# block 1

==> block_1/metal_density.png <==
Scale: 8 px per um. 8 x 9 tiles, from dark blue (low) to red (high), scaled to the fullest tile. Values are wire area over tile area, all layers added.
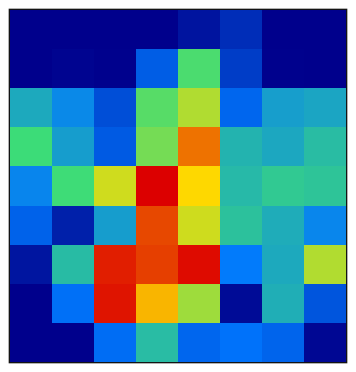

## src/rtl/controller_pkg.sv

```systemverilog
// Shared encodings and decode payload types for the single-cycle controller.
package controller_pkg;

  localparam int unsigned OP_W    = 6;
  localparam int unsigned FUNCT_W = 6;
  localparam int unsigned ALUOP_W = 2;
  localparam int unsigned ALUC_W  = 3;

  typedef logic [OP_W-1:0]    op_t;
  typedef logic [FUNCT_W-1:0] funct_t;
  typedef logic [ALUOP_W-1:0] aluop_t;
  typedef logic [ALUC_W-1:0]  aluc_t;

  // Opcodes (inst[31:26])
  localparam op_t OP_RTYPE = 6'b000000;
  localparam op_t OP_LW    = 6'b100011;
  localparam op_t OP_SW    = 6'b101011;
  localparam op_t OP_BEQ   = 6'b000100;
  localparam op_t OP_ADDI  = 6'b001000;
  localparam op_t OP_J     = 6'b000010;

  // R-type function codes (inst[5:0])
  localparam funct_t F_ADD = 6'b100000;
  localparam funct_t F_SUB = 6'b100010;
  localparam funct_t F_AND = 6'b100100;
  localparam funct_t F_OR  = 6'b100101;
  localparam funct_t F_SLT = 6'b101010;

  // Main-decoder to ALU-decoder operation class
  localparam aluop_t ALUOP_ADD   = 2'b00;
  localparam aluop_t ALUOP_SUB   = 2'b01;
  localparam aluop_t ALUOP_FUNCT = 2'b10;
  localparam aluop_t ALUOP_NONE  = 2'b11;

  // ALU operation select
  localparam aluc_t ALUC_ADD = 3'b010;
  localparam aluc_t ALUC_SUB = 3'b110;
  localparam aluc_t ALUC_AND = 3'b000;
  localparam aluc_t ALUC_OR  = 3'b001;
  localparam aluc_t ALUC_SLT = 3'b111;

  typedef struct packed {
    logic reg_write;
    logic reg_dst;
    logic alu_src;
    logic branch;
    logic mem_write;
    logic mem_to_reg;
    logic mem_read;
    logic jump;
  } flags_t;

  typedef struct packed {
    flags_t flags;
    aluc_t  alu_control;
  } ctrl_t;

endpackage

```

## src/rtl/controller_if.sv

```systemverilog
// Instruction fields in, registered control word out.
interface controller_if;
  import controller_pkg::*;

  op_t    op;
  funct_t funct;
  logic   RegWrite;
  logic   RegDst;
  logic   AluSrc;
  logic   Branch;
  logic   MemWrite;
  logic   MemtoReg;
  logic   MemRead;
  logic   Jump;
  aluc_t  ALUControl;

  modport master (
    output op, funct,
    input  RegWrite, RegDst, AluSrc, Branch, MemWrite, MemtoReg, MemRead, Jump, ALUControl
  );

  modport slave (
    input  op, funct,
    output RegWrite, RegDst, AluSrc, Branch, MemWrite, MemtoReg, MemRead, Jump, ALUControl
  );

endinterface

```

## src/rtl/alu_decoder.sv

```systemverilog
// Combinational ALU decoder: operation class plus funct to ALU select.
module alu_decoder
  import controller_pkg::*;
(
  input  funct_t funct,
  input  aluop_t aluop,
  output aluc_t  ALUControl
);

  // funct only matters for the R-type class; everything unlisted maps to 000
  always_comb begin
    ALUControl = ALUC_AND;
    case (aluop)
      ALUOP_ADD: ALUControl = ALUC_ADD;
      ALUOP_SUB: ALUControl = ALUC_SUB;
      ALUOP_FUNCT: begin
        case (funct)
          F_ADD:   ALUControl = ALUC_ADD;
          F_SUB:   ALUControl = ALUC_SUB;
          F_AND:   ALUControl = ALUC_AND;
          F_OR:    ALUControl = ALUC_OR;
          F_SLT:   ALUControl = ALUC_SLT;
          default: ALUControl = ALUC_AND;
        endcase
      end
      default: ALUControl = ALUC_AND;
    endcase
  end

endmodule

```

## src/rtl/controller.sv

```systemverilog
// Main decoder plus output register; one cycle from op/funct to control word.
module controller
  import controller_pkg::*;
(
  input  logic         clk,
  input  logic         rst,
  controller_if.slave  bus
);

  flags_t flags_c;
  aluop_t aluop_c;
  aluc_t  alu_ctrl_c;
  ctrl_t  ctrl_d;
  ctrl_t  ctrl_q;

  // Opcode to control flags; unknown opcodes use the NONE class so ALU select is 000
  always_comb begin
    flags_c = '0;
    aluop_c = ALUOP_NONE;
    case (bus.op)
      OP_RTYPE: begin
        flags_c.reg_write = 1'b1;
        flags_c.reg_dst   = 1'b1;
        aluop_c           = ALUOP_FUNCT;
      end
      OP_LW: begin
        flags_c.reg_write  = 1'b1;
        flags_c.alu_src    = 1'b1;
        flags_c.mem_to_reg = 1'b1;
        flags_c.mem_read   = 1'b1;
        aluop_c            = ALUOP_ADD;
      end
      OP_SW: begin
        flags_c.alu_src   = 1'b1;
        flags_c.mem_write = 1'b1;
        aluop_c           = ALUOP_ADD;
      end
      OP_BEQ: begin
        flags_c.branch = 1'b1;
        aluop_c        = ALUOP_SUB;
      end
      OP_ADDI: begin
        flags_c.reg_write = 1'b1;
        flags_c.alu_src   = 1'b1;
        aluop_c           = ALUOP_ADD;
      end
      OP_J: begin
        flags_c.jump = 1'b1;
        aluop_c      = ALUOP_ADD;
      end
      default: begin
        flags_c = '0;
        aluop_c = ALUOP_NONE;
      end
    endcase
  end

  alu_decoder u_alu_decoder (
    .funct      (bus.funct),
    .aluop      (aluop_c),
    .ALUControl (alu_ctrl_c)
  );

  assign ctrl_d = '{flags: flags_c, alu_control: alu_ctrl_c};

  // Capture a fresh decode every cycle; reset clears the word immediately
  always_ff @(posedge clk or negedge rst) begin
    if (!rst) begin
      ctrl_q <= '0;
    end else begin
      ctrl_q <= ctrl_d;
    end
  end

  assign bus.RegWrite   = ctrl_q.flags.reg_write;
  assign bus.RegDst     = ctrl_q.flags.reg_dst;
  assign bus.AluSrc     = ctrl_q.flags.alu_src;
  assign bus.Branch     = ctrl_q.flags.branch;
  assign bus.MemWrite   = ctrl_q.flags.mem_write;
  assign bus.MemtoReg   = ctrl_q.flags.mem_to_reg;
  assign bus.MemRead    = ctrl_q.flags.mem_read;
  assign bus.Jump       = ctrl_q.flags.jump;
  assign bus.ALUControl = ctrl_q.alu_control;

endmodule

```

## src/flat_wrapper.sv

```systemverilog
// flat-port wrapper written by rule: the top's interface ports become plain ports
module controller_flat import controller_pkg::*;
  (clk, rst, bus_op, bus_funct, bus_RegWrite, bus_RegDst, bus_AluSrc, bus_Branch, bus_MemWrite, bus_MemtoReg, bus_MemRead, bus_Jump, bus_ALUControl);
  controller_if bus_i ();
  input  logic clk;
  input  logic rst;
  input wire logic [$bits(bus_i.op)-1:0] bus_op;
  input wire logic [$bits(bus_i.funct)-1:0] bus_funct;
  output wire logic [$bits(bus_i.RegWrite)-1:0] bus_RegWrite;
  output wire logic [$bits(bus_i.RegDst)-1:0] bus_RegDst;
  output wire logic [$bits(bus_i.AluSrc)-1:0] bus_AluSrc;
  output wire logic [$bits(bus_i.Branch)-1:0] bus_Branch;
  output wire logic [$bits(bus_i.MemWrite)-1:0] bus_MemWrite;
  output wire logic [$bits(bus_i.MemtoReg)-1:0] bus_MemtoReg;
  output wire logic [$bits(bus_i.MemRead)-1:0] bus_MemRead;
  output wire logic [$bits(bus_i.Jump)-1:0] bus_Jump;
  output wire logic [$bits(bus_i.ALUControl)-1:0] bus_ALUControl;
  assign bus_i.op = bus_op;
  assign bus_i.funct = bus_funct;
  assign bus_RegWrite = bus_i.RegWrite;
  assign bus_RegDst = bus_i.RegDst;
  assign bus_AluSrc = bus_i.AluSrc;
  assign bus_Branch = bus_i.Branch;
  assign bus_MemWrite = bus_i.MemWrite;
  assign bus_MemtoReg = bus_i.MemtoReg;
  assign bus_MemRead = bus_i.MemRead;
  assign bus_Jump = bus_i.Jump;
  assign bus_ALUControl = bus_i.ALUControl;
  controller u_core (.clk(clk), .rst(rst), .bus(bus_i));
endmodule
```

## config.mk

```make
export PLATFORM = sky130hd
export DESIGN_NAME = controller_flat
export DESIGN_NICKNAME = d
export VERILOG_FILES = /design/src/rtl/controller_pkg.sv /design/src/rtl/controller_if.sv /design/src/rtl/alu_decoder.sv /design/src/rtl/controller.sv /design/src/flat_wrapper.sv
export SDC_FILE = /design/constraint.sdc
export NUM_CORES = 1
export LEC_CHECK = 0
export CAP_MARGIN = 20
export CORE_AREA = 2 2 40 42
export CTS_BUF_LIST = sky130_fd_sc_hd__clkbuf_8
export DETAILED_ROUTE_END_ITERATION = 8
export DIE_AREA = 0 0 42 44
export PLACE_DENSITY = 0.72
export SETUP_SLACK_MARGIN = 0.5
export SLEW_MARGIN = 20
export SYNTH_ARGS = -nofsm -noshare
export SYNTH_HDL_FRONTEND = slang
export SYNTH_SLANG_ARGS = --single-unit
export TNS_END_PERCENT = 20
```

## constraint.sdc

```tcl
create_clock -name clk -period 0.8 [get_ports clk]
set_input_delay 0.08 -clock clk [delete_from_list [all_inputs] [get_ports clk]]
set_output_delay 0.08 -clock clk [all_outputs]
set_load 0.03 [all_outputs]
```

# block 2

==> src/rtl/quad_decoder.sv <==
// Quadrature A/B decoder: synchronizer, optional glitch filter, step/dir/position outputs.
// Define QUAD_DEC_FILTER_EN to insert the FILTER_LEN-cycle glitch filter ahead of the decoder.
module quad_decoder #(
    parameter int N           = 8,
    parameter int SYNC_STAGES = 2,
    parameter int FILTER_LEN  = 3
) (
    input  logic         clk,
    input  logic         rst,
    input  logic         a_in,
    input  logic         b_in,
    input  logic         en,
    input  logic         clr,
    output logic         step,
    output logic         dir,
    output logic [N-1:0] position,
    output logic         err
);

    generate
        if (SYNC_STAGES < 2 || FILTER_LEN < 1) begin : g_bad_params
            $error("quad_decoder: SYNC_STAGES must be >= 2 and FILTER_LEN >= 1");
        end
    endgenerate

    typedef enum logic {INIT, RUN} state_t;

    logic [SYNC_STAGES-1:0] a_sync;
    logic [SYNC_STAGES-1:0] b_sync;
    logic [1:0]             pair;
    logic [1:0]             cur;

    always_ff @(posedge clk) begin
        if (rst) begin
            a_sync <= '0;
            b_sync <= '0;
        end else begin
            a_sync <= {a_sync[SYNC_STAGES-2:0], a_in};
            b_sync <= {b_sync[SYNC_STAGES-2:0], b_in};
        end
    end

    assign pair = {a_sync[SYNC_STAGES-1], b_sync[SYNC_STAGES-1]};

`ifdef QUAD_DEC_FILTER_EN
    localparam int INIT_LEN = SYNC_STAGES + FILTER_LEN;
    localparam int FCW      = $clog2(FILTER_LEN + 1);

    logic [FCW-1:0] stable_cnt;
    logic [1:0]     cand;
    logic [1:0]     filt;
    int unsigned    stable_nxt;

    // stable_nxt counts consecutive cycles the synchronized pair has matched cand
    always_comb begin
        stable_nxt = (pair == cand) ? int'(stable_cnt) + 1 : 1;
    end

    always_ff @(posedge clk) begin
        if (rst) begin
            stable_cnt <= '0;
            cand       <= '0;
            filt       <= '0;
        end else if (pair == filt) begin
            stable_cnt <= '0;
        end else begin
            cand <= pair;
            if (stable_nxt == FILTER_LEN) begin
                filt       <= pair;
                stable_cnt <= '0;
            end else begin
                stable_cnt <= FCW'(stable_nxt);
            end
        end
    end

    assign cur = filt;
`else
    localparam int INIT_LEN = SYNC_STAGES;

    assign cur = pair;
`endif

    localparam int ICW = $clog2(INIT_LEN + 1);

    state_t         state, state_n;
    logic [ICW-1:0] init_cnt, init_cnt_n;
    logic [1:0]     prev, prev_n;
    logic           step_n, err_n, dir_n;
    logic [N-1:0]   position_n;
    logic [1:0]     delta;

    // Position along the forward cycle 00,10,11,01 (Gray-to-binary of {b,a})
    function automatic logic [1:0] phase_idx(input logic [1:0] ab);
        return {ab[0], ab[0] ^ ab[1]};
    endfunction

    assign delta = phase_idx(cur) - phase_idx(prev);

    always_comb begin
        state_n    = state;
        init_cnt_n = init_cnt;
        prev_n     = cur;
        step_n     = 1'b0;
        err_n      = 1'b0;
        dir_n      = dir;
        position_n = position;
        case (state)
            INIT: begin
                if (init_cnt == ICW'(INIT_LEN)) state_n = RUN;
                else                            init_cnt_n = init_cnt + ICW'(1);
            end
            RUN: begin
                if (en) begin
                    case (delta)
                        2'd1: begin
                            step_n     = 1'b1;
                            dir_n      = 1'b1;
                            position_n = position + N'(1);
                        end
                        2'd3: begin
                            step_n     = 1'b1;
                            dir_n      = 1'b0;
                            position_n = position - N'(1);
                        end
                        2'd2:    err_n = 1'b1;
                        default: ;
                    endcase
                end
            end
            default: state_n = INIT;
        endcase
        if (clr) position_n = '0;
    end

    always_ff @(posedge clk) begin
        if (rst) begin
            state    <= INIT;
            init_cnt <= '0;
            prev     <= '0;
            step     <= 1'b0;
            err      <= 1'b0;
            dir      <= 1'b0;
            position <= '0;
        end else begin
            state    <= state_n;
            init_cnt <= init_cnt_n;
            prev     <= prev_n;
            step     <= step_n;
            err      <= err_n;
            dir      <= dir_n;
            position <= position_n;
        end
    end

endmodule

==> config.mk <==
export PLATFORM = sky130hd
export DESIGN_NAME = quad_decoder
export DESIGN_NICKNAME = d
export VERILOG_FILES = /design/src/rtl/quad_decoder.sv
export SDC_FILE = /design/constraint.sdc
export NUM_CORES = 1
export LEC_CHECK = 0
export CORE_ASPECT_RATIO = 1.2
export CORE_MARGIN = 3
export CORE_UTILIZATION = 40
export CTS_BUF_LIST = sky130_fd_sc_hd__clkbuf_4
export CTS_CLUSTER_SIZE = 14
export DETAILED_ROUTE_END_ITERATION = 10
export SLEW_MARGIN = 20
export SYNTH_ARGS = -nofsm -noshare
export SYNTH_HDL_FRONTEND = slang
export SYNTH_SLANG_ARGS = --single-unit
==> constraint.sdc <==
create_clock -name clk -period 2.26 [get_ports clk]
set_input_delay 0.339 -clock clk [delete_from_list [all_inputs] [get_ports clk]]
set_output_delay 0.339 -clock clk [all_outputs]
set_load 0.01 [all_outputs]
==> block_2/metal_density.png <==
Scale: 6 px per um. 10 x 12 tiles, from dark blue (low) to red (high), scaled to the fullest tile. Values are wire area over tile area, all layers added.
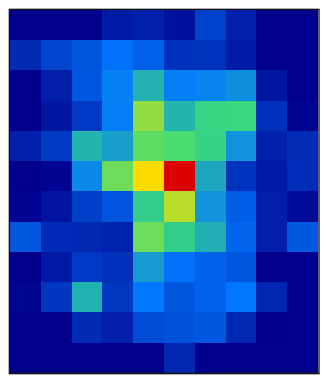
27% of the tiles are nearly empty. The fullest tile reaches 0.63. The mean over all tiles is 0.11. 6.7% of the tiles are over half the peak. The densest ninth of the die: center.
average wire length per cell after detail routing: 13.0 um
Post-Route WL: 2070 um
vias post-DR: 847
overall global routing resource usage: 0.143

==> commit_impl_results.txt, block 2 <==
Refresh implementation metrics

- Combinational Area: 577 um^2
* Row count: 19
* Core occupancy in the finished layout: 0.541
* Number of warning messages in the yosys log: 0
* Seq Cell Count: 20
* Commonest non-fill, non-tap cells in the layout: 18 x sky130_fd_sc_hd__dfxtp_1, 16 x sky130_fd_sc_hd__clkdlybuf4s50_1, 13 x sky130_fd_sc_hd__nand2_1, 13 x sky130_fd_sc_hd__nor2_1
- The first global-routing pass estimated 3370 um of wire.
* Number of cells in the yosys synthesis report: 107
- A synthesized cell averages 9.24 um^2.
- Entering global routing, the biggest net connects 13 pins.
* Count of inserted tapcells: 31
* Worst Path Class, Setup: flip-flop to flip-flop
* Count of input and output buffers: 16
- Compared with the post-synthesis result, the final layout area differs by 27.6%.
- The clock passes through at most 2 buffers.
- After layout, the setup clock skew is reported as 3.67 ps.
- Weighted congestion at the end of routability-driven global placement: 0.815
- In the finished design, the share of the clock period the worst path needs comes to 0.964.
- Run status: complete, no violations
* Worst Setup End Kind: flip-flop
* Violation count after the first detailed-route iteration: 20
- Per the placement report, the placed cell count is 154.
* Power share of the clock group: 0.249
* Number of antenna diodes: 0
## block 2: sequential cells by signal, indices dropped and copies added (netlist names)
| name | flops |
|---|---|
| prev | 2 |
| dir | 1 |
| init_cnt | 2 |
| state | 1 |
| a_sync | 2 |
| err | 1 |
| position | 8 |
| b_sync | 2 |
| step | 1 |
## block 2: power by group through the flow
stage	Combinational, mW	Clock [mW]	Sequential [mW]
6_report	0.149	0.181	0.397
5_1_grt	0.167	0.201	0.400
4_1_cts	0.146	0.183	0.397
3_5_place_dp	0.145	0	0.405
3_3_place_gp	0.141	0	0.404
2_1_floorplan	0.102	0	0.403
## block 2: per-layer routing
metal / vias up / global-route usage / routed length (um)
met2: 22 / 0.224 / 998
met4: 0 / 0.0899 / 46
met5: - / 0 / 0
met3: 8 / 0.0270 / 77
met1: 396 / 0.182 / 947
li1: 421 / - / -
## block 2: path summary, 6_finish.rpt
| check | end | slack, ps |
|---|---|---|
| max | position[6] | 80 |
| min | a_sync[1] | 460 |
| max reg2reg | position[6] | 80 |
| min reg2reg | a_sync[1] | 460 |
## block 2: timing repair
item                                    4_1_cts  5_1_grt
endpoints found under the setup margin        0        3
gates resized                                 0        6
setup buffers                                 0        1
==> block_1/layer_met3.png <==
Scale: 6 px per um. Cells faint in the background.
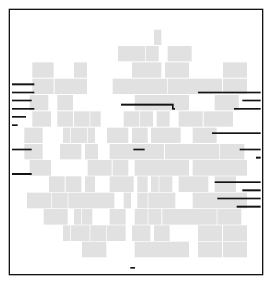
20 nets have wire on it. The layer carries 82.3 um of wire. The longest straight run is 10.1 um. The layer holds 7.3% of the routed length. The wires run mostly horizontal.
Post-Route WL: 1120 um
met3 Track Usage GR: 0.0625
vias post-DR: 457

Notes on block_1/metal_density.png above:
The emptiest ninth of the die: north-west. The fullest tile reaches 0.29. The densest ninth of the die: center. The mean over all tiles is 0.099.
overall global routing resource usage: 0.148
average wire length per cell after detail routing: 11.4 um

==> commit_impl_results.txt, block 1 <==
Refresh implementation metrics

- Run status: finished with violations
* Failing checks: setup timing
- Max fanout on the critical path was recorded as 2.
* Std-Cell Core Area: 1420 um^2
* Ys async rst share: 1.00
- Design internal power: 1.07 mW
- In this run, the synthesized area fraction spent on xor and xnor cells is recorded as 0.
* Number of antenna violations at the first check in global routing: 0
* Clock buffers created by TritonCTS: 3
- Once placement completed, the tool counted placed cells totaling 92.
- The detail route stage leaves a number of antenna-violating nets equal to 0.
- H-tree Lvls: 1
- Cell types with the largest area share after synthesis: sky130_fd_sc_hd__dfrtp_1 55%, sky130_fd_sc_hd__nor4_1 5.5%, sky130_fd_sc_hd__or3_4 5.0%
- First-pass GRT wire length: 1900 um
- The first routing iteration left 0 violations.
- Detailed-placement wirelength estimate: 841 um
- At the end of the flow, the number of nets in the layout was 97.
* Final max-slew violation count: 0
* AND/OR/NAND/NOR Cells, Area Fraction: 0.267
- The end-of-flow timing check tallies setup violations at 21.
- Remaining DRCs: 0
- Cell at the root of the clock tree: sky130_fd_sc_hd__clkbuf_8
- Final Worst Setup Slack: -312 ps
- Relative to the synthesized area, the layout overhead comes to 100%.
- Portion of total power attributed to sequential cells: 0.382
- For the pin with the worst max-slew slack, the measured transition is 220 ps.
## block 1: metal layers
metal | wire length (um) | track usage | vias to the layer above
met3 | 82 | 0.0625 | 2
li1 | - | - | 235
met5 | 0 | 0 | -
met4 | 19 | 0.0968 | 0
met2 | 571 | 0.250 | 22
met1 | 447 | 0.150 | 198
## block 1: area by class of cell
| type | instances | area, um^2 | share of cell area |
|---|---|---|---|
| flip-flops and latches | 10 | 250 | 0.275 |
| clock buffers | 4 | 55.1 | 0.0605 |
| well taps | 16 | 20.0 | 0.0220 |
| repair buffers | 37 | 345 | 0.380 |
| multi-input cells | 27 | 224 | 0.246 |
| inverters | 4 | 15.0 | 0.0165 |
## block 1: metrics by stage
stage               TNS [ps]  power [mW]  area [um^2]  setup WS, ps  hold slack, ps
CTS                    -1740        1.36          870          -308             151
detailed placement     -6000       0.735          758          -900             404
global placement       -5860       0.731          758          -882             379
global route           -2330        1.43          910          -318             152
finish                 -1780        1.36          910          -312             143
floorplan              -1380       0.587          454          -443            -216
## block 1: critical path, cell delays in order
cell and delay, ps:
sky130_fd_sc_hd__buf_6 90, sky130_fd_sc_hd__or3_4 370, sky130_fd_sc_hd__or3_4 330, sky130_fd_sc_hd__o311a_1 350

==> screenshots <==
Wiring by layer.
picture 1
Scale: 6 px per um. Two of the layers only.
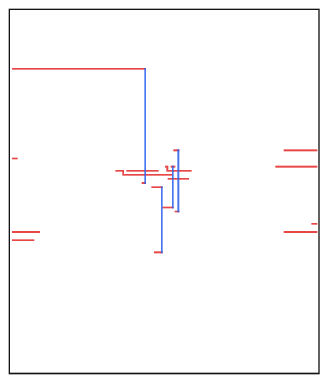
picture 2
Scale: 8 px per um. Two of the layers only.
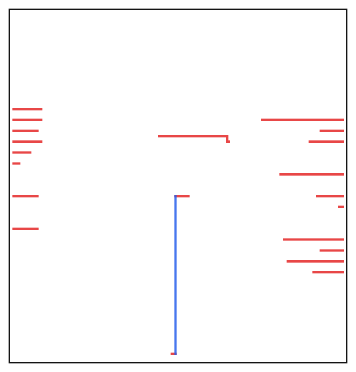
picture 2 -> block 1
picture 1 -> block 2
- most wire: picture 1

Key to picture 1:
Key: metal 4 = blue [wire length 46.9 um]; metal 3 = red [wire length 77.3 um]


# block 3

==> block_3/layer_met3.png <==
Scale: 3 px per um. Cells faint in the background.
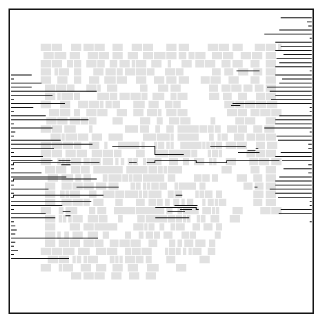

[src/rtl/pes_ram_arb_pkg.sv]
// Shared types and defaults for the pes_ram_port_arbiter slice.
package pes_ram_arb_pkg;
  localparam int NUM_REQ_DEF = 4;
  localparam int ADDR_W_DEF  = 6;
  localparam int DATA_W_DEF  = 8;
  localparam int PTR_W       = $clog2(NUM_REQ_DEF);

  typedef enum logic {
    ST_INIT = 1'b0,
    ST_RUN  = 1'b1
  } state_t;
endpackage

[src/rtl/pes_rr_pick.sv]
// Rotating-priority first-one finder: lowest set, unmasked bit at or after start, wrapping.
module pes_rr_pick #(
  parameter int N  = 4,
  parameter int IW = $clog2(N)
) (
  input  logic [N-1:0]  vec,
  input  logic [IW-1:0] start,
  input  logic [N-1:0]  mask,
  output logic          found,
  output logic [IW-1:0] idx
);
  // Scan from the far end so the closest candidate to start overwrites last.
  always_comb begin
    found = 1'b0;
    idx   = '0;
    for (int k = N - 1; k >= 0; k--) begin
      if (vec[(int'(start) + k) % N] && !mask[(int'(start) + k) % N]) begin
        found = 1'b1;
        idx   = IW'((int'(start) + k) % N);
      end
    end
  end
endmodule

[src/rtl/pes_ram_port_arbiter.sv]
// Two-port round-robin RAM arbiter; optional post-reset RAM zero-fill when
// PES_RAM_ARB_INIT_CLEAR_EN is defined.
import pes_ram_arb_pkg::*;

module pes_ram_port_arbiter #(
  parameter int NUM_REQ = NUM_REQ_DEF,
  parameter int ADDR_W  = ADDR_W_DEF,
  parameter int DATA_W  = DATA_W_DEF
) (
  input  logic                      clk,
  input  logic                      rst,
  input  logic [NUM_REQ-1:0]        req,
  input  logic [NUM_REQ-1:0]        req_we,
  input  logic [NUM_REQ*ADDR_W-1:0] req_addr,
  input  logic [NUM_REQ*DATA_W-1:0] req_wdata,
  output logic [NUM_REQ-1:0]        gnt,
  output logic [NUM_REQ-1:0]        rvalid,
  output logic [NUM_REQ*DATA_W-1:0] rdata,
  output logic                      busy,
  output logic [ADDR_W-1:0]         ram_addr_a,
  output logic [ADDR_W-1:0]         ram_addr_b,
  output logic [DATA_W-1:0]         ram_data_a,
  output logic [DATA_W-1:0]         ram_data_b,
  output logic                      ram_we_a,
  output logic                      ram_we_b,
  input  logic [DATA_W-1:0]         ram_q_a,
  input  logic [DATA_W-1:0]         ram_q_b
);
  localparam int PW = $clog2(NUM_REQ);

  function automatic logic [PW-1:0] wrap_inc(input logic [PW-1:0] i);
    return (int'(i) == NUM_REQ - 1) ? '0 : i + 1'b1;
  endfunction

  state_t              state;
  logic                init_act;
  logic [ADDR_W-1:0]   init_addr;

`ifdef PES_RAM_ARB_INIT_CLEAR_EN
  state_t              state_nxt;
  logic [ADDR_W-2:0]   cnt, cnt_nxt;

  always_ff @(posedge clk) begin
    if (rst) begin
      state <= ST_INIT;
      cnt   <= '0;
    end else begin
      state <= state_nxt;
      cnt   <= cnt_nxt;
    end
  end

  always_comb begin
    state_nxt = state;
    cnt_nxt   = cnt;
    if (state == ST_INIT) begin
      cnt_nxt = cnt + 1'b1;
      if (&cnt) state_nxt = ST_RUN;
    end
  end

  assign busy      = rst | (state == ST_INIT);
  assign init_act  = !rst && (state == ST_INIT);
  assign init_addr = {cnt, 1'b0};
`else
  assign state     = ST_RUN;
  assign busy      = 1'b0;
  assign init_act  = 1'b0;
  assign init_addr = '0;
`endif

  logic [PW-1:0]      ptr, idx1, idx2;
  logic               f1, f2, g1, g2, run, conflict;
  logic [ADDR_W-1:0]  a1, a2;
  logic [DATA_W-1:0]  d1, d2;
  logic [NUM_REQ-1:0] mask2;

  assign run   = !rst && (state == ST_RUN);
  assign mask2 = f1 ? (NUM_REQ'(1) << idx1) : '0;

  pes_rr_pick #(.N(NUM_REQ), .IW(PW)) u_pick1 (
    .vec(req), .start(ptr), .mask('0), .found(f1), .idx(idx1)
  );

  // Starting just past pick 1 is the same scan continued, since bits between ptr and pick 1 are clear.
  pes_rr_pick #(.N(NUM_REQ), .IW(PW)) u_pick2 (
    .vec(req), .start(wrap_inc(idx1)), .mask(mask2), .found(f2), .idx(idx2)
  );

  assign a1 = req_addr[int'(idx1)*ADDR_W +: ADDR_W];
  assign a2 = req_addr[int'(idx2)*ADDR_W +: ADDR_W];
  assign d1 = req_wdata[int'(idx1)*DATA_W +: DATA_W];
  assign d2 = req_wdata[int'(idx2)*DATA_W +: DATA_W];

  assign conflict = (a1 == a2) && (req_we[idx1] || req_we[idx2]);
  assign g1 = run && f1;
  assign g2 = run && f1 && f2 && !conflict;

  always_comb begin
    gnt        = '0;
    ram_we_a   = 1'b0;
    ram_we_b   = 1'b0;
    ram_addr_a = '0;
    ram_addr_b = '0;
    ram_data_a = '0;
    ram_data_b = '0;
    if (init_act) begin
      ram_we_a   = 1'b1;
      ram_we_b   = 1'b1;
      ram_addr_a = init_addr;
      ram_addr_b = init_addr | ADDR_W'(1);
    end
    if (g1) begin
      gnt[idx1]  = 1'b1;
      ram_we_a   = req_we[idx1];
      ram_addr_a = a1;
      ram_data_a = req_we[idx1] ? d1 : '0;
    end
    if (g2) begin
      gnt[idx2]  = 1'b1;
      ram_we_b   = req_we[idx2];
      ram_addr_b = a2;
      ram_data_b = req_we[idx2] ? d2 : '0;
    end
  end

  // Per-port owner / read flag, one stage deep to match the RAM read latency.
  logic          rd_a, rd_b;
  logic [PW-1:0] own_a, own_b;

  always_ff @(posedge clk) begin
    if (rst) begin
      ptr   <= '0;
      rd_a  <= 1'b0;
      rd_b  <= 1'b0;
      own_a <= '0;
      own_b <= '0;
    end else begin
      rd_a  <= g1 && !req_we[idx1];
      rd_b  <= g2 && !req_we[idx2];
      own_a <= idx1;
      own_b <= idx2;
      if (g2)      ptr <= wrap_inc(idx2);
      else if (g1) ptr <= wrap_inc(idx1);
    end
  end

  for (genvar i = 0; i < NUM_REQ; i++) begin : g_lane
    logic hit_a, hit_b;
    assign hit_a     = !rst && rd_a && (own_a == PW'(i));
    assign hit_b     = !rst && rd_b && (own_b == PW'(i));
    assign rvalid[i] = hit_a || hit_b;
    assign rdata[i*DATA_W +: DATA_W] = hit_a ? ram_q_a : hit_b ? ram_q_b : '0;
  end
endmodule

[config.mk]
export PLATFORM = sky130hd
export DESIGN_NAME = pes_ram_port_arbiter
export DESIGN_NICKNAME = d
export VERILOG_FILES = /design/src/rtl/pes_ram_arb_pkg.sv /design/src/rtl/pes_rr_pick.sv /design/src/rtl/pes_ram_port_arbiter.sv
export SDC_FILE = /design/constraint.sdc
export NUM_CORES = 1
export LEC_CHECK = 0
export CAP_MARGIN = 10
export CORE_MARGIN = 10
export CORE_UTILIZATION = 38
export CTS_CLUSTER_DIAMETER = 150
export CTS_CLUSTER_SIZE = 40
export DETAILED_ROUTE_END_ITERATION = 7
export HOLD_SLACK_MARGIN = 0.02
export PLACE_DENSITY = 0.82
export SETUP_SLACK_MARGIN = 0.2
export SYNTH_ARGS = -nofsm -noshare
export SYNTH_HDL_FRONTEND = slang
export SYNTH_SLANG_ARGS = --single-unit
[constraint.sdc]
create_clock -name clk -period 10.37 [get_ports clk]
set_input_delay 2.074 -clock clk [delete_from_list [all_inputs] [get_ports clk]]
set_output_delay 2.074 -clock clk [all_outputs]
set_load 0.02 [all_outputs]
# block 4

--- src/rtl/bcd_counter4_pkg.sv ---
// ---------------------------------------------------------------------------
// bcd_counter4_pkg: shared BCD digit constants, types and load clamp. Rev 1.0
// ---------------------------------------------------------------------------
`default_nettype none

package bcd_counter4_pkg;

    localparam int          BCD_DIGIT_W = 4;
    localparam logic [3:0]  BCD_MAX     = 4'd9;
    localparam int          NUM_DIGITS  = 4;

    typedef logic [BCD_DIGIT_W-1:0] digit_t;

    // Anything above 9 is not a decimal digit; saturate it to 9.
    function automatic digit_t bcd_clamp(input digit_t d);
        return (d > BCD_MAX) ? BCD_MAX : d;
    endfunction

endpackage

`default_nettype wire

--- src/rtl/bcd_counter4_digit.sv ---
// ---------------------------------------------------------------------------
// bcd_digit: one decade of the up/down BCD counter with carry/borrow out. Rev 1.0
// ---------------------------------------------------------------------------
`default_nettype none

module bcd_digit
    import bcd_counter4_pkg::*;
(
    input  logic   Clock,
    input  logic   Reset,
    input  logic   clear,
    input  logic   load,
    input  digit_t load_val,
    input  logic   step_in,
    input  logic   up,
    output digit_t digit,
    output logic   step_out
);

    digit_t digit_reg;

    // A step leaves this decade exactly when it rolls over in the chosen direction.
    assign step_out = step_in && (up ? (digit_reg == BCD_MAX) : (digit_reg == '0));
    assign digit    = digit_reg;

    always_ff @(posedge Clock or posedge Reset) begin
        if (Reset) begin
            digit_reg <= '0;
        end else if (clear) begin
            digit_reg <= '0;
        end else if (load) begin
            digit_reg <= bcd_clamp(load_val);
        end else if (step_in) begin
            if (up) begin
                digit_reg <= (digit_reg >= BCD_MAX) ? digit_t'(0) : digit_reg + digit_t'(1);
            end else begin
                digit_reg <= (digit_reg == '0) ? BCD_MAX : digit_reg - digit_t'(1);
            end
        end
    end

endmodule

`default_nettype wire

--- src/rtl/bcd_counter4.sv ---
// ---------------------------------------------------------------------------
// bcd_counter4: four-decade BCD up/down counter with prescaler, Tick and Wrap. Rev 1.0
// ---------------------------------------------------------------------------
`default_nettype none

module bcd_counter4
    import bcd_counter4_pkg::*;
#(
    parameter int PRESCALE   = 50000000,
    parameter int PRESCALE_W = 26
) (
    input  logic        Clock,
    input  logic        Reset,
    input  logic        Enable,
    input  logic        Up,
    input  logic        Clear,
    input  logic        Load,
    input  logic [15:0] LoadValue,
    output logic [15:0] Q,
    output logic        Tick,
    output logic        Wrap
);

    logic [PRESCALE_W-1:0] prescaler;
    logic                  pre_last;
    logic                  step;
    logic [NUM_DIGITS:0]   step_chain;

    assign pre_last = (prescaler == PRESCALE_W'(PRESCALE - 1));
    // Clear and load take priority, so they suppress the step entirely.
    assign step     = Enable && pre_last && !Clear && !Load;

    always_ff @(posedge Clock or posedge Reset) begin
        if (Reset) begin
            prescaler <= '0;
        end else if (Clear || Load) begin
            prescaler <= '0;
        end else if (Enable) begin
            prescaler <= pre_last ? '0 : prescaler + PRESCALE_W'(1);
        end
    end

    assign step_chain[0] = step;

    generate
        for (genvar i = 0; i < NUM_DIGITS; i++) begin : g_digit
            bcd_digit u_digit (
                .Clock    (Clock),
                .Reset    (Reset),
                .clear    (Clear),
                .load     (Load),
                .load_val (LoadValue[i*BCD_DIGIT_W +: BCD_DIGIT_W]),
                .step_in  (step_chain[i]),
                .up       (Up),
                .digit    (Q[i*BCD_DIGIT_W +: BCD_DIGIT_W]),
                .step_out (step_chain[i+1])
            );
        end
    endgenerate

    always_ff @(posedge Clock or posedge Reset) begin
        if (Reset) begin
            Tick <= 1'b0;
            Wrap <= 1'b0;
        end else begin
            Tick <= step;
            Wrap <= step_chain[NUM_DIGITS];
        end
    end

endmodule

`default_nettype wire

--- config.mk ---
export PLATFORM = sky130hd
export DESIGN_NAME = bcd_counter4
export DESIGN_NICKNAME = d
export VERILOG_FILES = /design/src/rtl/bcd_counter4_pkg.sv /design/src/rtl/bcd_counter4_digit.sv /design/src/rtl/bcd_counter4.sv
export SDC_FILE = /design/constraint.sdc
export NUM_CORES = 1
export LEC_CHECK = 0
export ABC_CLOCK_PERIOD_IN_PS = 8450
export CORE_AREA = 5 5 101 103
export CTS_BUF_LIST = sky130_fd_sc_hd__clkbuf_16
export DETAILED_ROUTE_END_ITERATION = 8
export DIE_AREA = 0 0 106 108
export GPL_ROUTABILITY_DRIVEN = 0
export PLACE_DENSITY = 0.56
export SETUP_SLACK_MARGIN = 0.02
export SLEW_MARGIN = 15
export SYNTH_ARGS = -nofsm -noshare
export SYNTH_HDL_FRONTEND = slang
export SYNTH_HIERARCHICAL = 1
export SYNTH_SLANG_ARGS = --single-unit
--- constraint.sdc ---
create_clock -name Clock -period 8.45 [get_ports Clock]
set_clock_uncertainty 0.05 [all_clocks]
set_input_delay 0.845 -clock Clock [delete_from_list [all_inputs] [get_ports Clock]]
set_output_delay 0.845 -clock Clock [all_outputs]
set_load 0.01 [all_outputs]
==> block_4/metal_density.png <==
Scale: 3 px per um. 21 x 22 tiles, from dark blue (low) to red (high), scaled to the fullest tile. Values are wire area over tile area, all layers added.
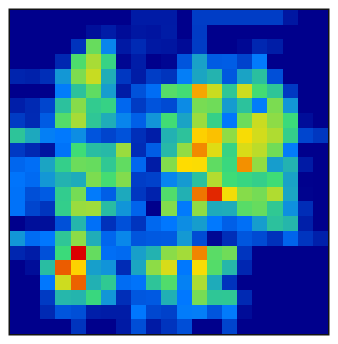
The fullest tile reaches 0.48. The emptiest ninth of the die: south-east. The mean over all tiles is 0.12. 18% of the tiles are over half the peak.
average wire length per cell after detail routing: 15.9 um
vias post-DR: 3,252
overall global routing resource usage: 0.161

==> block_4/placement.png <==
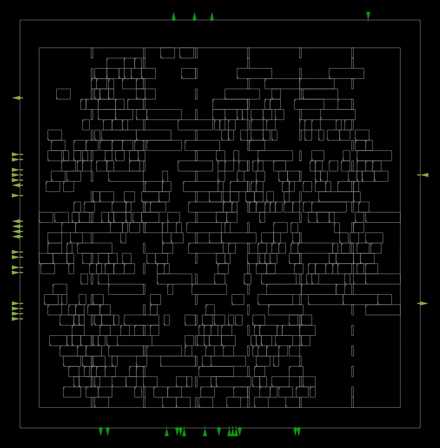
post-route non-filler standard cell count: 557
row count: 35

==> commit_impl_results.txt, block 4 <==
Refresh implementation metrics

* Run status: complete, no violations
- Most frequently placed logic cell in the final layout: sky130_fd_sc_hd__dfrtp_1
* Share of the synthesized area in the top cell type: 0.311
- By instance count, the cell type seen most on the critical path is sky130_fd_sc_hd__nor3b_1.
* Clock buffers created by TritonCTS: 5
* Layout Cell Area excl Fill: 4080 um^2
* Synthesized netlist cell count: 425
- Core occupancy in the finished layout: 0.448
* Number of antenna violations at the first check in global routing: 0
* MaxCap Viol Count: 0
* CTS max path bufs: 2
- Routing resource usage on met2 recorded by global route was 0.251.
- Total of flip-flops plus latches after synthesis: 44
- Master of the slowest instance on the critical path: sky130_fd_sc_hd__clkdlybuf4s50_1
- The number of nets in the synthesized netlist is 465.
- Tightest Pin Transition: 810 ps
- Synth area leader: sky130_fd_sc_hd__dfrtp_1
* Met3 Track Usage GR: 0.0275
* Overall power after layout: 0.505 mW
* Via count of the first global-routing pass: 3,047
* Setup violation total in the final timing report: 0
* Post CTS Setup Buffer Count: 0
- The floorplan step defined a die boundary enclosing 11,400 um^2.
- Per the power-grid run, VDD falls by no more than 0.0785 mV.
* Clock period minus worst slack: 5510 ps
- Vert. Die Dim: 108 um
block 4: worst paths after layout:
path	from	endpoint
setup / recovery	Clear	g_digit[3].u_digit/digit[2]
hold / removal	prescaler[22]	prescaler[22]
setup reg to reg	prescaler[0]	g_digit[3].u_digit/digit[2]
hold reg to reg	prescaler[22]	prescaler[22]
max in group asynchronous	Reset	prescaler[2]
min in group asynchronous	Reset	g_digit[1].u_digit/digit[3]
block 4: where the power goes:
group,internal [mW],switching (mW)
clock network,0.106,0.0750
registers,0.215,0.0117
logic,0.0469,0.0496
block 4: logic make-up (layout without fill, tap and decap cells):
logic type,after synthesis,in the layout,share of synthesized area
AOI/OAI and AO/OA,113,113,0.223
muxes,5,5,0.0141
xor gates and xnor gates,11,11,0.0272
and+or+nand+nor,171,171,0.283
adders and majority gates,18,18,0.0635
DFF,44,44,0.311
buffers and inverters,63,84,0.0790
block 4: cell type report:
type / count / area (um^2) / share of cell area
sequential: 44 / 1100 / 0.270
tap: 111 / 139 / 0.0340
clock inverter: 2 / 8.76 / 0.00215
inverter: 36 / 135 / 0.0331
clock buffer: 5 / 125 / 0.0307
timing repair buffer: 41 / 405 / 0.0994
multi-input combinational: 318 / 2160 / 0.531
==> block_3/wires.png <==
Scale: 4 px per um. Two of the layers only.
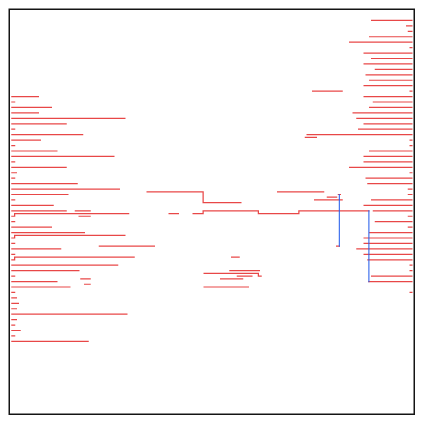
Key: metal 4 = blue [wire length 30.6 um]; metal 3 = red [wire length 1,100 um]
average wire length per cell after detail routing: 18.4 um
overall global routing resource usage: 0.178
Post-Route WL: 9940 um

## Picture notes: block_3/layer_met3.png
The longest straight run is 29.9 um. The layer carries 1,100 um of wire.
vias post-DR: 3,108
met3 Track Usage GR: 0.0768

==> commit_impl_results.txt, block 3 <==
Refresh implementation metrics

- Per report_power, the Clock row totals 0.0374 mW.
* Portion of total power attributed to sequential cells: 0.074
- Post CTS Setup Buffer Count: 0
* Nature of the critical path startpoint: input port
- Count of input and output buffers: 151
* Fin Hold WS: 937 ps
- Per the post-route antenna check, the number of violating nets is 0.
* Number of nets in the finished design: 552
* Gates resized, CTS repair: 1
- In the routed design, unresolved DRC markers number 0.
- Number of top-level design ports: 153
- Area added between synthesis and finish: 65.1%
- For met2 alone, demand over resource in global routing was 0.304.
* Number of warning messages in the yosys log: 0
* Run status: complete, no violations
- MaxCap Viol Count: 0
* Hold-critical path endpoint: ptr[0]
- Switching share of power: 0.512
* Relative contribution of combinational cells to total power: 0.883
- Aggregate global routing overflow: 0
- The power report puts the net switching power at 0.441 mW.
* Critical-path cell list: clkdlybuf4s50_1 > nor2b_1 > a2111oi_2 > or2_1 > inv_2 > ha_1 > and3b_1 > a21oi_1 > o31ai_1 > a221oi_4 > buf_12 > a2111oi_0 > a22oi_1 > xnor2_1 > nor4_4 > a211oi_2 > a22o_1 > clkdlybuf4s50_1
- AND/OR/NAND/NOR Cells, Area Fraction: 0.231
- Summing internal, switching and leakage power gives 0.862 mW.
-- block 3: cell type report --
cell class                      instances  area, um^2  area share
Inverter                                7        26.3     0.00641
Timing Repair Buffer                  161        1600       0.390
Multi-Input combinational cell        284        2180       0.531
Clock buffer                            3        41.3      0.0101
Sequential cell                         8         160      0.0390
Tap cell                               77        96.3      0.0235
-- block 3: placed cells by master, fill, tap and decap left out, drive strengths merged, types with 2 or more instances in the layout --
master         Yosys  layout
clkdlybuf4s50      0     151
mux2i             41      41
a22o              34      34
nand2             28      28
nor2              22      22
a211oi            20      20
nor2b             18      18
mux2              15      15
buf               17      10
o21ai              9       9
a21oi              9       9
o211a              8       8
dfxtp              8       8
nand3              8       8
xnor2              7       7
and2               7       7
inv                7       7
nand2b             5       5
o22ai              5       5
ha                 5       5
or2                4       4
nor3b              3       3
and3               3       3
nor3               3       3
clkbuf            10       3
a2111oi            3       3
and3b              2       2
a21o               2       2
a221oi             2       2
nor4               2       2
-- block 3: through the flow --
| stage | util | instances |
|---|---|---|
| after CTS | 0.639 | 536 |
| after floorplan | - | 326 |
| after global placement | 0.632 | 533 |
| after global routing | 0.646 | 540 |
| final | 0.646 | 540 |
| after detailed placement | 0.632 | 533 |

# block 5

==> block_5/placement.png <==
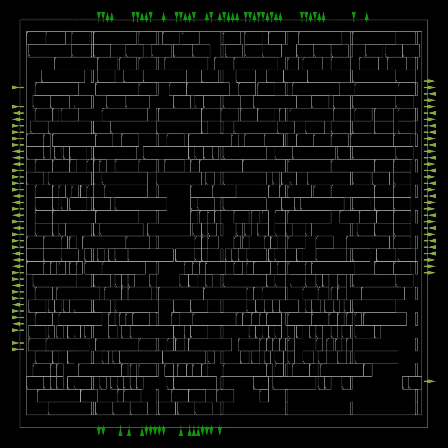

<file path="config.mk">
export PLATFORM = sky130hd
export DESIGN_NAME = m68k_bus_responder
export DESIGN_NICKNAME = d
export VERILOG_FILES = /design/src/rtl/m68k_bus_responder_pkg.sv /design/src/rtl/m68k_bus_responder_strobe_sync.sv /design/src/rtl/m68k_bus_responder.sv
export SDC_FILE = /design/constraint.sdc
export NUM_CORES = 1
export LEC_CHECK = 0
export ABC_AREA = 1
export ABC_CLOCK_PERIOD_IN_PS = 5800
export CAP_MARGIN = 25
export CORE_MARGIN = 1
export CORE_UTILIZATION = 48
export CTS_CLUSTER_DIAMETER = 60
export DETAILED_ROUTE_END_ITERATION = 16
export GPL_TIMING_DRIVEN = 0
export PLACE_DENSITY = 0.86
export SKIP_LAST_GASP = 1
export SYNTH_ARGS = -nofsm -noshare
export SYNTH_HDL_FRONTEND = slang
export SYNTH_SLANG_ARGS = --single-unit
</file>
<file path="constraint.sdc">
create_clock -name SYSCLK -period 5.8 [get_ports SYSCLK]
set_clock_uncertainty 0.05 [all_clocks]
set_input_delay 0.87 -clock SYSCLK [delete_from_list [all_inputs] [get_ports SYSCLK]]
set_output_delay 0.87 -clock SYSCLK [all_outputs]
set_load 0.05 [all_outputs]
</file>
<file path="src/rtl/m68k_bus_responder_pkg.sv">
// ---------------------------------------------------------------------------
// m68k_bus_responder_pkg
// Shared definitions for the 68000 bus responder: FSM state encoding,
// default address window and timeout, and the window-decode helper.
// ---------------------------------------------------------------------------
package m68k_bus_responder_pkg;

  typedef enum logic [3:0] {
    RSP_IDLE,
    RSP_DECODE,
    RSP_IGNORE,
    RSP_WAIT_DS,
    RSP_REQUEST,
    RSP_WAIT_RSP,
    RSP_ACK,
    RSP_ERROR,
    RSP_RELEASE,
    RSP_DRAIN
  } rsp_state_t;

  localparam logic [23:0] DEFAULT_BASE_ADDR = 24'hE9_0000;
  localparam logic [23:0] DEFAULT_ADDR_MASK = 24'hFF_0000;
  localparam int          DEFAULT_TIMEOUT   = 255;

  // Byte address hit test; bit 0 never takes part (68000 has no A0).
  function automatic logic addr_in_window(input logic [23:0] addr,
                                          input logic [23:0] base,
                                          input logic [23:0] mask);
    return ((addr ^ base) & mask & 24'hFF_FFFE) == 24'h0;
  endfunction

endpackage

</file>
<file path="src/rtl/m68k_bus_responder_strobe_sync.sv">
// ---------------------------------------------------------------------------
// m68k_bus_responder_strobe_sync
// Plain 2-flop synchroniser for asynchronous bus control lines.
//   sys_clk   in   destination clock
//   rst       in   asynchronous, active-high reset
//   async_in  in   WIDTH asynchronous inputs
//   sync_out  out  WIDTH synchronised outputs (reset to RESET_VAL)
// RESET_VAL lets active-low strobes come out of reset in their idle state.
// ---------------------------------------------------------------------------
module m68k_bus_responder_strobe_sync #(
  parameter int                 WIDTH     = 4,
  parameter logic [WIDTH-1:0]   RESET_VAL = '1
) (
  input  logic             sys_clk,
  input  logic             rst,
  input  logic [WIDTH-1:0] async_in,
  output logic [WIDTH-1:0] sync_out
);

  logic [WIDTH-1:0] meta_q;

  // NOTE: non-blocking assignments make both flops sample the old value of
  // their source on the same edge, which is what builds a two-stage chain.
  always_ff @(posedge sys_clk or posedge rst) begin
    if (rst) begin
      meta_q   <= RESET_VAL;
      sync_out <= RESET_VAL;
    end else begin
      meta_q   <= async_in;
      sync_out <= meta_q;
    end
  end

endmodule

</file>
<file path="src/rtl/m68k_bus_responder.sv">
// ---------------------------------------------------------------------------
// m68k_bus_responder
// 68000 bus target: decodes an address window on a bus driven by another
// master, forwards each hit cycle as one local request, and terminates the
// bus cycle with nDTACK (response) or nBERR (local timeout).
//   SYSCLK, RESET            clock, asynchronous active-high reset
//   MASTER_ACTIVE            PiStorm owns the bus; new cycles are ignored
//   AS_N/UDS_N/LDS_N/RNW     asynchronous 68000 control lines
//   A_IN, D_IN               address A[23:1] and data, sampled once stable
//   D_OUT, D_OE              read data and its bus drive enable
//   DTACK_OE, BERR_OE        open-drain pull-down enables
//   REQ_*                    local request, valid/ready handshake
//   RSP_VALID, RSP_RDATA     single-cycle local response
//   BUSY                     FSM not idle
// ---------------------------------------------------------------------------
module m68k_bus_responder
  import m68k_bus_responder_pkg::*;
#(
  parameter logic [23:0] BASE_ADDR = DEFAULT_BASE_ADDR,
  parameter logic [23:0] ADDR_MASK = DEFAULT_ADDR_MASK,
  parameter int          TIMEOUT   = DEFAULT_TIMEOUT
) (
  input  logic        SYSCLK,
  input  logic        RESET,
  input  logic        MASTER_ACTIVE,
  input  logic        AS_N,
  input  logic        UDS_N,
  input  logic        LDS_N,
  input  logic        RNW,
  input  logic [23:1] A_IN,
  input  logic [15:0] D_IN,
  output logic [15:0] D_OUT,
  output logic        D_OE,
  output logic        DTACK_OE,
  output logic        BERR_OE,
  output logic        REQ_VALID,
  input  logic        REQ_READY,
  output logic [23:0] REQ_ADDR,
  output logic [1:0]  REQ_BE,
  output logic        REQ_READ,
  output logic [15:0] REQ_WDATA,
  input  logic        RSP_VALID,
  input  logic [15:0] RSP_RDATA,
  output logic        BUSY
);

  localparam int              CNT_W    = $clog2(TIMEOUT + 1);
  localparam logic [CNT_W-1:0] CNT_LAST = CNT_W'(TIMEOUT);

  // Synchronised strobes, converted to active-high.
  logic as_n_s, uds_n_s, lds_n_s, rnw_s;
  logic as, uds, lds;

  m68k_bus_responder_strobe_sync #(
    .WIDTH     (4),
    .RESET_VAL (4'b1111)
  ) u_strobe_sync (
    .sys_clk  (SYSCLK),
    .rst      (RESET),
    .async_in ({AS_N, UDS_N, LDS_N, RNW}),
    .sync_out ({as_n_s, uds_n_s, lds_n_s, rnw_s})
  );

  assign as  = ~as_n_s;
  assign uds = ~uds_n_s;
  assign lds = ~lds_n_s;

  rsp_state_t       state_q, state_d;
  logic [23:1]      addr_q;
  logic             read_q;
  logic [1:0]       be_q;
  logic [15:0]      wdata_q;
  logic [15:0]      rdata_q;
  logic [CNT_W-1:0] cnt_q, cnt_next;
  logic             timeout_hit;
  logic             ld_addr, ld_be, ld_rdata, cnt_clr, cnt_inc;
  logic             dtack_q, doe_q, berr_q;

  // Saturating count; once at CNT_LAST the timeout condition stays true.
  assign cnt_next    = (cnt_q == CNT_LAST) ? cnt_q : cnt_q + 1'b1;
  assign timeout_hit = (cnt_next == CNT_LAST);

  // NOTE: every signal assigned here gets a default first, so no path can
  // leave one unassigned and infer a latch.
  always_comb begin
    state_d  = state_q;
    ld_addr  = 1'b0;
    ld_be    = 1'b0;
    ld_rdata = 1'b0;
    cnt_clr  = 1'b0;
    cnt_inc  = 1'b0;
    case (state_q)
      RSP_IDLE: begin
        if (as && !MASTER_ACTIVE) begin
          ld_addr = 1'b1;
          state_d = RSP_DECODE;
        end
      end
      RSP_DECODE:
        state_d = addr_in_window({addr_q, 1'b0}, BASE_ADDR, ADDR_MASK) ? RSP_WAIT_DS
                                                                      : RSP_IGNORE;
      RSP_IGNORE:
        if (!as) state_d = RSP_IDLE;
      RSP_WAIT_DS: begin
        if (!as) begin
          state_d = RSP_IDLE;
        end else if (uds || lds) begin
          ld_be   = 1'b1;
          state_d = RSP_REQUEST;
        end
      end
      RSP_REQUEST: begin
        // An offered request that is accepted is committed even if AS
        // drops in the same cycle; the response is then drained.
        if (REQ_READY) begin
          cnt_clr = 1'b1;
          state_d = RSP_WAIT_RSP;
        end else if (!as) begin
          state_d = RSP_IDLE;
        end
      end
      RSP_WAIT_RSP: begin
        cnt_inc = 1'b1;
        if (RSP_VALID) begin
          ld_rdata = read_q;
          state_d  = as ? RSP_ACK : RSP_IDLE;
        end else if (!as) begin
          state_d = RSP_DRAIN;
        end else if (timeout_hit) begin
          state_d = RSP_ERROR;
        end
      end
      RSP_ACK:
        if (!as) state_d = RSP_RELEASE;
      RSP_ERROR:
        if (!as) state_d = RSP_RELEASE;
      RSP_RELEASE:
        state_d = RSP_IDLE;
      RSP_DRAIN: begin
        cnt_inc = 1'b1;
        if (RSP_VALID || timeout_hit) state_d = RSP_IDLE;
      end
      default:
        state_d = RSP_IDLE;
    endcase
  end

  always_ff @(posedge SYSCLK or posedge RESET) begin
    if (RESET) begin
      state_q <= RSP_IDLE;
      addr_q  <= '0;
      read_q  <= 1'b0;
      be_q    <= 2'b00;
      wdata_q <= '0;
      rdata_q <= '0;
      cnt_q   <= '0;
      dtack_q <= 1'b0;
      doe_q   <= 1'b0;
      berr_q  <= 1'b0;
    end else begin
      state_q <= state_d;
      if (ld_addr) begin
        addr_q <= A_IN;
        read_q <= rnw_s;
      end
      // Data strobes follow valid write data, so D_IN is settled here.
      if (ld_be) begin
        be_q <= {uds, lds};
        if (!read_q) wdata_q <= D_IN;
      end
      if (ld_rdata) rdata_q <= RSP_RDATA;
      if (cnt_clr)      cnt_q <= '0;
      else if (cnt_inc) cnt_q <= cnt_next;
      // Pin enables are registered from the next state so the open-drain
      // lines never see decode glitches; timing equals decoding state_q.
      dtack_q <= (state_d == RSP_ACK);
      doe_q   <= (state_d == RSP_ACK) && read_q;
      berr_q  <= (state_d == RSP_ERROR);
    end
  end

  assign D_OUT     = rdata_q;
  assign D_OE      = doe_q;
  assign DTACK_OE  = dtack_q;
  assign BERR_OE   = berr_q;
  assign REQ_VALID = (state_q == RSP_REQUEST);
  assign REQ_ADDR  = {addr_q, 1'b0};
  assign REQ_BE    = be_q;
  assign REQ_READ  = read_q;
  assign REQ_WDATA = wdata_q;
  assign BUSY      = (state_q != RSP_IDLE);

endmodule

</file>
# block 6

==> src/rtl/bram_rr_arbiter.sv <==
// Round-robin arbiter and sequencer sharing one BRAM between two requesters.
// A granted access keeps mem_en high until the memory's READY pulse or a timeout.
module bram_rr_arbiter #(
  parameter int AW      = 32,
  parameter int DW      = 32,
  parameter int TIMEOUT = 64
) (
  input  logic          CLK,
  input  logic          RST,

  input  logic          m0_req,
  input  logic [3:0]    m0_we,
  input  logic [AW-1:0] m0_addr,
  input  logic [DW-1:0] m0_wdata,
  output logic          m0_ack,
  output logic          m0_err,
  output logic [DW-1:0] m0_rdata,

  input  logic          m1_req,
  input  logic [3:0]    m1_we,
  input  logic [AW-1:0] m1_addr,
  input  logic [DW-1:0] m1_wdata,
  output logic          m1_ack,
  output logic          m1_err,
  output logic [DW-1:0] m1_rdata,

  output logic          mem_en,
  output logic [3:0]    mem_we,
  output logic [AW-1:0] mem_addr,
  output logic [DW-1:0] mem_di,
  input  logic [DW-1:0] mem_do,
  input  logic          mem_ready
);

  localparam bit TO_EN = (TIMEOUT > 0);
  localparam int CW = (TIMEOUT > 1) ? $clog2(TIMEOUT) : 1;
  localparam logic [CW-1:0] TO_LAST = TO_EN ? CW'(TIMEOUT - 1) : '0;

  typedef enum logic [1:0] {
    IDLE = 2'd0,
    BUSY = 2'd1,
    ACK  = 2'd2
  } state_t;

  state_t        state;
  state_t        state_nx;

  logic          owner;
  logic          ptr;
  logic          grant;
  logic          any_req;
  logic          timeout_hit;
  logic [3:0]    lat_we;
  logic [AW-1:0] lat_addr;
  logic [DW-1:0] lat_wdata;
  logic [CW-1:0] cnt;
  logic [DW-1:0] rdata0;
  logic [DW-1:0] rdata1;
  logic          err0;
  logic          err1;

  // The pointer only breaks ties; a lone requester is always granted.
  assign any_req     = m0_req | m1_req;
  assign grant       = (m0_req & m1_req) ? ptr : m1_req;
  assign timeout_hit = TO_EN && (cnt == TO_LAST) && !mem_ready;

  assign mem_addr = lat_addr;
  assign mem_di   = lat_wdata;
  assign m0_rdata = rdata0;
  assign m1_rdata = rdata1;
  assign m0_err   = err0;
  assign m1_err   = err1;

  always_ff @(posedge CLK) begin
    if (RST) state <= IDLE;
    else     state <= state_nx;
  end

  always_comb begin
    state_nx = state;
    mem_en   = 1'b0;
    mem_we   = 4'h0;
    m0_ack   = 1'b0;
    m1_ack   = 1'b0;
    case (state)
      IDLE: begin
        if (any_req) state_nx = BUSY;
      end
      BUSY: begin
        mem_en = 1'b1;
        mem_we = lat_we;
        if (mem_ready || timeout_hit) state_nx = ACK;
      end
      ACK: begin
        m0_ack   = !owner;
        m1_ack   = owner;
        state_nx = IDLE;
      end
      default: state_nx = IDLE;
    endcase
  end

  // Requester inputs are captured once at grant; the memory sees only the latched copy.
  always_ff @(posedge CLK) begin
    if (RST) begin
      owner     <= 1'b0;
      ptr       <= 1'b0;
      lat_we    <= 4'h0;
      lat_addr  <= '0;
      lat_wdata <= '0;
      cnt       <= '0;
      rdata0    <= '0;
      rdata1    <= '0;
      err0      <= 1'b0;
      err1      <= 1'b0;
    end else begin
      case (state)
        IDLE: begin
          if (any_req) begin
            owner     <= grant;
            ptr       <= ~grant;
            lat_we    <= grant ? m1_we    : m0_we;
            lat_addr  <= grant ? m1_addr  : m0_addr;
            lat_wdata <= grant ? m1_wdata : m0_wdata;
            cnt       <= '0;
          end
        end
        BUSY: begin
          if (mem_ready) begin
            cnt <= '0;
            if (owner) begin
              rdata1 <= mem_do;
              err1   <= 1'b0;
            end else begin
              rdata0 <= mem_do;
              err0   <= 1'b0;
            end
          end else if (timeout_hit) begin
            cnt <= '0;
            if (owner) begin
              rdata1 <= '0;
              err1   <= 1'b1;
            end else begin
              rdata0 <= '0;
              err0   <= 1'b1;
            end
          end else begin
            cnt <= cnt + CW'(1);
          end
        end
        default: begin
        end
      endcase
    end
  end

endmodule

==> config.mk <==
export PLATFORM = sky130hd
export DESIGN_NAME = bram_rr_arbiter
export DESIGN_NICKNAME = d
export VERILOG_FILES = /design/src/rtl/bram_rr_arbiter.sv
export SDC_FILE = /design/constraint.sdc
export NUM_CORES = 1
export LEC_CHECK = 0
export CAP_MARGIN = 10
export CELL_PAD_IN_SITES_DETAIL_PLACEMENT = 2
export CELL_PAD_IN_SITES_GLOBAL_PLACEMENT = 2
export CORE_ASPECT_RATIO = 0.75
export CORE_MARGIN = 2
export CORE_UTILIZATION = 23
export DETAILED_ROUTE_END_ITERATION = 12
export GPL_ROUTABILITY_DRIVEN = 0
export PLACE_DENSITY = 0.92
export SYNTH_ARGS = -nofsm -noshare
export SYNTH_HDL_FRONTEND = slang
export SYNTH_SLANG_ARGS = --single-unit
==> constraint.sdc <==
create_clock -name CLK -period 4 [get_ports CLK]
set_input_delay 0.8 -clock CLK [delete_from_list [all_inputs] [get_ports CLK]]
set_output_delay 0.8 -clock CLK [all_outputs]
set_load 0.05 [all_outputs]
# block 7

`src/rtl/ca_rule_sequencer_if.sv`:
```
// Manual rule-load channel: valid/data from the sender, ready back from the sequencer.
interface ca_rule_sequencer_if;
    logic       load_valid;
    logic [7:0] load_data;
    logic       load_ready;

    modport master (output load_valid, output load_data, input load_ready);
    modport slave  (input load_valid, input load_data, output load_ready);
endinterface

```
`src/rtl/ca_rule_sequencer.sv`:
```
// Selects the Wolfram rule and table index for the CA renderer; every change
// is deferred to a frame_tick so a frame never mixes rules.
module ca_rule_sequencer #(
    parameter int unsigned NUM_RULES       = 8,
    parameter int unsigned FRAMES_PER_RULE = 256,
    parameter int unsigned DEBOUNCE_FRAMES = 3,
    localparam int unsigned IW = (NUM_RULES > 1) ? $clog2(NUM_RULES) : 1
) (
    input  logic                 clk,
    input  logic                 reset,
    input  logic                 frame_tick,
    input  logic                 btn_next,
    input  logic                 btn_prev,
    input  logic                 auto_en,
    ca_rule_sequencer_if.slave   load,
    output logic [7:0]           rule,
    output logic [IW-1:0]        rule_idx,
    output logic                 seed_req
);
    localparam logic [15:0] FPR = 16'(FRAMES_PER_RULE);
    localparam logic [3:0]  DEB = 4'(DEBOUNCE_FRAMES);

    typedef enum logic [1:0] {RELEASED, ARM_PRESS, PRESSED, ARM_RELEASE} db_state_t;

    function automatic logic [7:0] init_rule(input int unsigned i);
        case (i)
            0: return 8'd30;
            1: return 8'd110;
            2: return 8'd22;
            3: return 8'd73;
            4: return 8'd90;
            5: return 8'd146;
            6: return 8'd105;
            7: return 8'd102;
            default: return 8'd0;
        endcase
    endfunction

    logic [7:0]    rule_tab [NUM_RULES];
    db_state_t     db_st    [2];
    logic [3:0]    db_cnt   [2];
    logic [1:0]    btn_in;
    logic [1:0]    press_ev;
    logic [15:0]   fcnt;
    logic          pend_load;
    logic [7:0]    pend_data;
    logic          auto_ev;
    logic [IW-1:0] idx_fwd;
    logic [IW-1:0] idx_back;

    assign load.load_ready = !pend_load;

    // Press events are decoded from the pre-update state so the apply logic
    // sees the debouncer result of this same frame_tick.
    always_comb begin
        btn_in   = {btn_prev, btn_next};
        press_ev = '0;
        for (int unsigned b = 0; b < 2; b++) begin
            if (frame_tick && btn_in[b]) begin
                if (db_st[b] == RELEASED && DEB == 4'd1)
                    press_ev[b] = 1'b1;
                if (db_st[b] == ARM_PRESS && (db_cnt[b] + 4'd1) == DEB)
                    press_ev[b] = 1'b1;
            end
        end
        auto_ev  = frame_tick && auto_en && ((fcnt + 16'd1) >= FPR);
        idx_fwd  = rule_idx + IW'(1);
        idx_back = rule_idx - IW'(1);
    end

    always_ff @(posedge clk) begin
        if (reset) begin
            for (int unsigned i = 0; i < NUM_RULES; i++)
                rule_tab[i] <= init_rule(i);
            for (int unsigned b = 0; b < 2; b++) begin
                db_st[b]  <= RELEASED;
                db_cnt[b] <= '0;
            end
            fcnt      <= '0;
            pend_load <= 1'b0;
            pend_data <= '0;
            rule_idx  <= '0;
            rule      <= init_rule(0);
            seed_req  <= 1'b0;
        end else begin
            seed_req <= 1'b0;
            if (frame_tick) begin
                for (int unsigned b = 0; b < 2; b++) begin
                    case (db_st[b])
                        RELEASED:
                            if (btn_in[b]) begin
                                if (DEB == 4'd1) begin
                                    db_st[b] <= PRESSED;
                                end else begin
                                    db_st[b]  <= ARM_PRESS;
                                    db_cnt[b] <= 4'd1;
                                end
                            end
                        ARM_PRESS:
                            if (!btn_in[b]) begin
                                db_st[b]  <= RELEASED;
                                db_cnt[b] <= '0;
                            end else if (press_ev[b]) begin
                                db_st[b]  <= PRESSED;
                                db_cnt[b] <= '0;
                            end else begin
                                db_cnt[b] <= db_cnt[b] + 4'd1;
                            end
                        PRESSED:
                            if (!btn_in[b]) begin
                                if (DEB == 4'd1) begin
                                    db_st[b] <= RELEASED;
                                end else begin
                                    db_st[b]  <= ARM_RELEASE;
                                    db_cnt[b] <= 4'd1;
                                end
                            end
                        ARM_RELEASE:
                            if (btn_in[b]) begin
                                db_st[b]  <= PRESSED;
                                db_cnt[b] <= '0;
                            end else if ((db_cnt[b] + 4'd1) == DEB) begin
                                db_st[b]  <= RELEASED;
                                db_cnt[b] <= '0;
                            end else begin
                                db_cnt[b] <= db_cnt[b] + 4'd1;
                            end
                        default: begin
                            db_st[b]  <= RELEASED;
                            db_cnt[b] <= '0;
                        end
                    endcase
                end

                fcnt <= auto_en ? fcnt + 16'd1 : '0;

                if (pend_load) begin
                    rule_tab[rule_idx] <= pend_data;
                    rule      <= pend_data;
                    pend_load <= 1'b0;
                    fcnt      <= '0;
                    seed_req  <= 1'b1;
                end else if (press_ev[0] || (auto_ev && !press_ev[1])) begin
                    rule_idx <= idx_fwd;
                    rule     <= rule_tab[idx_fwd];
                    fcnt     <= '0;
                    seed_req <= 1'b1;
                end else if (press_ev[1]) begin
                    rule_idx <= idx_back;
                    rule     <= rule_tab[idx_back];
                    fcnt     <= '0;
                    seed_req <= 1'b1;
                end
            end else if (!auto_en) begin
                fcnt <= '0;
            end

            // Placed last so a load arriving on an applying tick survives the clear.
            if (load.load_valid && !pend_load) begin
                pend_load <= 1'b1;
                pend_data <= load.load_data;
            end
        end
    end
endmodule

```
`src/flat_wrapper.sv`:
```
// flat-port wrapper written by rule: the top's interface ports become plain ports
module ca_rule_sequencer_flat 
#(
    parameter int unsigned NUM_RULES       = 8,
    parameter int unsigned FRAMES_PER_RULE = 256,
    parameter int unsigned DEBOUNCE_FRAMES = 3,
    localparam int unsigned IW = (NUM_RULES > 1) ? $clog2(NUM_RULES) : 1
)
  (clk, reset, frame_tick, btn_next, btn_prev, auto_en, rule, rule_idx, seed_req, load_load_valid, load_load_data, load_load_ready);
  ca_rule_sequencer_if load_i ();
  input  logic clk;
  input  logic reset;
  input  logic frame_tick;
  input  logic btn_next;
  input  logic btn_prev;
  input  logic auto_en;
  output logic [7:0] rule;
  output logic [IW-1:0] rule_idx;
  output logic seed_req;
  input wire logic [$bits(load_i.load_valid)-1:0] load_load_valid;
  input wire logic [$bits(load_i.load_data)-1:0] load_load_data;
  output wire logic [$bits(load_i.load_ready)-1:0] load_load_ready;
  assign load_i.load_valid = load_load_valid;
  assign load_i.load_data = load_load_data;
  assign load_load_ready = load_i.load_ready;
  ca_rule_sequencer #(.NUM_RULES(NUM_RULES), .FRAMES_PER_RULE(FRAMES_PER_RULE), .DEBOUNCE_FRAMES(DEBOUNCE_FRAMES)) u_core (.clk(clk), .reset(reset), .frame_tick(frame_tick), .btn_next(btn_next), .btn_prev(btn_prev), .auto_en(auto_en), .load(load_i), .rule(rule), .rule_idx(rule_idx), .seed_req(seed_req));
endmodule
```
`config.mk`:
```
export PLATFORM = sky130hd
export DESIGN_NAME = ca_rule_sequencer_flat
export DESIGN_NICKNAME = d
export VERILOG_FILES = /design/src/rtl/ca_rule_sequencer_if.sv /design/src/rtl/ca_rule_sequencer.sv /design/src/flat_wrapper.sv
export SDC_FILE = /design/constraint.sdc
export NUM_CORES = 1
export LEC_CHECK = 0
export CORE_MARGIN = 2
export CORE_UTILIZATION = 55
export CTS_CLUSTER_SIZE = 14
export DETAILED_ROUTE_END_ITERATION = 10
export PLACE_DENSITY = 0.77
export SLEW_MARGIN = 40
export SYNTH_ARGS = -nofsm -noshare
export SYNTH_HDL_FRONTEND = slang
export SYNTH_SLANG_ARGS = --single-unit
```
`constraint.sdc`:
```
create_clock -name clk -period 3.38 [get_ports clk]
set_input_delay 0.676 -clock clk [delete_from_list [all_inputs] [get_ports clk]]
set_output_delay 0.676 -clock clk [all_outputs]
set_load 0.01 [all_outputs]
```
==> block_7/flops_by_reg.png <==
Scale: 6 px per um.
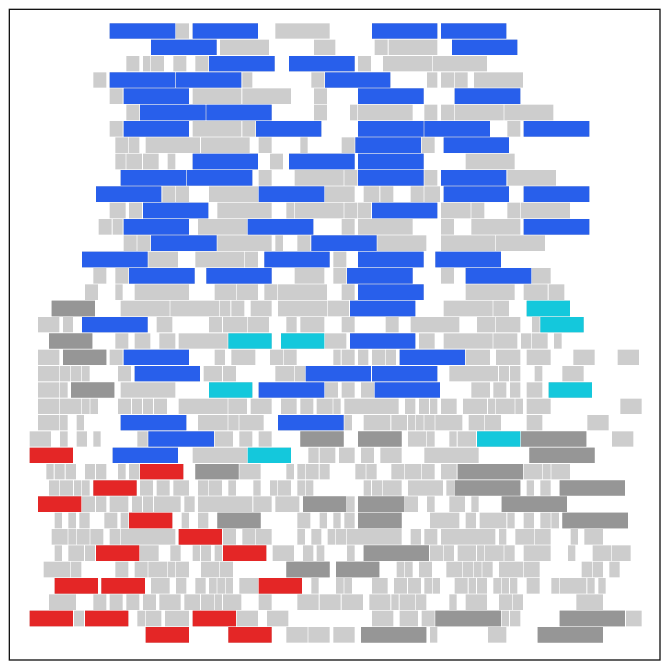
Key: u_core.fcnt = red [flops 16, where south-west]; u_core.rule_tab = blue [flops 64]; u_core.rule = cyan [flops 8]
Another 25 sequential cells are not colored.
core occupancy in the finished layout: 0.655
flop share of the area: 0.431

==> commit_impl_results.txt, block 7 <==
Refresh implementation metrics

* Area added between synthesis and finish: 17.4%
- Synth Area in Compound Gates: 0.0825
- The number of maximum-capacitance violations recorded for the run is 0.
* Number of warning messages in the yosys log: 0
* Overall power after layout: 3.44 mW
- Looking at the post-CTS report, the setup buffer insertion count equals 0.
- At the worst endpoint, the required time is 3760 ps.
* Hold_buf cts: 0
- Yosys reported that registers with async set or reset make up 0.
* Max stage delay on crit path: 570 ps
- Counting only logic cells after layout, the most numerous master is sky130_fd_sc_hd__edfxtp_1.
* Reg2Reg Capture Point: u_core.rule[3]
* Commonest non-fill, non-tap cells in the layout: 76 x sky130_fd_sc_hd__edfxtp_1, 40 x sky130_fd_sc_hd__nor2_1, 37 x sky130_fd_sc_hd__and2_1
* Final max-slew violation count: 0
* Number of antenna diodes: 0
* Run status: complete, no violations
* Clock period minus worst slack: 3080 ps
- The placement report lists the number of port buffers as 27.
- Die outline width: 108 um
- For reference, the clock transition at the flip-flops on the worst setup and hold paths is 50 ps.
- The timing report shows the most common cell along the critical path to be sky130_fd_sc_hd__nand4_1.
- Entering global routing, the biggest net connects 35 pins.
- RePlAce ended its routability-driven mode at a weighted congestion of 0.858.
- Worst Setup End Kind: flip-flop
- Global Route met2 Usage: 0.428
- Fillers: 803
- Chip Footprint: 11,700 um^2
- Grouping non-sequential cells by family puts the most area in simple AND/OR/NAND/NOR gates.
- Leakage: 2.47 nW
- The timing report gives the worst reg2reg path a setup slack of 300 ps.
- The most common cell in the synthesized netlist is sky130_fd_sc_hd__edfxtp_1.
## block 7: worst max-delay path by stage
stage	slack [ps]	end	cells after the start
final	300	u_core.rule[3]	9
after global routing	80	u_core.rule[3]	9
after CTS	300	u_core.rule[3]	9
after detailed placement	230	u_core.rule[3]	9
after global placement	330	u_core.rule[4]	9
after floorplan	30	u_core.rule[1]	10
## block 7: final cells by class
class,instances,area (um^2),area share
Clock buffer,28,527,0.0751
Sequential cell,113,3020,0.431
Clock inverter,4,20.0,0.00286
Timing Repair Buffer,48,428,0.0610
Inverter,13,48.8,0.00696
Multi-Input combinational cell,362,2790,0.398
Tap cell,140,175,0.0250
## block 7: per-stage QoR
step | hold WS [ps] | std cells | area, um^2
CTS | 508 | 708 | 7010
floorplan | 474 | 513 | 5970
detailed placement | 500 | 676 | 6460
finish | 510 | 708 | 7010
global placement | 488 | 676 | 6460
global route | 522 | 708 | 7010
## block 7: state kept, by name, indices dropped and copies added (netlist names)
signal	count
u_core.rule	8
u_core.fcnt	16
u_core.seed_req	1
u_core.pend_load	1
u_core.rule_idx	3
u_core.rule_tab	64
u_core.db_cnt	8
u_core.pend_data	8
u_core.db_st	4
==> block_5/flops_by_reg.png <==
Scale: 6 px per um.
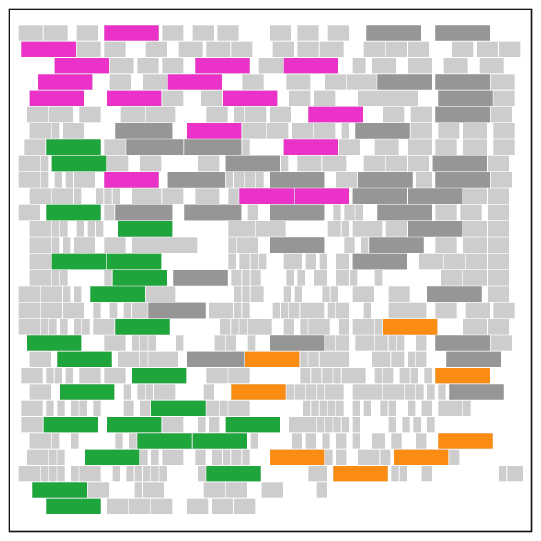
Key: addr_q = green [flops 23]; REQ_WDATA = magenta [flops 16]; cnt_q = orange [flops 8]
Another 34 sequential cells are not colored.
Storage cell area: 2040 um^2
sequential power: 0.896 mW
core occupancy in the finished layout: 0.736

About block_5/placement.png:
Fillers: 521
count of inserted tapcells: 96
post-route non-filler standard cell count: 574

==> commit_impl_results.txt, block 5 <==
Refresh implementation metrics

- Comb/total area: 0.248
* Worst Path Class, Setup: flip-flop to output pin
- Entering global routing, the biggest net connects 74 pins.
* Number of cells in the yosys synthesis report: 335
* Number of clock buffer instances in the layout: 10
- Per the run report, area growth between synthesis and finish was 46.5%.
- Of the total power, registers draw 0.331.
* Class of the worst hold path: flip-flop to flip-flop
* Post CTS Setup Buffer Count: 0
- AND/OR/NAND/NOR Cells, Area Fraction: 0.204
- Nature of the critical path startpoint: flip-flop
- Non-clock inverter count: 31
* Multiplexer share of the synthesized area: 0.104
- The pre-antenna-repair detailed-routing pass consisted of 4 iterations.
* Combinational-cell power consumption: 1.40 mW
- The run finished with clean final reports.
- In the synthesized netlist the dominant register cell turns out to be sky130_fd_sc_hd__dfrtp_1.
- Timing analysis after detailed placement gives a worst setup slack of 3220 ps.
* P_clk: 0.410 mW
- Distinct lib cells: 32
* Highest signal layer in the routed design: met4
- Overall global routing resource usage: 0.218
- Row count: 30
- Worst setup path startpoint: state_q[3]
block 5: worst min-delay path by stage:
stage                                 start  slack (ps)  cells after the start                        end
floorplan           u_strobe_sync.meta_q[0]         300                      0  u_strobe_sync.sync_out[0]
global placement    u_strobe_sync.meta_q[0]         300                      0  u_strobe_sync.sync_out[0]
detailed placement  u_strobe_sync.meta_q[2]         300                      0  u_strobe_sync.sync_out[2]
CTS                 u_strobe_sync.meta_q[2]         300                      0  u_strobe_sync.sync_out[2]
global route        u_strobe_sync.meta_q[2]         300                      0  u_strobe_sync.sync_out[2]
finish              u_strobe_sync.meta_q[2]         300                      0  u_strobe_sync.sync_out[2]
block 5: cell families after synthesis:
group,Yosys count
buffers and inverters,39
XOR/XNOR,1
other,1
multiplexers,32
adder cells (fa/ha/maj),1
flip-flops,81
AND/OR/NAND/NOR,149
AND-OR/OR-AND,31
block 5: state kept, by name, indices dropped and copies added (netlist names):
register	flops
REQ_READ	1
addr_q	23
u_strobe_sync.meta_q	4
DTACK_OE	1
REQ_WDATA	16
state_q	4
D_OE	1
D_OUT	16
cnt_q	8
REQ_BE	2
u_strobe_sync.sync_out	4
BERR_OE	1
==> block_6/io_fan.png <==
Scale: 2 px per um.
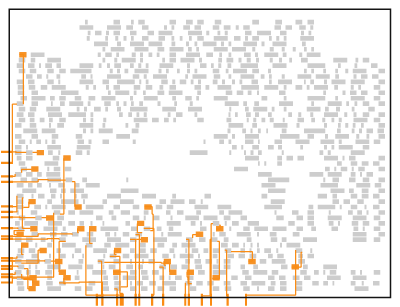
Key: m1_addr = orange [bits 32, direction input, end cells 32, buffers 32, wire 1,030 um]
number of top-level design ports: 310
count of input and output buffers: 309

==> commit_impl_results.txt, block 6 <==
Refresh implementation metrics

* Worst setup path end: mem_we[3]
- Run status: complete, no violations
- Between the synthesized netlist and the finished layout, the area growth was recorded as 67.1%.
- The largest single stage delay on the critical path is 840 ps.
* AND/OR/NAND/NOR Cells, Area Fraction: 0.137
- Final period util: 0.790
- Ys async rst share: 0
- Per the post-run analysis, buffers plus inverters along the critical path come to 2.
* Class of the worst hold path: flip-flop to flip-flop
- After synthesis, the mean cell area works out to 8.87 um^2.
- Worst Path Class, Setup: flip-flop to output pin
* Violation count after the first detailed-route iteration: 196
- Setup violation total in the final timing report: 0
- Counting the warning lines in the Yosys log gives 0.
- The biggest slice of the total power is consumed by clock.
- Sequential power: 1.60 mW
* Cell at the root of the clock tree: sky130_fd_sc_hd__clkbuf_16
- The final power report lists total power as 4.39 mW.
* Reg-to-reg critical path startpoint: state[0]
* Worst setup path startpoint: state[0]
block 6: layout make-up:
class	count	area, um^2
repair buffers	321	3230
well taps	338	423
clock buffers	21	460
flip-flops and latches	144	2880
fillers	2732	15300
multi-input cells	453	2810
clock inverters	10	136
inverters	3	11.3
block 6: flip-flops by register name, indices dropped and copies added (netlist names), 2 cells and up:
signal,flops
m0_rdata,32
mem_addr,32
lat_we,4
cnt,6
m1_rdata,32
state,2
mem_di,32
block 6: cells in the final DEF, fill, tap and decap left out, drive strengths merged, types with 4 or more instances in the layout:
cell type,Yosys,routed
dfxtp,144,144
and2,4,4
o21ai,66,66
mux2i,69,69
nand3,35,35
a31oi,5,5
clkinv,0,4
nand2,5,5
a21oi,68,68
a211oi,70,70
clkbuf,53,21
nand4,32,32
buf,19,14
clkdlybuf4s50,0,307
nor2,81,81
block 6: per-layer routing:
metal | GRT usage | routed length, um | vias up
li1 | - | - | 2982
met5 | 0 | 0 | -
met4 | 0.0718 | 720 | 0
met3 | 0.0652 | 1790 | 42
met2 | 0.326 | 12600 | 204
met1 | 0.212 | 10500 | 3087

## Gallery

Signal metal coverage by tile.
panel A
Scale: 2 px per um. 38 x 29 tiles, from dark blue (low) to red (high), scaled to the fullest tile. Values are wire area over tile area, all layers added.
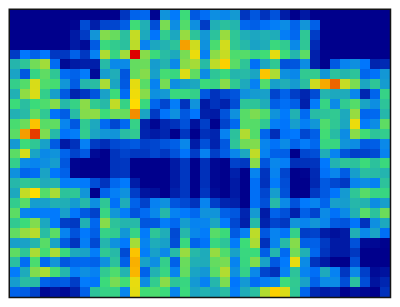
panel B
Scale: 3 px per um. 22 x 22 tiles, from dark blue (low) to red (high), scaled to the fullest tile. Values are wire area over tile area, all layers added.
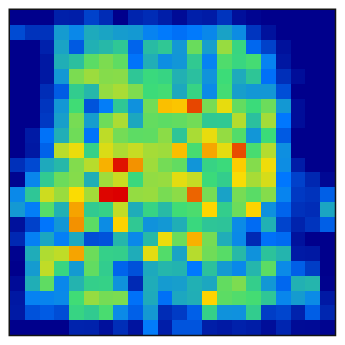
panel C
Scale: 4 px per um. 17 x 17 tiles, from dark blue (low) to red (high), scaled to the fullest tile. Values are wire area over tile area, all layers added.
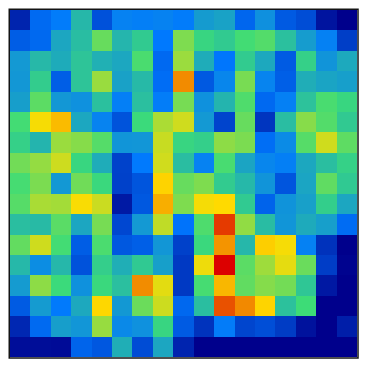
block 5 -> panel C
block 7 -> panel B
block 6 -> panel A
Of these, smallest die: panel C

Key to panel A:
14% of the tiles are over half the peak. The densest ninth of the die: north. The fullest tile reaches 0.52. The mean over all tiles is 0.15. 12% of the tiles are nearly empty.


# block 8

==> block_8/placement.png <==
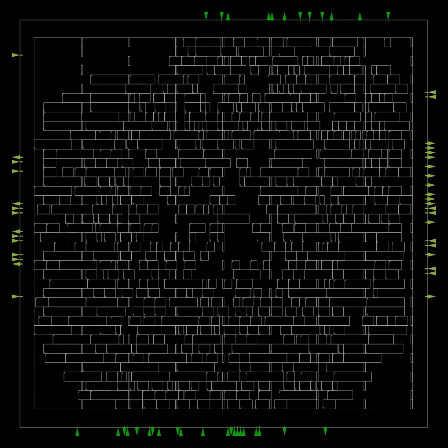

## src/rtl/pf_sched_pkg.sv

```systemverilog
// Shared types and widths for the prefetch/demand memory request scheduler.
package pf_sched_pkg;

  typedef enum logic [1:0] {
    IDLE  = 2'd0,
    ISSUE = 2'd1,
    WAIT  = 2'd2
  } state_t;

  localparam int ADDR_W = 16;
  localparam int DROP_W = 8;

endpackage

```

## src/rtl/pf_queue.sv

```systemverilog
// Circular prefetch queue with per-entry valid bits; all entries are exposed
// so the scheduler can compare addresses for dedup and demand invalidation.
module pf_queue
  import pf_sched_pkg::*;
#(
  parameter int QLOG2 = 2
) (
  input  logic                                  clk,
  input  logic                                  rst,
  input  logic                                  push,
  input  logic [ADDR_W-1:0]                     push_addr,
  input  logic                                  pop,
  input  logic [(1<<QLOG2)-1:0]                 inval,
  output logic [(1<<QLOG2)-1:0]                 ent_valid,
  output logic [(1<<QLOG2)-1:0][ADDR_W-1:0]     ent_addr,
  output logic                                  head_valid,
  output logic [ADDR_W-1:0]                     head_addr,
  output logic                                  full,
  output logic                                  advance,
  output logic [QLOG2:0]                        count
);

  localparam int DEPTH = 1 << QLOG2;
  localparam int CW    = QLOG2 + 1;

  logic [CW-1:0]                 head_reg, tail_reg, count_reg, used;
  logic [DEPTH-1:0]              valid_reg, valid_next;
  logic [DEPTH-1:0][ADDR_W-1:0]  addr_reg;
  logic [QLOG2-1:0]              head_idx, tail_idx;
  logic                          slots_empty;

  assign head_idx    = head_reg[QLOG2-1:0];
  assign tail_idx    = tail_reg[QLOG2-1:0];
  assign used        = tail_reg - head_reg;
  assign slots_empty = (used == '0);
  assign full        = (used == CW'(DEPTH));
  assign head_valid  = !slots_empty && valid_reg[head_idx];
  assign head_addr   = addr_reg[head_idx];
  // An invalidated head slot is retired on its own, without needing a grant.
  assign advance     = !slots_empty && (pop || !valid_reg[head_idx]);
  assign ent_valid   = valid_reg;
  assign ent_addr    = addr_reg;
  assign count       = count_reg;

  always_comb begin
    valid_next = valid_reg & ~inval;
    if (advance) valid_next[head_idx] = 1'b0;
    if (push)    valid_next[tail_idx] = 1'b1;
  end

  always_ff @(posedge clk) begin
    if (rst) begin
      head_reg  <= '0;
      tail_reg  <= '0;
      valid_reg <= '0;
      count_reg <= '0;
    end else begin
      valid_reg <= valid_next;
      if (advance) head_reg <= head_reg + CW'(1);
      if (push)    tail_reg <= tail_reg + CW'(1);
      count_reg <= count_reg + CW'(push) - CW'(pop && head_valid) - CW'(|inval);
    end
  end

  always_ff @(posedge clk) begin
    if (push) addr_reg[tail_idx] <= push_addr;
  end

endmodule

```

## src/rtl/pf_sched.sv

```systemverilog
// Arbitrates demand requests against queued prefetches onto a single-outstanding
// memory request port, with starvation protection for the prefetch queue.
module pf_sched
  import pf_sched_pkg::*;
#(
  parameter int QLOG2      = 2,
  parameter int STARVE_LIM = 8
) (
  input  logic              clk,
  input  logic              rst,
  input  logic              dem_v,
  input  logic [ADDR_W-1:0] dem_addr,
  output logic              dem_ready,
  input  logic              pf_v,
  input  logic [ADDR_W-1:0] pf_addr,
  output logic              mem_req_v,
  output logic [ADDR_W-1:0] mem_req_addr,
  output logic              mem_req_pf,
  input  logic              mem_req_ready,
  input  logic              mem_resp_v,
  output logic [QLOG2:0]    pf_count,
  output logic [DROP_W-1:0] pf_drops
);

  localparam int DEPTH = 1 << QLOG2;
  localparam int SW    = $clog2(STARVE_LIM + 1);

  state_t                       state_reg;
  logic [ADDR_W-1:0]            req_addr_reg;
  logic                         req_pf_reg, req_v_reg;
  logic [SW-1:0]                starve_reg;
  logic [DROP_W-1:0]            drops_reg;

  logic [DEPTH-1:0]             ent_valid, inval, hit;
  logic [DEPTH-1:0][ADDR_W-1:0] ent_addr;
  logic                         head_valid, full, advance;
  logic [ADDR_W-1:0]            head_addr;
  logic                         force_pf, dem_grant, pf_grant, dup, push, drop;

  assign force_pf  = head_valid && (starve_reg == SW'(STARVE_LIM - 1));
  assign dem_grant = (state_reg == IDLE) && dem_v && !force_pf;
  assign pf_grant  = (state_reg == IDLE) && head_valid && !dem_grant;

  generate
    for (genvar gi = 0; gi < DEPTH; gi++) begin : g_cmp
      assign inval[gi] = dem_grant && ent_valid[gi] && (ent_addr[gi] == dem_addr);
      assign hit[gi]   = ent_valid[gi] && (ent_addr[gi] == pf_addr);
    end
  endgenerate

  // A candidate is redundant if already queued, in flight, or being demanded now.
  assign dup  = (|hit)
              || ((state_reg != IDLE) && (pf_addr == req_addr_reg))
              || (dem_grant && (pf_addr == dem_addr));
  assign push = pf_v && !dup && (!full || advance);
  assign drop = pf_v && !dup && full && !advance;

  pf_queue #(.QLOG2(QLOG2)) u_queue (
    .clk        (clk),
    .rst        (rst),
    .push       (push),
    .push_addr  (pf_addr),
    .pop        (pf_grant),
    .inval      (inval),
    .ent_valid  (ent_valid),
    .ent_addr   (ent_addr),
    .head_valid (head_valid),
    .head_addr  (head_addr),
    .full       (full),
    .advance    (advance),
    .count      (pf_count)
  );

  always_ff @(posedge clk) begin
    if (rst) begin
      state_reg    <= IDLE;
      req_addr_reg <= '0;
      req_pf_reg   <= 1'b0;
      req_v_reg    <= 1'b0;
      starve_reg   <= '0;
      drops_reg    <= '0;
    end else begin
      if (drop && (drops_reg != '1)) drops_reg <= drops_reg + DROP_W'(1);

      if (pf_grant || (pf_count == '0))
        starve_reg <= '0;
      else if (dem_grant && (starve_reg != SW'(STARVE_LIM - 1)))
        starve_reg <= starve_reg + SW'(1);

      case (state_reg)
        IDLE: begin
          if (dem_grant || pf_grant) begin
            req_addr_reg <= dem_grant ? dem_addr : head_addr;
            req_pf_reg   <= pf_grant;
            req_v_reg    <= 1'b1;
            state_reg    <= ISSUE;
          end
        end
        ISSUE: begin
          if (mem_req_ready) begin
            req_v_reg <= 1'b0;
            state_reg <= WAIT;
          end
        end
        WAIT: begin
          if (mem_resp_v) state_reg <= IDLE;
        end
        default: state_reg <= IDLE;
      endcase
    end
  end

  assign dem_ready    = dem_grant;
  assign mem_req_v    = req_v_reg;
  assign mem_req_addr = req_addr_reg;
  assign mem_req_pf   = req_pf_reg;
  assign pf_drops     = drops_reg;

endmodule

```

## config.mk

```make
export PLATFORM = sky130hd
export DESIGN_NAME = pf_sched
export DESIGN_NICKNAME = d
export VERILOG_FILES = /design/src/rtl/pf_sched_pkg.sv /design/src/rtl/pf_queue.sv /design/src/rtl/pf_sched.sv
export SDC_FILE = /design/constraint.sdc
export NUM_CORES = 1
export LEC_CHECK = 0
export CORE_MARGIN = 4
export CORE_UTILIZATION = 54
export DETAILED_ROUTE_END_ITERATION = 8
export PLACE_DENSITY = 0.76
export REMOVE_ABC_BUFFERS = 1
export SYNTH_ARGS = -nofsm -noshare
export SYNTH_HDL_FRONTEND = slang
export SYNTH_HIERARCHICAL = 1
export SYNTH_SLANG_ARGS = --single-unit
```

## constraint.sdc

```tcl
create_clock -name clk -period 9.3 [get_ports clk]
set_input_delay 1.395 -clock clk [delete_from_list [all_inputs] [get_ports clk]]
set_output_delay 1.395 -clock clk [all_outputs]
set_load 0.01 [all_outputs]
```

# block 9

`src/rtl/cprv_lsu_stage.sv`:
```
// cprv_lsu_stage: in-order pipelined load/store stage with an OUTST_DEPTH-entry tracking FIFO.
// Misaligned-access trapping is enabled by defining CPRV_LSU_MISALIGN_EN.
module cprv_lsu_stage #(
  parameter int unsigned DATA_WIDTH  = 64,
  parameter int unsigned OUTST_DEPTH = 2
) (
  input  logic                    clk,
  input  logic                    rst,
  input  logic                    valid_mem_i,
  output logic                    ready_mem_o,
  input  logic [4:0]              rd_addr_mem_i,
  input  logic                    rd_en_mem_i,
  input  logic [6:0]              opcode_mem_i,
  input  logic [2:0]              funct3_mem_i,
  input  logic [DATA_WIDTH-1:0]   rs2_data_mem_i,
  input  logic [DATA_WIDTH-1:0]   alu_out_mem_i,
  output logic                    valid_wb_o,
  input  logic                    ready_wb_i,
  output logic [4:0]              rd_addr_wb_o,
  output logic                    rd_en_wb_o,
  output logic [6:0]              opcode_wb_o,
  output logic [DATA_WIDTH-1:0]   result_wb_o,
  output logic                    misalign_wb_o,
  output logic                    valid_dmem_o,
  input  logic                    ready_dmem_i,
  output logic [DATA_WIDTH-1:0]   addr_dmem_o,
  output logic [DATA_WIDTH-1:0]   wdata_dmem_o,
  output logic [DATA_WIDTH/8-1:0] wstrb_dmem_o,
  output logic                    w_en_dmem_o,
  input  logic                    valid_mem_dmem_i,
  output logic                    ready_mem_dmem_o,
  input  logic [DATA_WIDTH-1:0]   rdata_dmem_i
);

  localparam int unsigned STRB_W = DATA_WIDTH / 8;
  localparam int unsigned OFF_W  = $clog2(STRB_W);
  localparam int unsigned PTR_W  = $clog2(OUTST_DEPTH);
  localparam int unsigned CNT_W  = PTR_W + 1;
  localparam logic [6:0]  OP_LOAD  = 7'b0000011;
  localparam logic [6:0]  OP_STORE = 7'b0100011;

  typedef struct packed {
    logic [4:0]            rd_addr;
    logic                  rd_en;
    logic [6:0]            opcode;
    logic [2:0]            funct3;
    logic [OFF_W-1:0]      off;
    logic [DATA_WIDTH-1:0] alu_out;
    logic                  need_resp;
    logic                  misalign;
  } entry_t;

  entry_t           fifo_mem [OUTST_DEPTH];
  logic [PTR_W-1:0] wr_ptr, rd_ptr;
  logic [CNT_W-1:0] count;

  logic                  is_load, is_store, is_mem, misalign;
  logic [OFF_W-1:0]      off_raw, align_mask, off_eff;
  logic [STRB_W-1:0]     size_strb;
  logic                  full, empty, req_free, accept, issue, wb_free, head_go;
  entry_t                push_entry, head;
  logic [DATA_WIDTH-1:0] lane, load_ext, head_result;

  // Decode the incoming instruction: size, offset and alignment.
  always_comb begin
    is_load    = (opcode_mem_i == OP_LOAD);
    is_store   = (opcode_mem_i == OP_STORE);
    is_mem     = is_load | is_store;
    off_raw    = alu_out_mem_i[OFF_W-1:0];
    align_mask = OFF_W'((4'd1 << funct3_mem_i[1:0]) - 4'd1);
    case (funct3_mem_i[1:0])
      2'd0:    size_strb = STRB_W'(8'h01);
      2'd1:    size_strb = STRB_W'(8'h03);
      2'd2:    size_strb = STRB_W'(8'h0F);
      default: size_strb = STRB_W'(8'hFF);
    endcase
`ifdef CPRV_LSU_MISALIGN_EN
    misalign = is_mem & (|(off_raw & align_mask));
    off_eff  = off_raw;
`else
    misalign = 1'b0;
    off_eff  = off_raw & ~align_mask;
`endif
  end

  assign full     = (count == CNT_W'(OUTST_DEPTH));
  assign empty    = (count == '0);
  assign req_free = ~valid_dmem_o | ready_dmem_i;
  assign ready_mem_o = ~full & (~is_mem | req_free);
  assign accept   = valid_mem_i & ready_mem_o;
  assign issue    = accept & is_mem & ~misalign;

  assign push_entry = '{rd_addr: rd_addr_mem_i, rd_en: rd_en_mem_i, opcode: opcode_mem_i,
                        funct3: funct3_mem_i, off: off_eff, alu_out: alu_out_mem_i,
                        need_resp: is_mem & ~misalign, misalign: misalign};

  assign head    = fifo_mem[rd_ptr];
  assign wb_free = ~valid_wb_o | ready_wb_i;
  assign head_go = ~empty & wb_free & (~head.need_resp | valid_mem_dmem_i);
  assign ready_mem_dmem_o = ~empty & head.need_resp & wb_free;

  // Align and extend load data for the head entry.
  always_comb begin
    lane = rdata_dmem_i >> {head.off, 3'b000};
    case (head.funct3)
      3'd0:    load_ext = DATA_WIDTH'($signed(lane[7:0]));
      3'd1:    load_ext = DATA_WIDTH'($signed(lane[15:0]));
      3'd2:    load_ext = DATA_WIDTH'($signed(lane[31:0]));
      3'd4:    load_ext = DATA_WIDTH'(lane[7:0]);
      3'd5:    load_ext = DATA_WIDTH'(lane[15:0]);
      3'd6:    load_ext = DATA_WIDTH'(lane[31:0]);
      default: load_ext = lane;
    endcase
    head_result = (head.need_resp && head.opcode == OP_LOAD) ? load_ext : head.alu_out;
  end

  always_ff @(posedge clk) begin
    if (accept) fifo_mem[wr_ptr] <= push_entry;
  end

  always_ff @(posedge clk) begin
    if (rst) begin
      wr_ptr        <= '0;
      rd_ptr        <= '0;
      count         <= '0;
      valid_dmem_o  <= 1'b0;
      addr_dmem_o   <= '0;
      wdata_dmem_o  <= '0;
      wstrb_dmem_o  <= '0;
      w_en_dmem_o   <= 1'b0;
      valid_wb_o    <= 1'b0;
      rd_addr_wb_o  <= '0;
      rd_en_wb_o    <= 1'b0;
      opcode_wb_o   <= '0;
      result_wb_o   <= '0;
      misalign_wb_o <= 1'b0;
    end else begin
      if (accept)  wr_ptr <= wr_ptr + PTR_W'(1);
      if (head_go) rd_ptr <= rd_ptr + PTR_W'(1);
      case ({accept, head_go})
        2'b10:   count <= count + CNT_W'(1);
        2'b01:   count <= count - CNT_W'(1);
        default: count <= count;
      endcase

      // Request register: holds until dmem accepts.
      if (issue) begin
        valid_dmem_o <= 1'b1;
        addr_dmem_o  <= {alu_out_mem_i[DATA_WIDTH-1:OFF_W], OFF_W'(0)};
        wdata_dmem_o <= rs2_data_mem_i << {off_eff, 3'b000};
        wstrb_dmem_o <= is_store ? (size_strb << off_eff) : '1;
        w_en_dmem_o  <= is_store;
      end else if (ready_dmem_i) begin
        valid_dmem_o <= 1'b0;
      end

      // Writeback register: holds until wb accepts.
      if (head_go) begin
        valid_wb_o    <= 1'b1;
        rd_addr_wb_o  <= head.rd_addr;
        rd_en_wb_o    <= head.rd_en;
        opcode_wb_o   <= head.opcode;
        result_wb_o   <= head_result;
        misalign_wb_o <= head.misalign;
      end else if (ready_wb_i) begin
        valid_wb_o <= 1'b0;
      end
    end
  end

endmodule

```
`config.mk`:
```
export PLATFORM = sky130hd
export DESIGN_NAME = cprv_lsu_stage
export DESIGN_NICKNAME = d
export VERILOG_FILES = /design/src/rtl/cprv_lsu_stage.sv
export SDC_FILE = /design/constraint.sdc
export NUM_CORES = 1
export LEC_CHECK = 0
export ABC_AREA = 1
export CAP_MARGIN = 20
export CORE_MARGIN = 5
export CORE_UTILIZATION = 36
export CTS_CLUSTER_DIAMETER = 80
export DETAILED_ROUTE_END_ITERATION = 10
export PLACE_DENSITY = 0.6
export SLEW_MARGIN = 20
export SYNTH_ARGS = -nofsm -noshare
export SYNTH_HDL_FRONTEND = slang
export SYNTH_SLANG_ARGS = --single-unit
```
`constraint.sdc`:
```
create_clock -name clk -period 6.6 [get_ports clk]
set_clock_uncertainty 0.2 [all_clocks]
set_input_delay 1.32 -clock clk [delete_from_list [all_inputs] [get_ports clk]]
set_output_delay 1.32 -clock clk [all_outputs]
set_load 0.01 [all_outputs]
```
# block 10

--- src/rtl/mio_responder.sv ---
// Slave end of the CPU MemRead/MemWrite/MIO_ready handshake: decodes each word
// transaction to data RAM (with wait states), a GPIO register or a free-running counter.
module mio_responder #(
  parameter int RAM_LAT = 2,
  parameter int RAM_AW  = 10
) (
  input  logic              clk,
  input  logic              reset,
  input  logic              mem_r,
  input  logic              mem_w,
  input  logic              cpu_mio,
  input  logic [31:0]       addr,
  input  logic [31:0]       wdata,
  output logic [31:0]       rdata,
  output logic              mio_ready,
  output logic [RAM_AW-1:0] ram_addr,
  output logic              ram_we,
  output logic [31:0]       ram_din,
  input  logic [31:0]       ram_dout,
  input  logic [31:0]       gpio_in,
  output logic [31:0]       gpio_out,
  output logic [31:0]       counter_out
);

  typedef enum logic [1:0] {IDLE, WAIT, ACK} state_t;

  localparam logic [29:0] GPIO_WORD = 30'h3C00_0000;
  localparam logic [29:0] CNT_WORD  = 30'h3C00_0001;
  localparam logic [3:0]  LAT_M1    = 4'(RAM_LAT - 1);

  state_t            state;
  logic [3:0]        wait_cnt;
  logic [RAM_AW-1:0] cap_ram_addr;
  logic [31:0]       cap_wdata;
  logic              cap_write;
  logic              cap_ram;
  logic              cap_gpio;
  logic              cap_cnt;
  logic [31:0]       counter;

  logic req;
  logic sel_ram;
  logic sel_gpio;
  logic sel_cnt;
  logic unused_addr_lsb;

  assign req             = cpu_mio & (mem_r | mem_w);
  assign sel_ram         = (addr[31:28] != 4'hF);
  assign sel_gpio        = (addr[31:2] == GPIO_WORD);
  assign sel_cnt         = (addr[31:2] == CNT_WORD);
  assign unused_addr_lsb = &{1'b0, addr[1:0]};

  function automatic logic [31:0] io_read(input logic is_gpio, input logic is_cnt,
                                          input logic [31:0] gpio_val,
                                          input logic [31:0] cnt_val);
    if (is_gpio)     return gpio_val;
    else if (is_cnt) return cnt_val;
    else             return 32'h0;
  endfunction

  // In IDLE the RAM sees the live address so its one-cycle read latency is
  // already spent by the time the WAIT state hands rdata its value.
  assign ram_addr    = (state == IDLE) ? addr[RAM_AW+1:2] : cap_ram_addr;
  assign ram_din     = cap_wdata;
  assign ram_we      = (state == ACK) & cap_ram & cap_write;
  assign mio_ready   = (state == ACK);
  assign counter_out = counter;

  always_ff @(posedge clk or posedge reset) begin
    if (reset) begin
      state        <= IDLE;
      wait_cnt     <= 4'd0;
      cap_ram_addr <= '0;
      cap_wdata    <= 32'h0;
      cap_write    <= 1'b0;
      cap_ram      <= 1'b0;
      cap_gpio     <= 1'b0;
      cap_cnt      <= 1'b0;
      rdata        <= 32'h0;
      gpio_out     <= 32'h0;
      counter      <= 32'h0;
    end else begin
      counter <= counter + 32'd1;
      case (state)
        IDLE: begin
          if (req) begin
            cap_ram_addr <= addr[RAM_AW+1:2];
            cap_wdata    <= wdata;
            cap_write    <= mem_w;
            cap_ram      <= sel_ram;
            cap_gpio     <= sel_gpio;
            cap_cnt      <= sel_cnt;
            if (sel_ram) begin
              state    <= WAIT;
              wait_cnt <= LAT_M1;
            end else begin
              state <= ACK;
              if (!mem_w) rdata <= io_read(sel_gpio, sel_cnt, gpio_in, counter);
            end
          end
        end
        WAIT: begin
          if (wait_cnt == 4'd0) begin
            state <= ACK;
            if (!cap_write) rdata <= ram_dout;
          end else begin
            wait_cnt <= wait_cnt - 4'd1;
          end
        end
        ACK: begin
          state <= IDLE;
          // IO writes commit as ACK ends; a counter load overrides the increment.
          if (cap_write && !cap_ram) begin
            if (cap_gpio) gpio_out <= cap_wdata;
            if (cap_cnt)  counter  <= cap_wdata;
          end
        end
        default: state <= IDLE;
      endcase
    end
  end

endmodule

--- config.mk ---
export PLATFORM = sky130hd
export DESIGN_NAME = mio_responder
export DESIGN_NICKNAME = d
export VERILOG_FILES = /design/src/rtl/mio_responder.sv
export SDC_FILE = /design/constraint.sdc
export NUM_CORES = 1
export LEC_CHECK = 0
export CAP_MARGIN = 5
export CORE_ASPECT_RATIO = 0.75
export CORE_MARGIN = 3
export CORE_UTILIZATION = 48
export CTS_CLUSTER_DIAMETER = 150
export DETAILED_ROUTE_END_ITERATION = 8
export PLACE_DENSITY_LB_ADDON = 0.05
export SLEW_MARGIN = 10
export SYNTH_ARGS = -nofsm -noshare
export SYNTH_HDL_FRONTEND = slang
export SYNTH_SLANG_ARGS = --single-unit
--- constraint.sdc ---
create_clock -name clk -period 11.8 [get_ports clk]
set_input_delay 3.54 -clock clk [delete_from_list [all_inputs] [get_ports clk]]
set_output_delay 3.54 -clock clk [all_outputs]
set_load 0.005 [all_outputs]
# block 11

`src/rtl/ham_secded_if.sv`:
```
// Stream interface of the SECDED decoder.
// Input side:  in_valid, in_ready, cw_in.
// Output side: out_valid, out_ready, data_out, syndrome, sgl_err, dbl_err.
// The decoder connects through the slave modport. The producer/consumer
// connects through the master modport.
interface ham_secded_if #(
    parameter int unsigned DATA_W = 4
);
    // Smallest R with 2^R >= d + R + 1.
    function automatic int unsigned calc_par_w(input int unsigned d);
        int unsigned r;
        r = 1;
        while ((32'd1 << r) < (d + r + 32'd1)) r = r + 1;
        return r;
    endfunction

    localparam int unsigned PAR_W = calc_par_w(DATA_W);
    localparam int unsigned CW_W  = DATA_W + PAR_W + 1;

    logic              in_valid;
    logic              in_ready;
    logic [CW_W-1:0]   cw_in;
    logic              out_valid;
    logic              out_ready;
    logic [DATA_W-1:0] data_out;
    logic [PAR_W-1:0]  syndrome;
    logic              sgl_err;
    logic              dbl_err;

    modport slave (
        input  in_valid, cw_in, out_ready,
        output in_ready, out_valid, data_out, syndrome, sgl_err, dbl_err
    );

    modport master (
        output in_valid, cw_in, out_ready,
        input  in_ready, out_valid, data_out, syndrome, sgl_err, dbl_err
    );
endinterface

```
`src/rtl/ham_secded_decoder.sv`:
```
// Pipelined SECDED (extended Hamming) decoder with a valid/ready stream.
// Ports:
//   clk, rst  - rising-edge clock, asynchronous active-high reset
//   bus       - stream interface (slave): codeword in; corrected data,
//               syndrome and error flags out, one cycle after accept
//   clr_cnt   - synchronous clear of both error counters
//   cor_cnt   - saturating count of words flagged sgl_err
//   unc_cnt   - saturating count of words flagged dbl_err
module ham_secded_decoder #(
    parameter int unsigned DATA_W  = 4,
    parameter int unsigned CNT_W   = 8,
    parameter int unsigned OUT_INV = 0
) (
    input  logic              clk,
    input  logic              rst,
    ham_secded_if.slave       bus,
    input  logic              clr_cnt,
    output logic [CNT_W-1:0]  cor_cnt,
    output logic [CNT_W-1:0]  unc_cnt
);
    function automatic int unsigned calc_par_w(input int unsigned d);
        int unsigned r;
        r = 1;
        while ((32'd1 << r) < (d + r + 32'd1)) r = r + 1;
        return r;
    endfunction

    // Codeword position of data bit k: k-th non-power-of-two position from 3.
    function automatic int unsigned data_pos(input int unsigned k);
        int unsigned pos;
        int unsigned cnt;
        pos = 0;
        cnt = 0;
        for (int unsigned q = 3; q < 128; q++) begin
            if ((q & (q - 32'd1)) != 0) begin
                if (cnt == k) pos = q;
                cnt = cnt + 1;
            end
        end
        return pos;
    endfunction

    localparam int unsigned PAR_W = calc_par_w(DATA_W);
    localparam int unsigned CW_W  = DATA_W + PAR_W + 1;
    localparam logic [CNT_W-1:0]  CNT_MAX  = {CNT_W{1'b1}};
    localparam logic [DATA_W-1:0] INV_MASK = (OUT_INV != 0) ? {DATA_W{1'b1}} : '0;

    logic [PAR_W-1:0]  syn;
    logic              op;
    logic              syn_zero;
    logic              in_range;
    logic              flip;
    logic              dec_sgl;
    logic              dec_dbl;
    logic [CW_W-1:0]   cw_fix;
    logic [DATA_W-1:0] dec_data;
    logic              accept;

    assign bus.in_ready = ~bus.out_valid | bus.out_ready;
    assign accept       = bus.in_valid & bus.in_ready;

    // Syndrome and overall parity of the incoming codeword.
    always_comb begin
        syn = '0;
        for (int unsigned p = 1; p < CW_W; p++) begin
            if (bus.cw_in[p]) syn = syn ^ PAR_W'(p);
        end
        op = ^bus.cw_in;
    end

    // Syndromes beyond the last position only arise in shortened codes.
    assign syn_zero = (syn == '0);
    assign in_range = (syn <= PAR_W'(CW_W - 1));
    assign flip     = ~syn_zero & op & in_range;
    assign dec_sgl  = op & (syn_zero | in_range);
    assign dec_dbl  = ~syn_zero & (~op | ~in_range);
    assign cw_fix   = flip ? (bus.cw_in ^ (CW_W'(1) << syn)) : bus.cw_in;

    for (genvar k = 0; k < DATA_W; k++) begin : g_extract
        localparam int unsigned POS = data_pos(k);
        assign dec_data[k] = cw_fix[POS];
    end

    // Output stage: load on accept, drop valid once consumed, hold on stall.
    always_ff @(posedge clk or posedge rst) begin
        if (rst) begin
            bus.out_valid <= 1'b0;
            bus.data_out  <= INV_MASK;
            bus.syndrome  <= '0;
            bus.sgl_err   <= 1'b0;
            bus.dbl_err   <= 1'b0;
        end else if (accept) begin
            bus.out_valid <= 1'b1;
            bus.data_out  <= dec_data ^ INV_MASK;
            bus.syndrome  <= syn;
            bus.sgl_err   <= dec_sgl;
            bus.dbl_err   <= dec_dbl;
        end else if (bus.out_ready) begin
            bus.out_valid <= 1'b0;
        end
    end

    // Saturating error statistics; clear wins over a same-cycle increment.
    always_ff @(posedge clk or posedge rst) begin
        if (rst) begin
            cor_cnt <= '0;
            unc_cnt <= '0;
        end else if (clr_cnt) begin
            cor_cnt <= '0;
            unc_cnt <= '0;
        end else if (accept) begin
            if (dec_sgl && cor_cnt != CNT_MAX) cor_cnt <= cor_cnt + CNT_W'(1);
            if (dec_dbl && unc_cnt != CNT_MAX) unc_cnt <= unc_cnt + CNT_W'(1);
        end
    end
endmodule

```
`src/flat_wrapper.sv`:
```
// flat-port wrapper written by rule: the top's interface ports become plain ports
module ham_secded_decoder_flat 
#(
    parameter int unsigned DATA_W  = 4,
    parameter int unsigned CNT_W   = 8,
    parameter int unsigned OUT_INV = 0
)
  (clk, rst, clr_cnt, cor_cnt, unc_cnt, bus_in_valid, bus_cw_in, bus_out_ready, bus_in_ready, bus_out_valid, bus_data_out, bus_syndrome, bus_sgl_err, bus_dbl_err);
  ham_secded_if #(.DATA_W(DATA_W)) bus_i ();
  input  logic clk;
  input  logic rst;
  input  logic clr_cnt;
  output logic [CNT_W-1:0] cor_cnt;
  output logic [CNT_W-1:0] unc_cnt;
  input wire logic [$bits(bus_i.in_valid)-1:0] bus_in_valid;
  input wire logic [$bits(bus_i.cw_in)-1:0] bus_cw_in;
  input wire logic [$bits(bus_i.out_ready)-1:0] bus_out_ready;
  output wire logic [$bits(bus_i.in_ready)-1:0] bus_in_ready;
  output wire logic [$bits(bus_i.out_valid)-1:0] bus_out_valid;
  output wire logic [$bits(bus_i.data_out)-1:0] bus_data_out;
  output wire logic [$bits(bus_i.syndrome)-1:0] bus_syndrome;
  output wire logic [$bits(bus_i.sgl_err)-1:0] bus_sgl_err;
  output wire logic [$bits(bus_i.dbl_err)-1:0] bus_dbl_err;
  assign bus_i.in_valid = bus_in_valid;
  assign bus_i.cw_in = bus_cw_in;
  assign bus_i.out_ready = bus_out_ready;
  assign bus_in_ready = bus_i.in_ready;
  assign bus_out_valid = bus_i.out_valid;
  assign bus_data_out = bus_i.data_out;
  assign bus_syndrome = bus_i.syndrome;
  assign bus_sgl_err = bus_i.sgl_err;
  assign bus_dbl_err = bus_i.dbl_err;
  ham_secded_decoder #(.DATA_W(DATA_W), .CNT_W(CNT_W), .OUT_INV(OUT_INV)) u_core (.clk(clk), .rst(rst), .bus(bus_i), .clr_cnt(clr_cnt), .cor_cnt(cor_cnt), .unc_cnt(unc_cnt));
endmodule
```
`config.mk`:
```
export PLATFORM = sky130hd
export DESIGN_NAME = ham_secded_decoder_flat
export DESIGN_NICKNAME = d
export VERILOG_FILES = /design/src/rtl/ham_secded_if.sv /design/src/rtl/ham_secded_decoder.sv /design/src/flat_wrapper.sv
export SDC_FILE = /design/constraint.sdc
export NUM_CORES = 1
export LEC_CHECK = 0
export CAP_MARGIN = 25
export CORE_ASPECT_RATIO = 0.6
export CORE_MARGIN = 3
export CORE_UTILIZATION = 42
export CTS_CLUSTER_SIZE = 8
export DETAILED_ROUTE_END_ITERATION = 10
export GPL_ROUTABILITY_DRIVEN = 0
export GPL_TIMING_DRIVEN = 1
export PLACE_DENSITY_LB_ADDON = 0.05
export SETUP_SLACK_MARGIN = 0.5
export SYNTH_ARGS = -nofsm -noshare
export SYNTH_HDL_FRONTEND = slang
export SYNTH_SLANG_ARGS = --single-unit
export TNS_END_PERCENT = 20
```
`constraint.sdc`:
```
create_clock -name clk -period 2.3 [get_ports clk]
set_input_delay 0.46 -clock clk [delete_from_list [all_inputs] [get_ports clk]]
set_output_delay 0.46 -clock clk [all_outputs]
set_load 0.02 [all_outputs]
```

==> layout pictures side by side <==
Wiring by layer.
shot_01.png
Scale: 2 px per um. Two of the layers only.
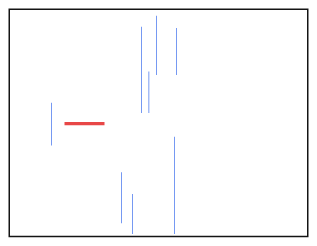
shot_02.png
Scale: 3 px per um. Two of the layers only.
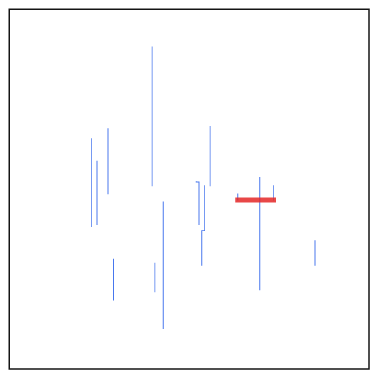
shot_03.png
Scale: 1.5 px per um. Two of the layers only.
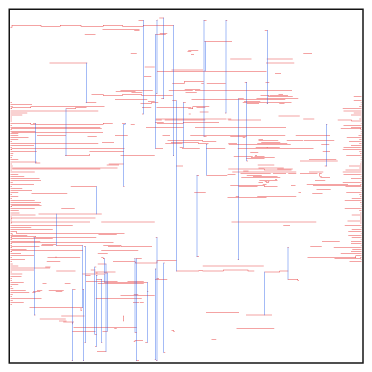
shot_04.png
Scale: 4 px per um. Two of the layers only.
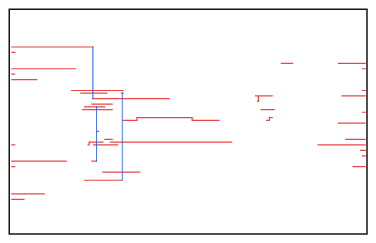
The one with the largest die is shot_03.png.
- block 9 = shot_03.png
- block 8 = shot_02.png
- block 10 = shot_01.png
- block 11 = shot_04.png

==> block_9/metal_density.png <==
Scale: 1.5 px per um. 23 x 23 tiles, from dark blue (low) to red (high), scaled to the fullest tile. Values are wire area over tile area, all layers added.
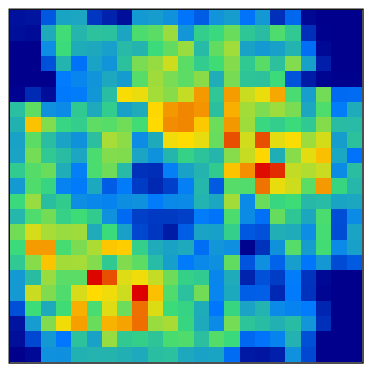
The fullest tile reaches 0.50. The mean over all tiles is 0.20. 7.9% of the tiles are nearly empty. The emptiest ninth of the die: south-east. 34% of the tiles are over half the peak.
average wire length per cell after detail routing: 20.5 um
overall global routing resource usage: 0.235

==> block_9/placement.png <==
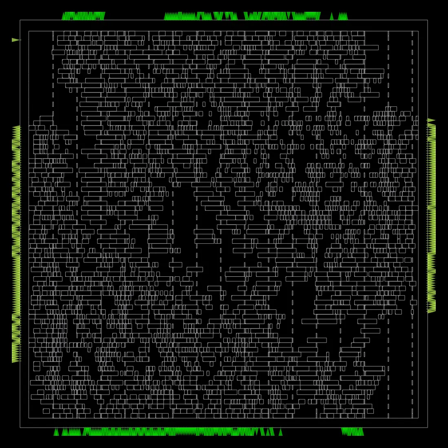
flop share of the area: 0.387
Fillers: 4,844
Seq Cell Count: 386

==> commit_impl_results.txt, block 9 <==
Refresh implementation metrics

* Aggregate global routing overflow: 0
* Hold Violations, Final: 0
- Class of the worst hold path: flip-flop to flip-flop
* Number of antenna diodes: 4
- Per the post-route antenna check, the number of violating nets is 0.
* Adder and majority gate portion of the synthesized area: 0.000687
- Post-Route WL: 68,500 um
* Detailed-placement wirelength estimate: 47,600 um
- The STA report counts the stages on the worst setup path as 6.
- The analysis attributes to cell leakage a power of 9.43 nW.
- Checking max transition, the worst relative margin is 0.291.
* First-pass detailed-route iteration total: 6
* Total of flip-flops plus latches after synthesis: 386
* CTS tree: done
* CTS max path bufs: 3
* Cell types with the largest area share after synthesis: sky130_fd_sc_hd__edfxtp_1 28%, sky130_fd_sc_hd__dfxtp_1 24%, sky130_fd_sc_hd__nand2_1 15%
* Area added between synthesis and finish: 33.4%
- In the per-layer summary, the met1 wirelength comes to 30,200 um.
- Of all nets on the critical path, the largest fanout is 4.
- According to the I/O placement log, the pin count is 433.
- The fraction of cell area in multi-input combinational cells is reported as 0.309.
- P_clk: 2.46 mW
* Count of clock tree sinks: 386
* Insertion delay to the later sink of the worst-skew pair: 580 ps
- Reg2Reg Capture Point: result_wb_o[48]
- Power share of the clock group: 0.280
* Number of nets in the finished design: 2,840
* Cell area reported after detailed placement: 22,800 um^2
* Syn Std Cell Area: 18,200 um^2
* Via count of the first global-routing pass: 16,700
- Run status: complete, no violations
- Seq share, synth: 0.517
* Required time of the critical path: 5080 ps
* Number of antenna violations at the first check in global routing: 5
==> block 9: cells in the mapped netlist, types with 45 or more instances <==
library cell               instances
sky130_fd_sc_hd__clkbuf_1        108
sky130_fd_sc_hd__o211ai_1         45
sky130_fd_sc_hd__inv_1           128
sky130_fd_sc_hd__dfxtp_1         218
sky130_fd_sc_hd__nor2_1          101
sky130_fd_sc_hd__nand2_1         723
sky130_fd_sc_hd__a31oi_1          67
sky130_fd_sc_hd__buf_2            45
sky130_fd_sc_hd__nand3_1         211
sky130_fd_sc_hd__nand4_1          52
sky130_fd_sc_hd__a21oi_1         188
sky130_fd_sc_hd__edfxtp_1        168
sky130_fd_sc_hd__o21ai_0         133
==> block 9: flip-flops by register name (all words and copies together) (netlist names), named ones only <==
| name | count |
|---|---|
| result_wb_o | 64 |
| fifo_mem | 168 |
| rd_en_wb_o | 1 |
| opcode_wb_o | 7 |
| rd_addr_wb_o | 5 |
| count | 2 |
| wstrb_dmem_o | 8 |
| rd_ptr | 1 |
| valid_dmem_o | 1 |
| wr_ptr | 1 |
| addr_dmem_o | 61 |
| valid_wb_o | 1 |
| wdata_dmem_o | 64 |
| w_en_dmem_o | 1 |
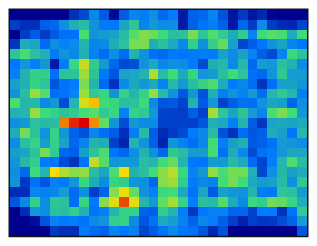
(block_10/metal_density.png)
Scale: 2 px per um. 30 x 23 tiles, from dark blue (low) to red (high), scaled to the fullest tile. Values are wire area over tile area, all layers added.
The fullest tile reaches 0.63. 3.8% of the tiles are nearly empty. The densest ninth of the die: west.
average wire length per cell after detail routing: 18.3 um
overall global routing resource usage: 0.255

==> block_10/flops_by_reg.png <==
Scale: 4 px per um.
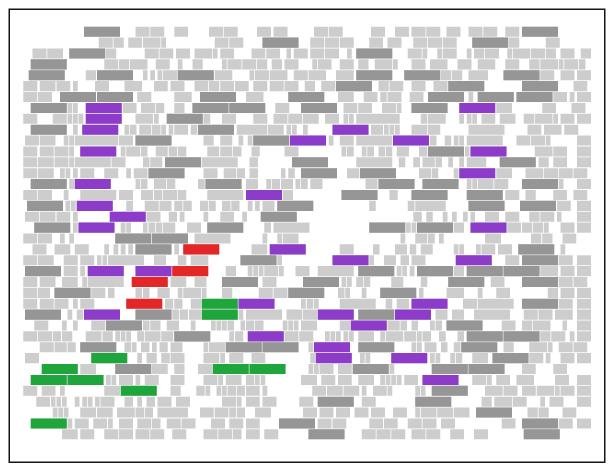
Key: ram_din = purple [flops 32]; wait_cnt = red [flops 4, where west]; cap_ram_addr = green [flops 10, where south-west]
Another 102 sequential cells are not colored.
flop share of the area: 0.350
Storage cell area: 3700 um^2

==> commit_impl_results.txt, block 10 <==
Refresh implementation metrics

- Vert. Die Dim: 113 um
* Number of logged tool warnings: 29
- Counting every net in the synthesized netlist gives 830.
- Vias/cell: 5.34
- Post-Route WL: 21,200 um
- Portion of total power attributed to sequential cells: 0.378
* Total power per unit cell area: 189 nW/um^2
* Worst hold stages: 2
- The finished layout holds 1,161 standard cells, fillers aside.
- Number of warning messages in the yosys log: 0
- Nonclk buf count: 275
- Area share of buffers outside the clock network: 0.258
- Note that the worst hold path type here is flip-flop to flip-flop.
- Count of clock tree sinks: 148
* Via count of the first global-routing pass: 6,448
- TritonCTS built the clock tree.
- Design internal power: 1.38 mW
* Aggregate global routing overflow: 0
- The endpoint identified for the worst register-to-register timing path is rdata[28].
- Worst Path Class, Setup: input port to output pin
* Run status: complete, no violations
- Of the total power, the clock network draws 0.265.
- Chip area in the Yosys report: 7310 um^2
* Slew headroom: 0.305
- The launch point of the critical path was reported as addr[2].
- Number of antenna diodes: 0
* Comb/total area: 0.312
* First-pass detailed-route iteration total: 5
* Vias post-DR: 6,204
- The synthesized netlist contains 45 unique library cells.
- Sorting the Yosys area breakdown by cell type puts at the top sky130_fd_sc_hd__dfrtp_1.
-- block 10: kinds of logic (layout without fill, tap and decap cells) --
kind of cell | after synthesis | count (layout) | share of synthesized area
buffers and inverters | 44 | 311 | 0.0431
xor gates and xnor gates | 32 | 32 | 0.0383
adders and majority gates | 3 | 3 | 0.00513
DFF | 148 | 148 | 0.507
and+or+nand+nor | 286 | 286 | 0.179
muxes | 76 | 76 | 0.112
AOI/OAI and AO/OA | 105 | 105 | 0.117
-- block 10: power by group through the flow --
stage          combinational, mW  clock (mW)  sequential [mW]
2_1_floorplan              0.350           0            0.748
3_3_place_gp               0.700           0            0.755
3_5_place_dp               0.719           0            0.764
4_1_cts                    0.724       0.539            0.756
5_1_grt                    0.780       0.561            0.778
6_report                   0.715       0.531            0.757
-- block 10: metal layers --
| layer | track usage | share of wire | vias to the layer above |
|---|---|---|---|
| met5 | 0 | 0.00085 | - |
| li1 | - | - | 2914 |
| met2 | 0.425 | 0.49 | 226 |
| met1 | 0.335 | 0.43 | 3042 |
| met3 | 0.0721 | 0.070 | 20 |
| met4 | 0.0603 | 0.011 | 2 |
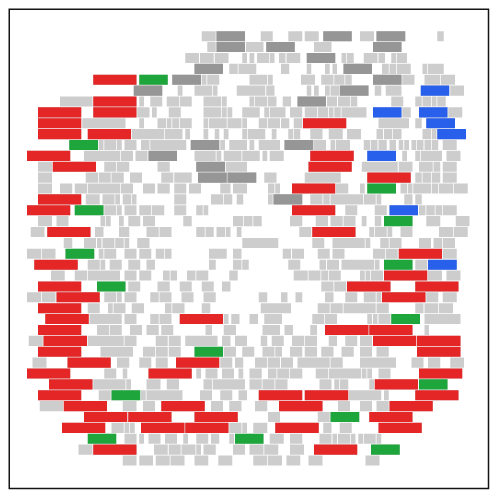
(block_8/flops_by_reg.png)
Scale: 4 px per um.
Key: u_queue/ent_addr = red [flops 64, where widely spread]; pf_drops = blue [flops 8, where north-east]; mem_req_addr = green [flops 16]
Another 21 sequential cells are not colored.
core occupancy in the finished layout: 0.630
sequential power: 0.682 mW
flop share of the area: 0.372

## Picture notes: block_8/placement.png
post-route non-filler standard cell count: 822
count of inserted tapcells: 168
row count: 40

==> commit_impl_results.txt, block 8 <==
Refresh implementation metrics

* Run status: complete, no violations
* Number of cells in the yosys synthesis report: 617
* Share of the synthesized area in the top cell type: 0.287
- The clock tree synthesis step divided the H-tree into 3 levels.
- Amount of wire on met2 after detailed routing: 8890 um
- Switching share of power: 0.347
- Synth Area in Compound Gates: 0.0509
- In this run the power density over the cells is 212 nW/um^2.
* Vias/cell: 5.86
* Vias post-DR: 4,814
* CTS max path bufs: 2
- Setup repair after global routing missed its margin: no
- Buffers & Inverters on Critical Path: 4
* Ratio of cells with drive above 1 in the final layout: 0.0841
- According to the timing report, the data required time at the worst endpoint equals 7910 ps.
- The number of warnings reported in the stage logs is 31.
* Fin Hold WS: 456 ps
* Gates resized, CTS repair: 0
- By instance count, the cell type seen most on the critical path is sky130_fd_sc_hd__inv_1.
- Including well taps, the total number of placed cells is 806.
block 8: metrics by stage:
stage | util | instance area [um^2]
finish | 0.630 | 7600
global route | 0.630 | 7600
floorplan | - | 6400
detailed placement | 0.605 | 7300
CTS | 0.630 | 7600
global placement | 0.605 | 7300
block 8: cell type report:
type                       instances  share of cell area
multi-input combinational        441               0.462
tap                              168              0.0277
timing repair buffer              70              0.0906
clock buffer                       9              0.0296
inverter                          18             0.00889
clock inverter                     7             0.00972
sequential                       109               0.372
block 8: path summary, 6_finish.rpt:
check	slack (ps)	endpoint	startpoint	cells after the start
max reg2reg	4050	u_queue/count[2]	u_queue/head_reg[1]	19
max	3860	dem_ready	u_queue/head_reg[1]	10
min reg2reg	460	mem_req_v	mem_req_v	2
min	460	mem_req_v	mem_req_v	2
block 8: per-layer routing:
layer | vias to the layer above | global-route usage
li1 | 2217 | -
met1 | 2408 | 0.363
met2 | 160 | 0.429
met3 | 27 | 0.0632
met4 | 2 | 0.0644
met5 | - | 0
block 8: logic make-up after synthesis:
logic type	count (synthesis)
muxes	25
DFF	109
and+or+nand+nor	187
adders and majority gates	16
AOI/OAI and AO/OA	44
xor gates and xnor gates	169
buffers and inverters	67
==> block_11/placement.png <==
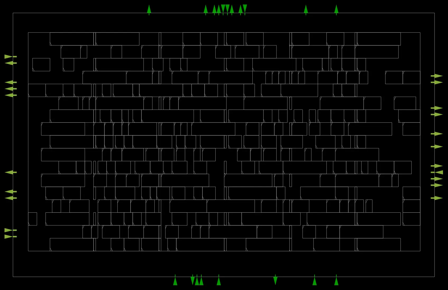
core occupancy in the finished layout: 0.697
flop share of the area: 0.244
Std-Cell Core Area: 3830 um^2

==> commit_impl_results.txt, block 11 <==
Refresh implementation metrics

- Once detail routing completed, the nets flagged for antenna violations numbered 0.
* Dominant kind of combinational cell: simple AND/OR/NAND/NOR gates
- Number of top-level design ports: 40
- Global Route met2 Usage: 0.349
- Required time of the critical path: 2460 ps
* Vias post-DR: 1,692
* Vias/cell: 5.70
- Run status: complete, no violations
- The CTS report gives the tree buffer count as 3.
* Post-synth top cells: 26 x sky130_fd_sc_hd__dfrtp_1, 21 x sky130_fd_sc_hd__nand3_1, 16 x sky130_fd_sc_hd__o21ai_0, 13 x sky130_fd_sc_hd__nand2_1, 12 x sky130_fd_sc_hd__nor2_1
- Layout Cell Area excl Fill: 2670 um^2
- For this design, the CTS-stage hold fixing added 0 buffers.
- Average footprint of a synthesized cell: 9.45 um^2
- Multiplexer share of the synthesized area: 0.0576
- Number of antenna violations at the first check in global routing: 0
- The via count of the first global-routing pass is 1,707.
- The floorplan step set the die width to 89.0 um.
* Worst path depth: 7
- Worst Setup End Kind: flip-flop
-- block 11: layout make-up --
| cell class | count | area share |
|---|---|---|
| multi-input combinational | 144 | 0.461 |
| inverter | 4 | 0.00563 |
| clock inverter | 1 | 0.0113 |
| clock buffer | 3 | 0.0155 |
| tap | 47 | 0.0220 |
| sequential | 26 | 0.244 |
| timing repair buffer | 72 | 0.241 |
-- block 11: report_power, final --
part	total [mW]	switching [mW]	internal [mW]
sequential	0.535	0.0337	0.501
combinational	0.672	0.351	0.321
clock	0.387	0.154	0.233
total	1.59	0.539	1.05
-- block 11: metrics by stage --
step                TNS [ps]  hold WS (ps)
floorplan                  0           500
global placement       -3230           462
detailed placement     -3990           473
CTS                        0           497
global route               0           535
finish                     0           495
-- block 11: state kept, by name (all words and copies together), names as in the netlist --
signal                count
u_core.bus.out_valid      1
u_core.unc_cnt            8
u_core.cor_cnt            8
u_core.bus.syndrome       3
u_core.bus.data_out       4
u_core.bus.sgl_err        1
u_core.bus.dbl_err        1
-- block 11: timing repair --
action,CTS,global route
pin swaps,12,3
hold endpoints to repair,0,0
gates resized,58,4
gates cloned,1,0
endpoints found under the setup margin,33,28
buffers inserted,8,0


## Gallery

Signal metal coverage by tile.
Plate I
Scale: 4 px per um. 20 x 20 tiles, from dark blue (low) to red (high), scaled to the fullest tile. Values are wire area over tile area, all layers added.
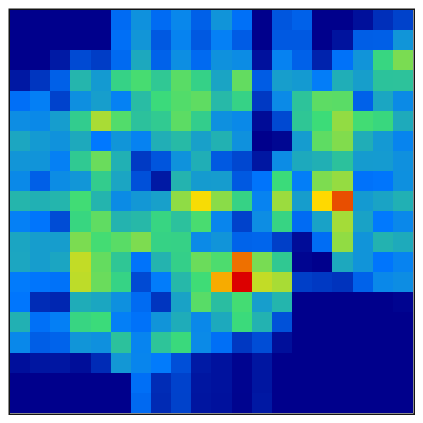
Plate II
Scale: 4 px per um. 18 x 11 tiles, from dark blue (low) to red (high), scaled to the fullest tile. Values are wire area over tile area, all layers added.
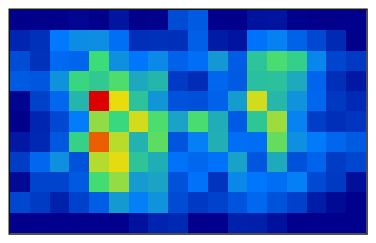
Plate III
Scale: 3 px per um. 24 x 24 tiles, from dark blue (low) to red (high), scaled to the fullest tile. Values are wire area over tile area, all layers added.
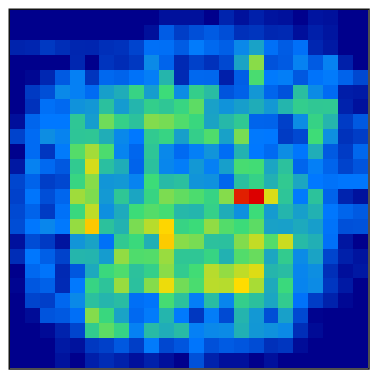
The one with the smallest die is Plate II.
block 11 -> Plate II
block 8 -> Plate III
block 3 -> Plate I


## Gallery

Wiring by layer.
image #1
Scale: 3 px per um. Two of the layers only.
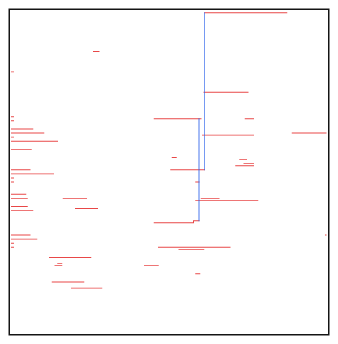
image #2
Scale: 3 px per um. Two of the layers only.
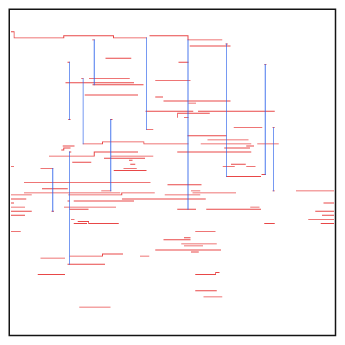
image #3
Scale: 2 px per um. Two of the layers only.
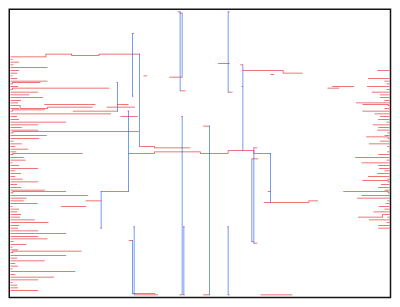
image #4
Scale: 4 px per um. Two of the layers only.
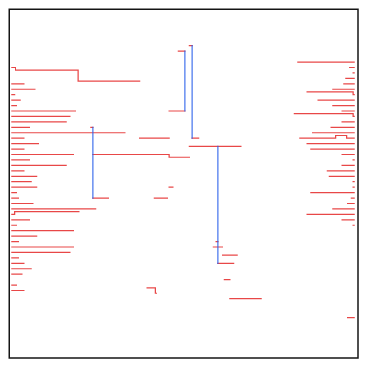
- block 7 = image #2
- block 4 = image #1
- block 5 = image #4
- block 6 = image #3
Of these, most wire: image #3

No activity file was given, so power comes from the tool's default toggle rates.
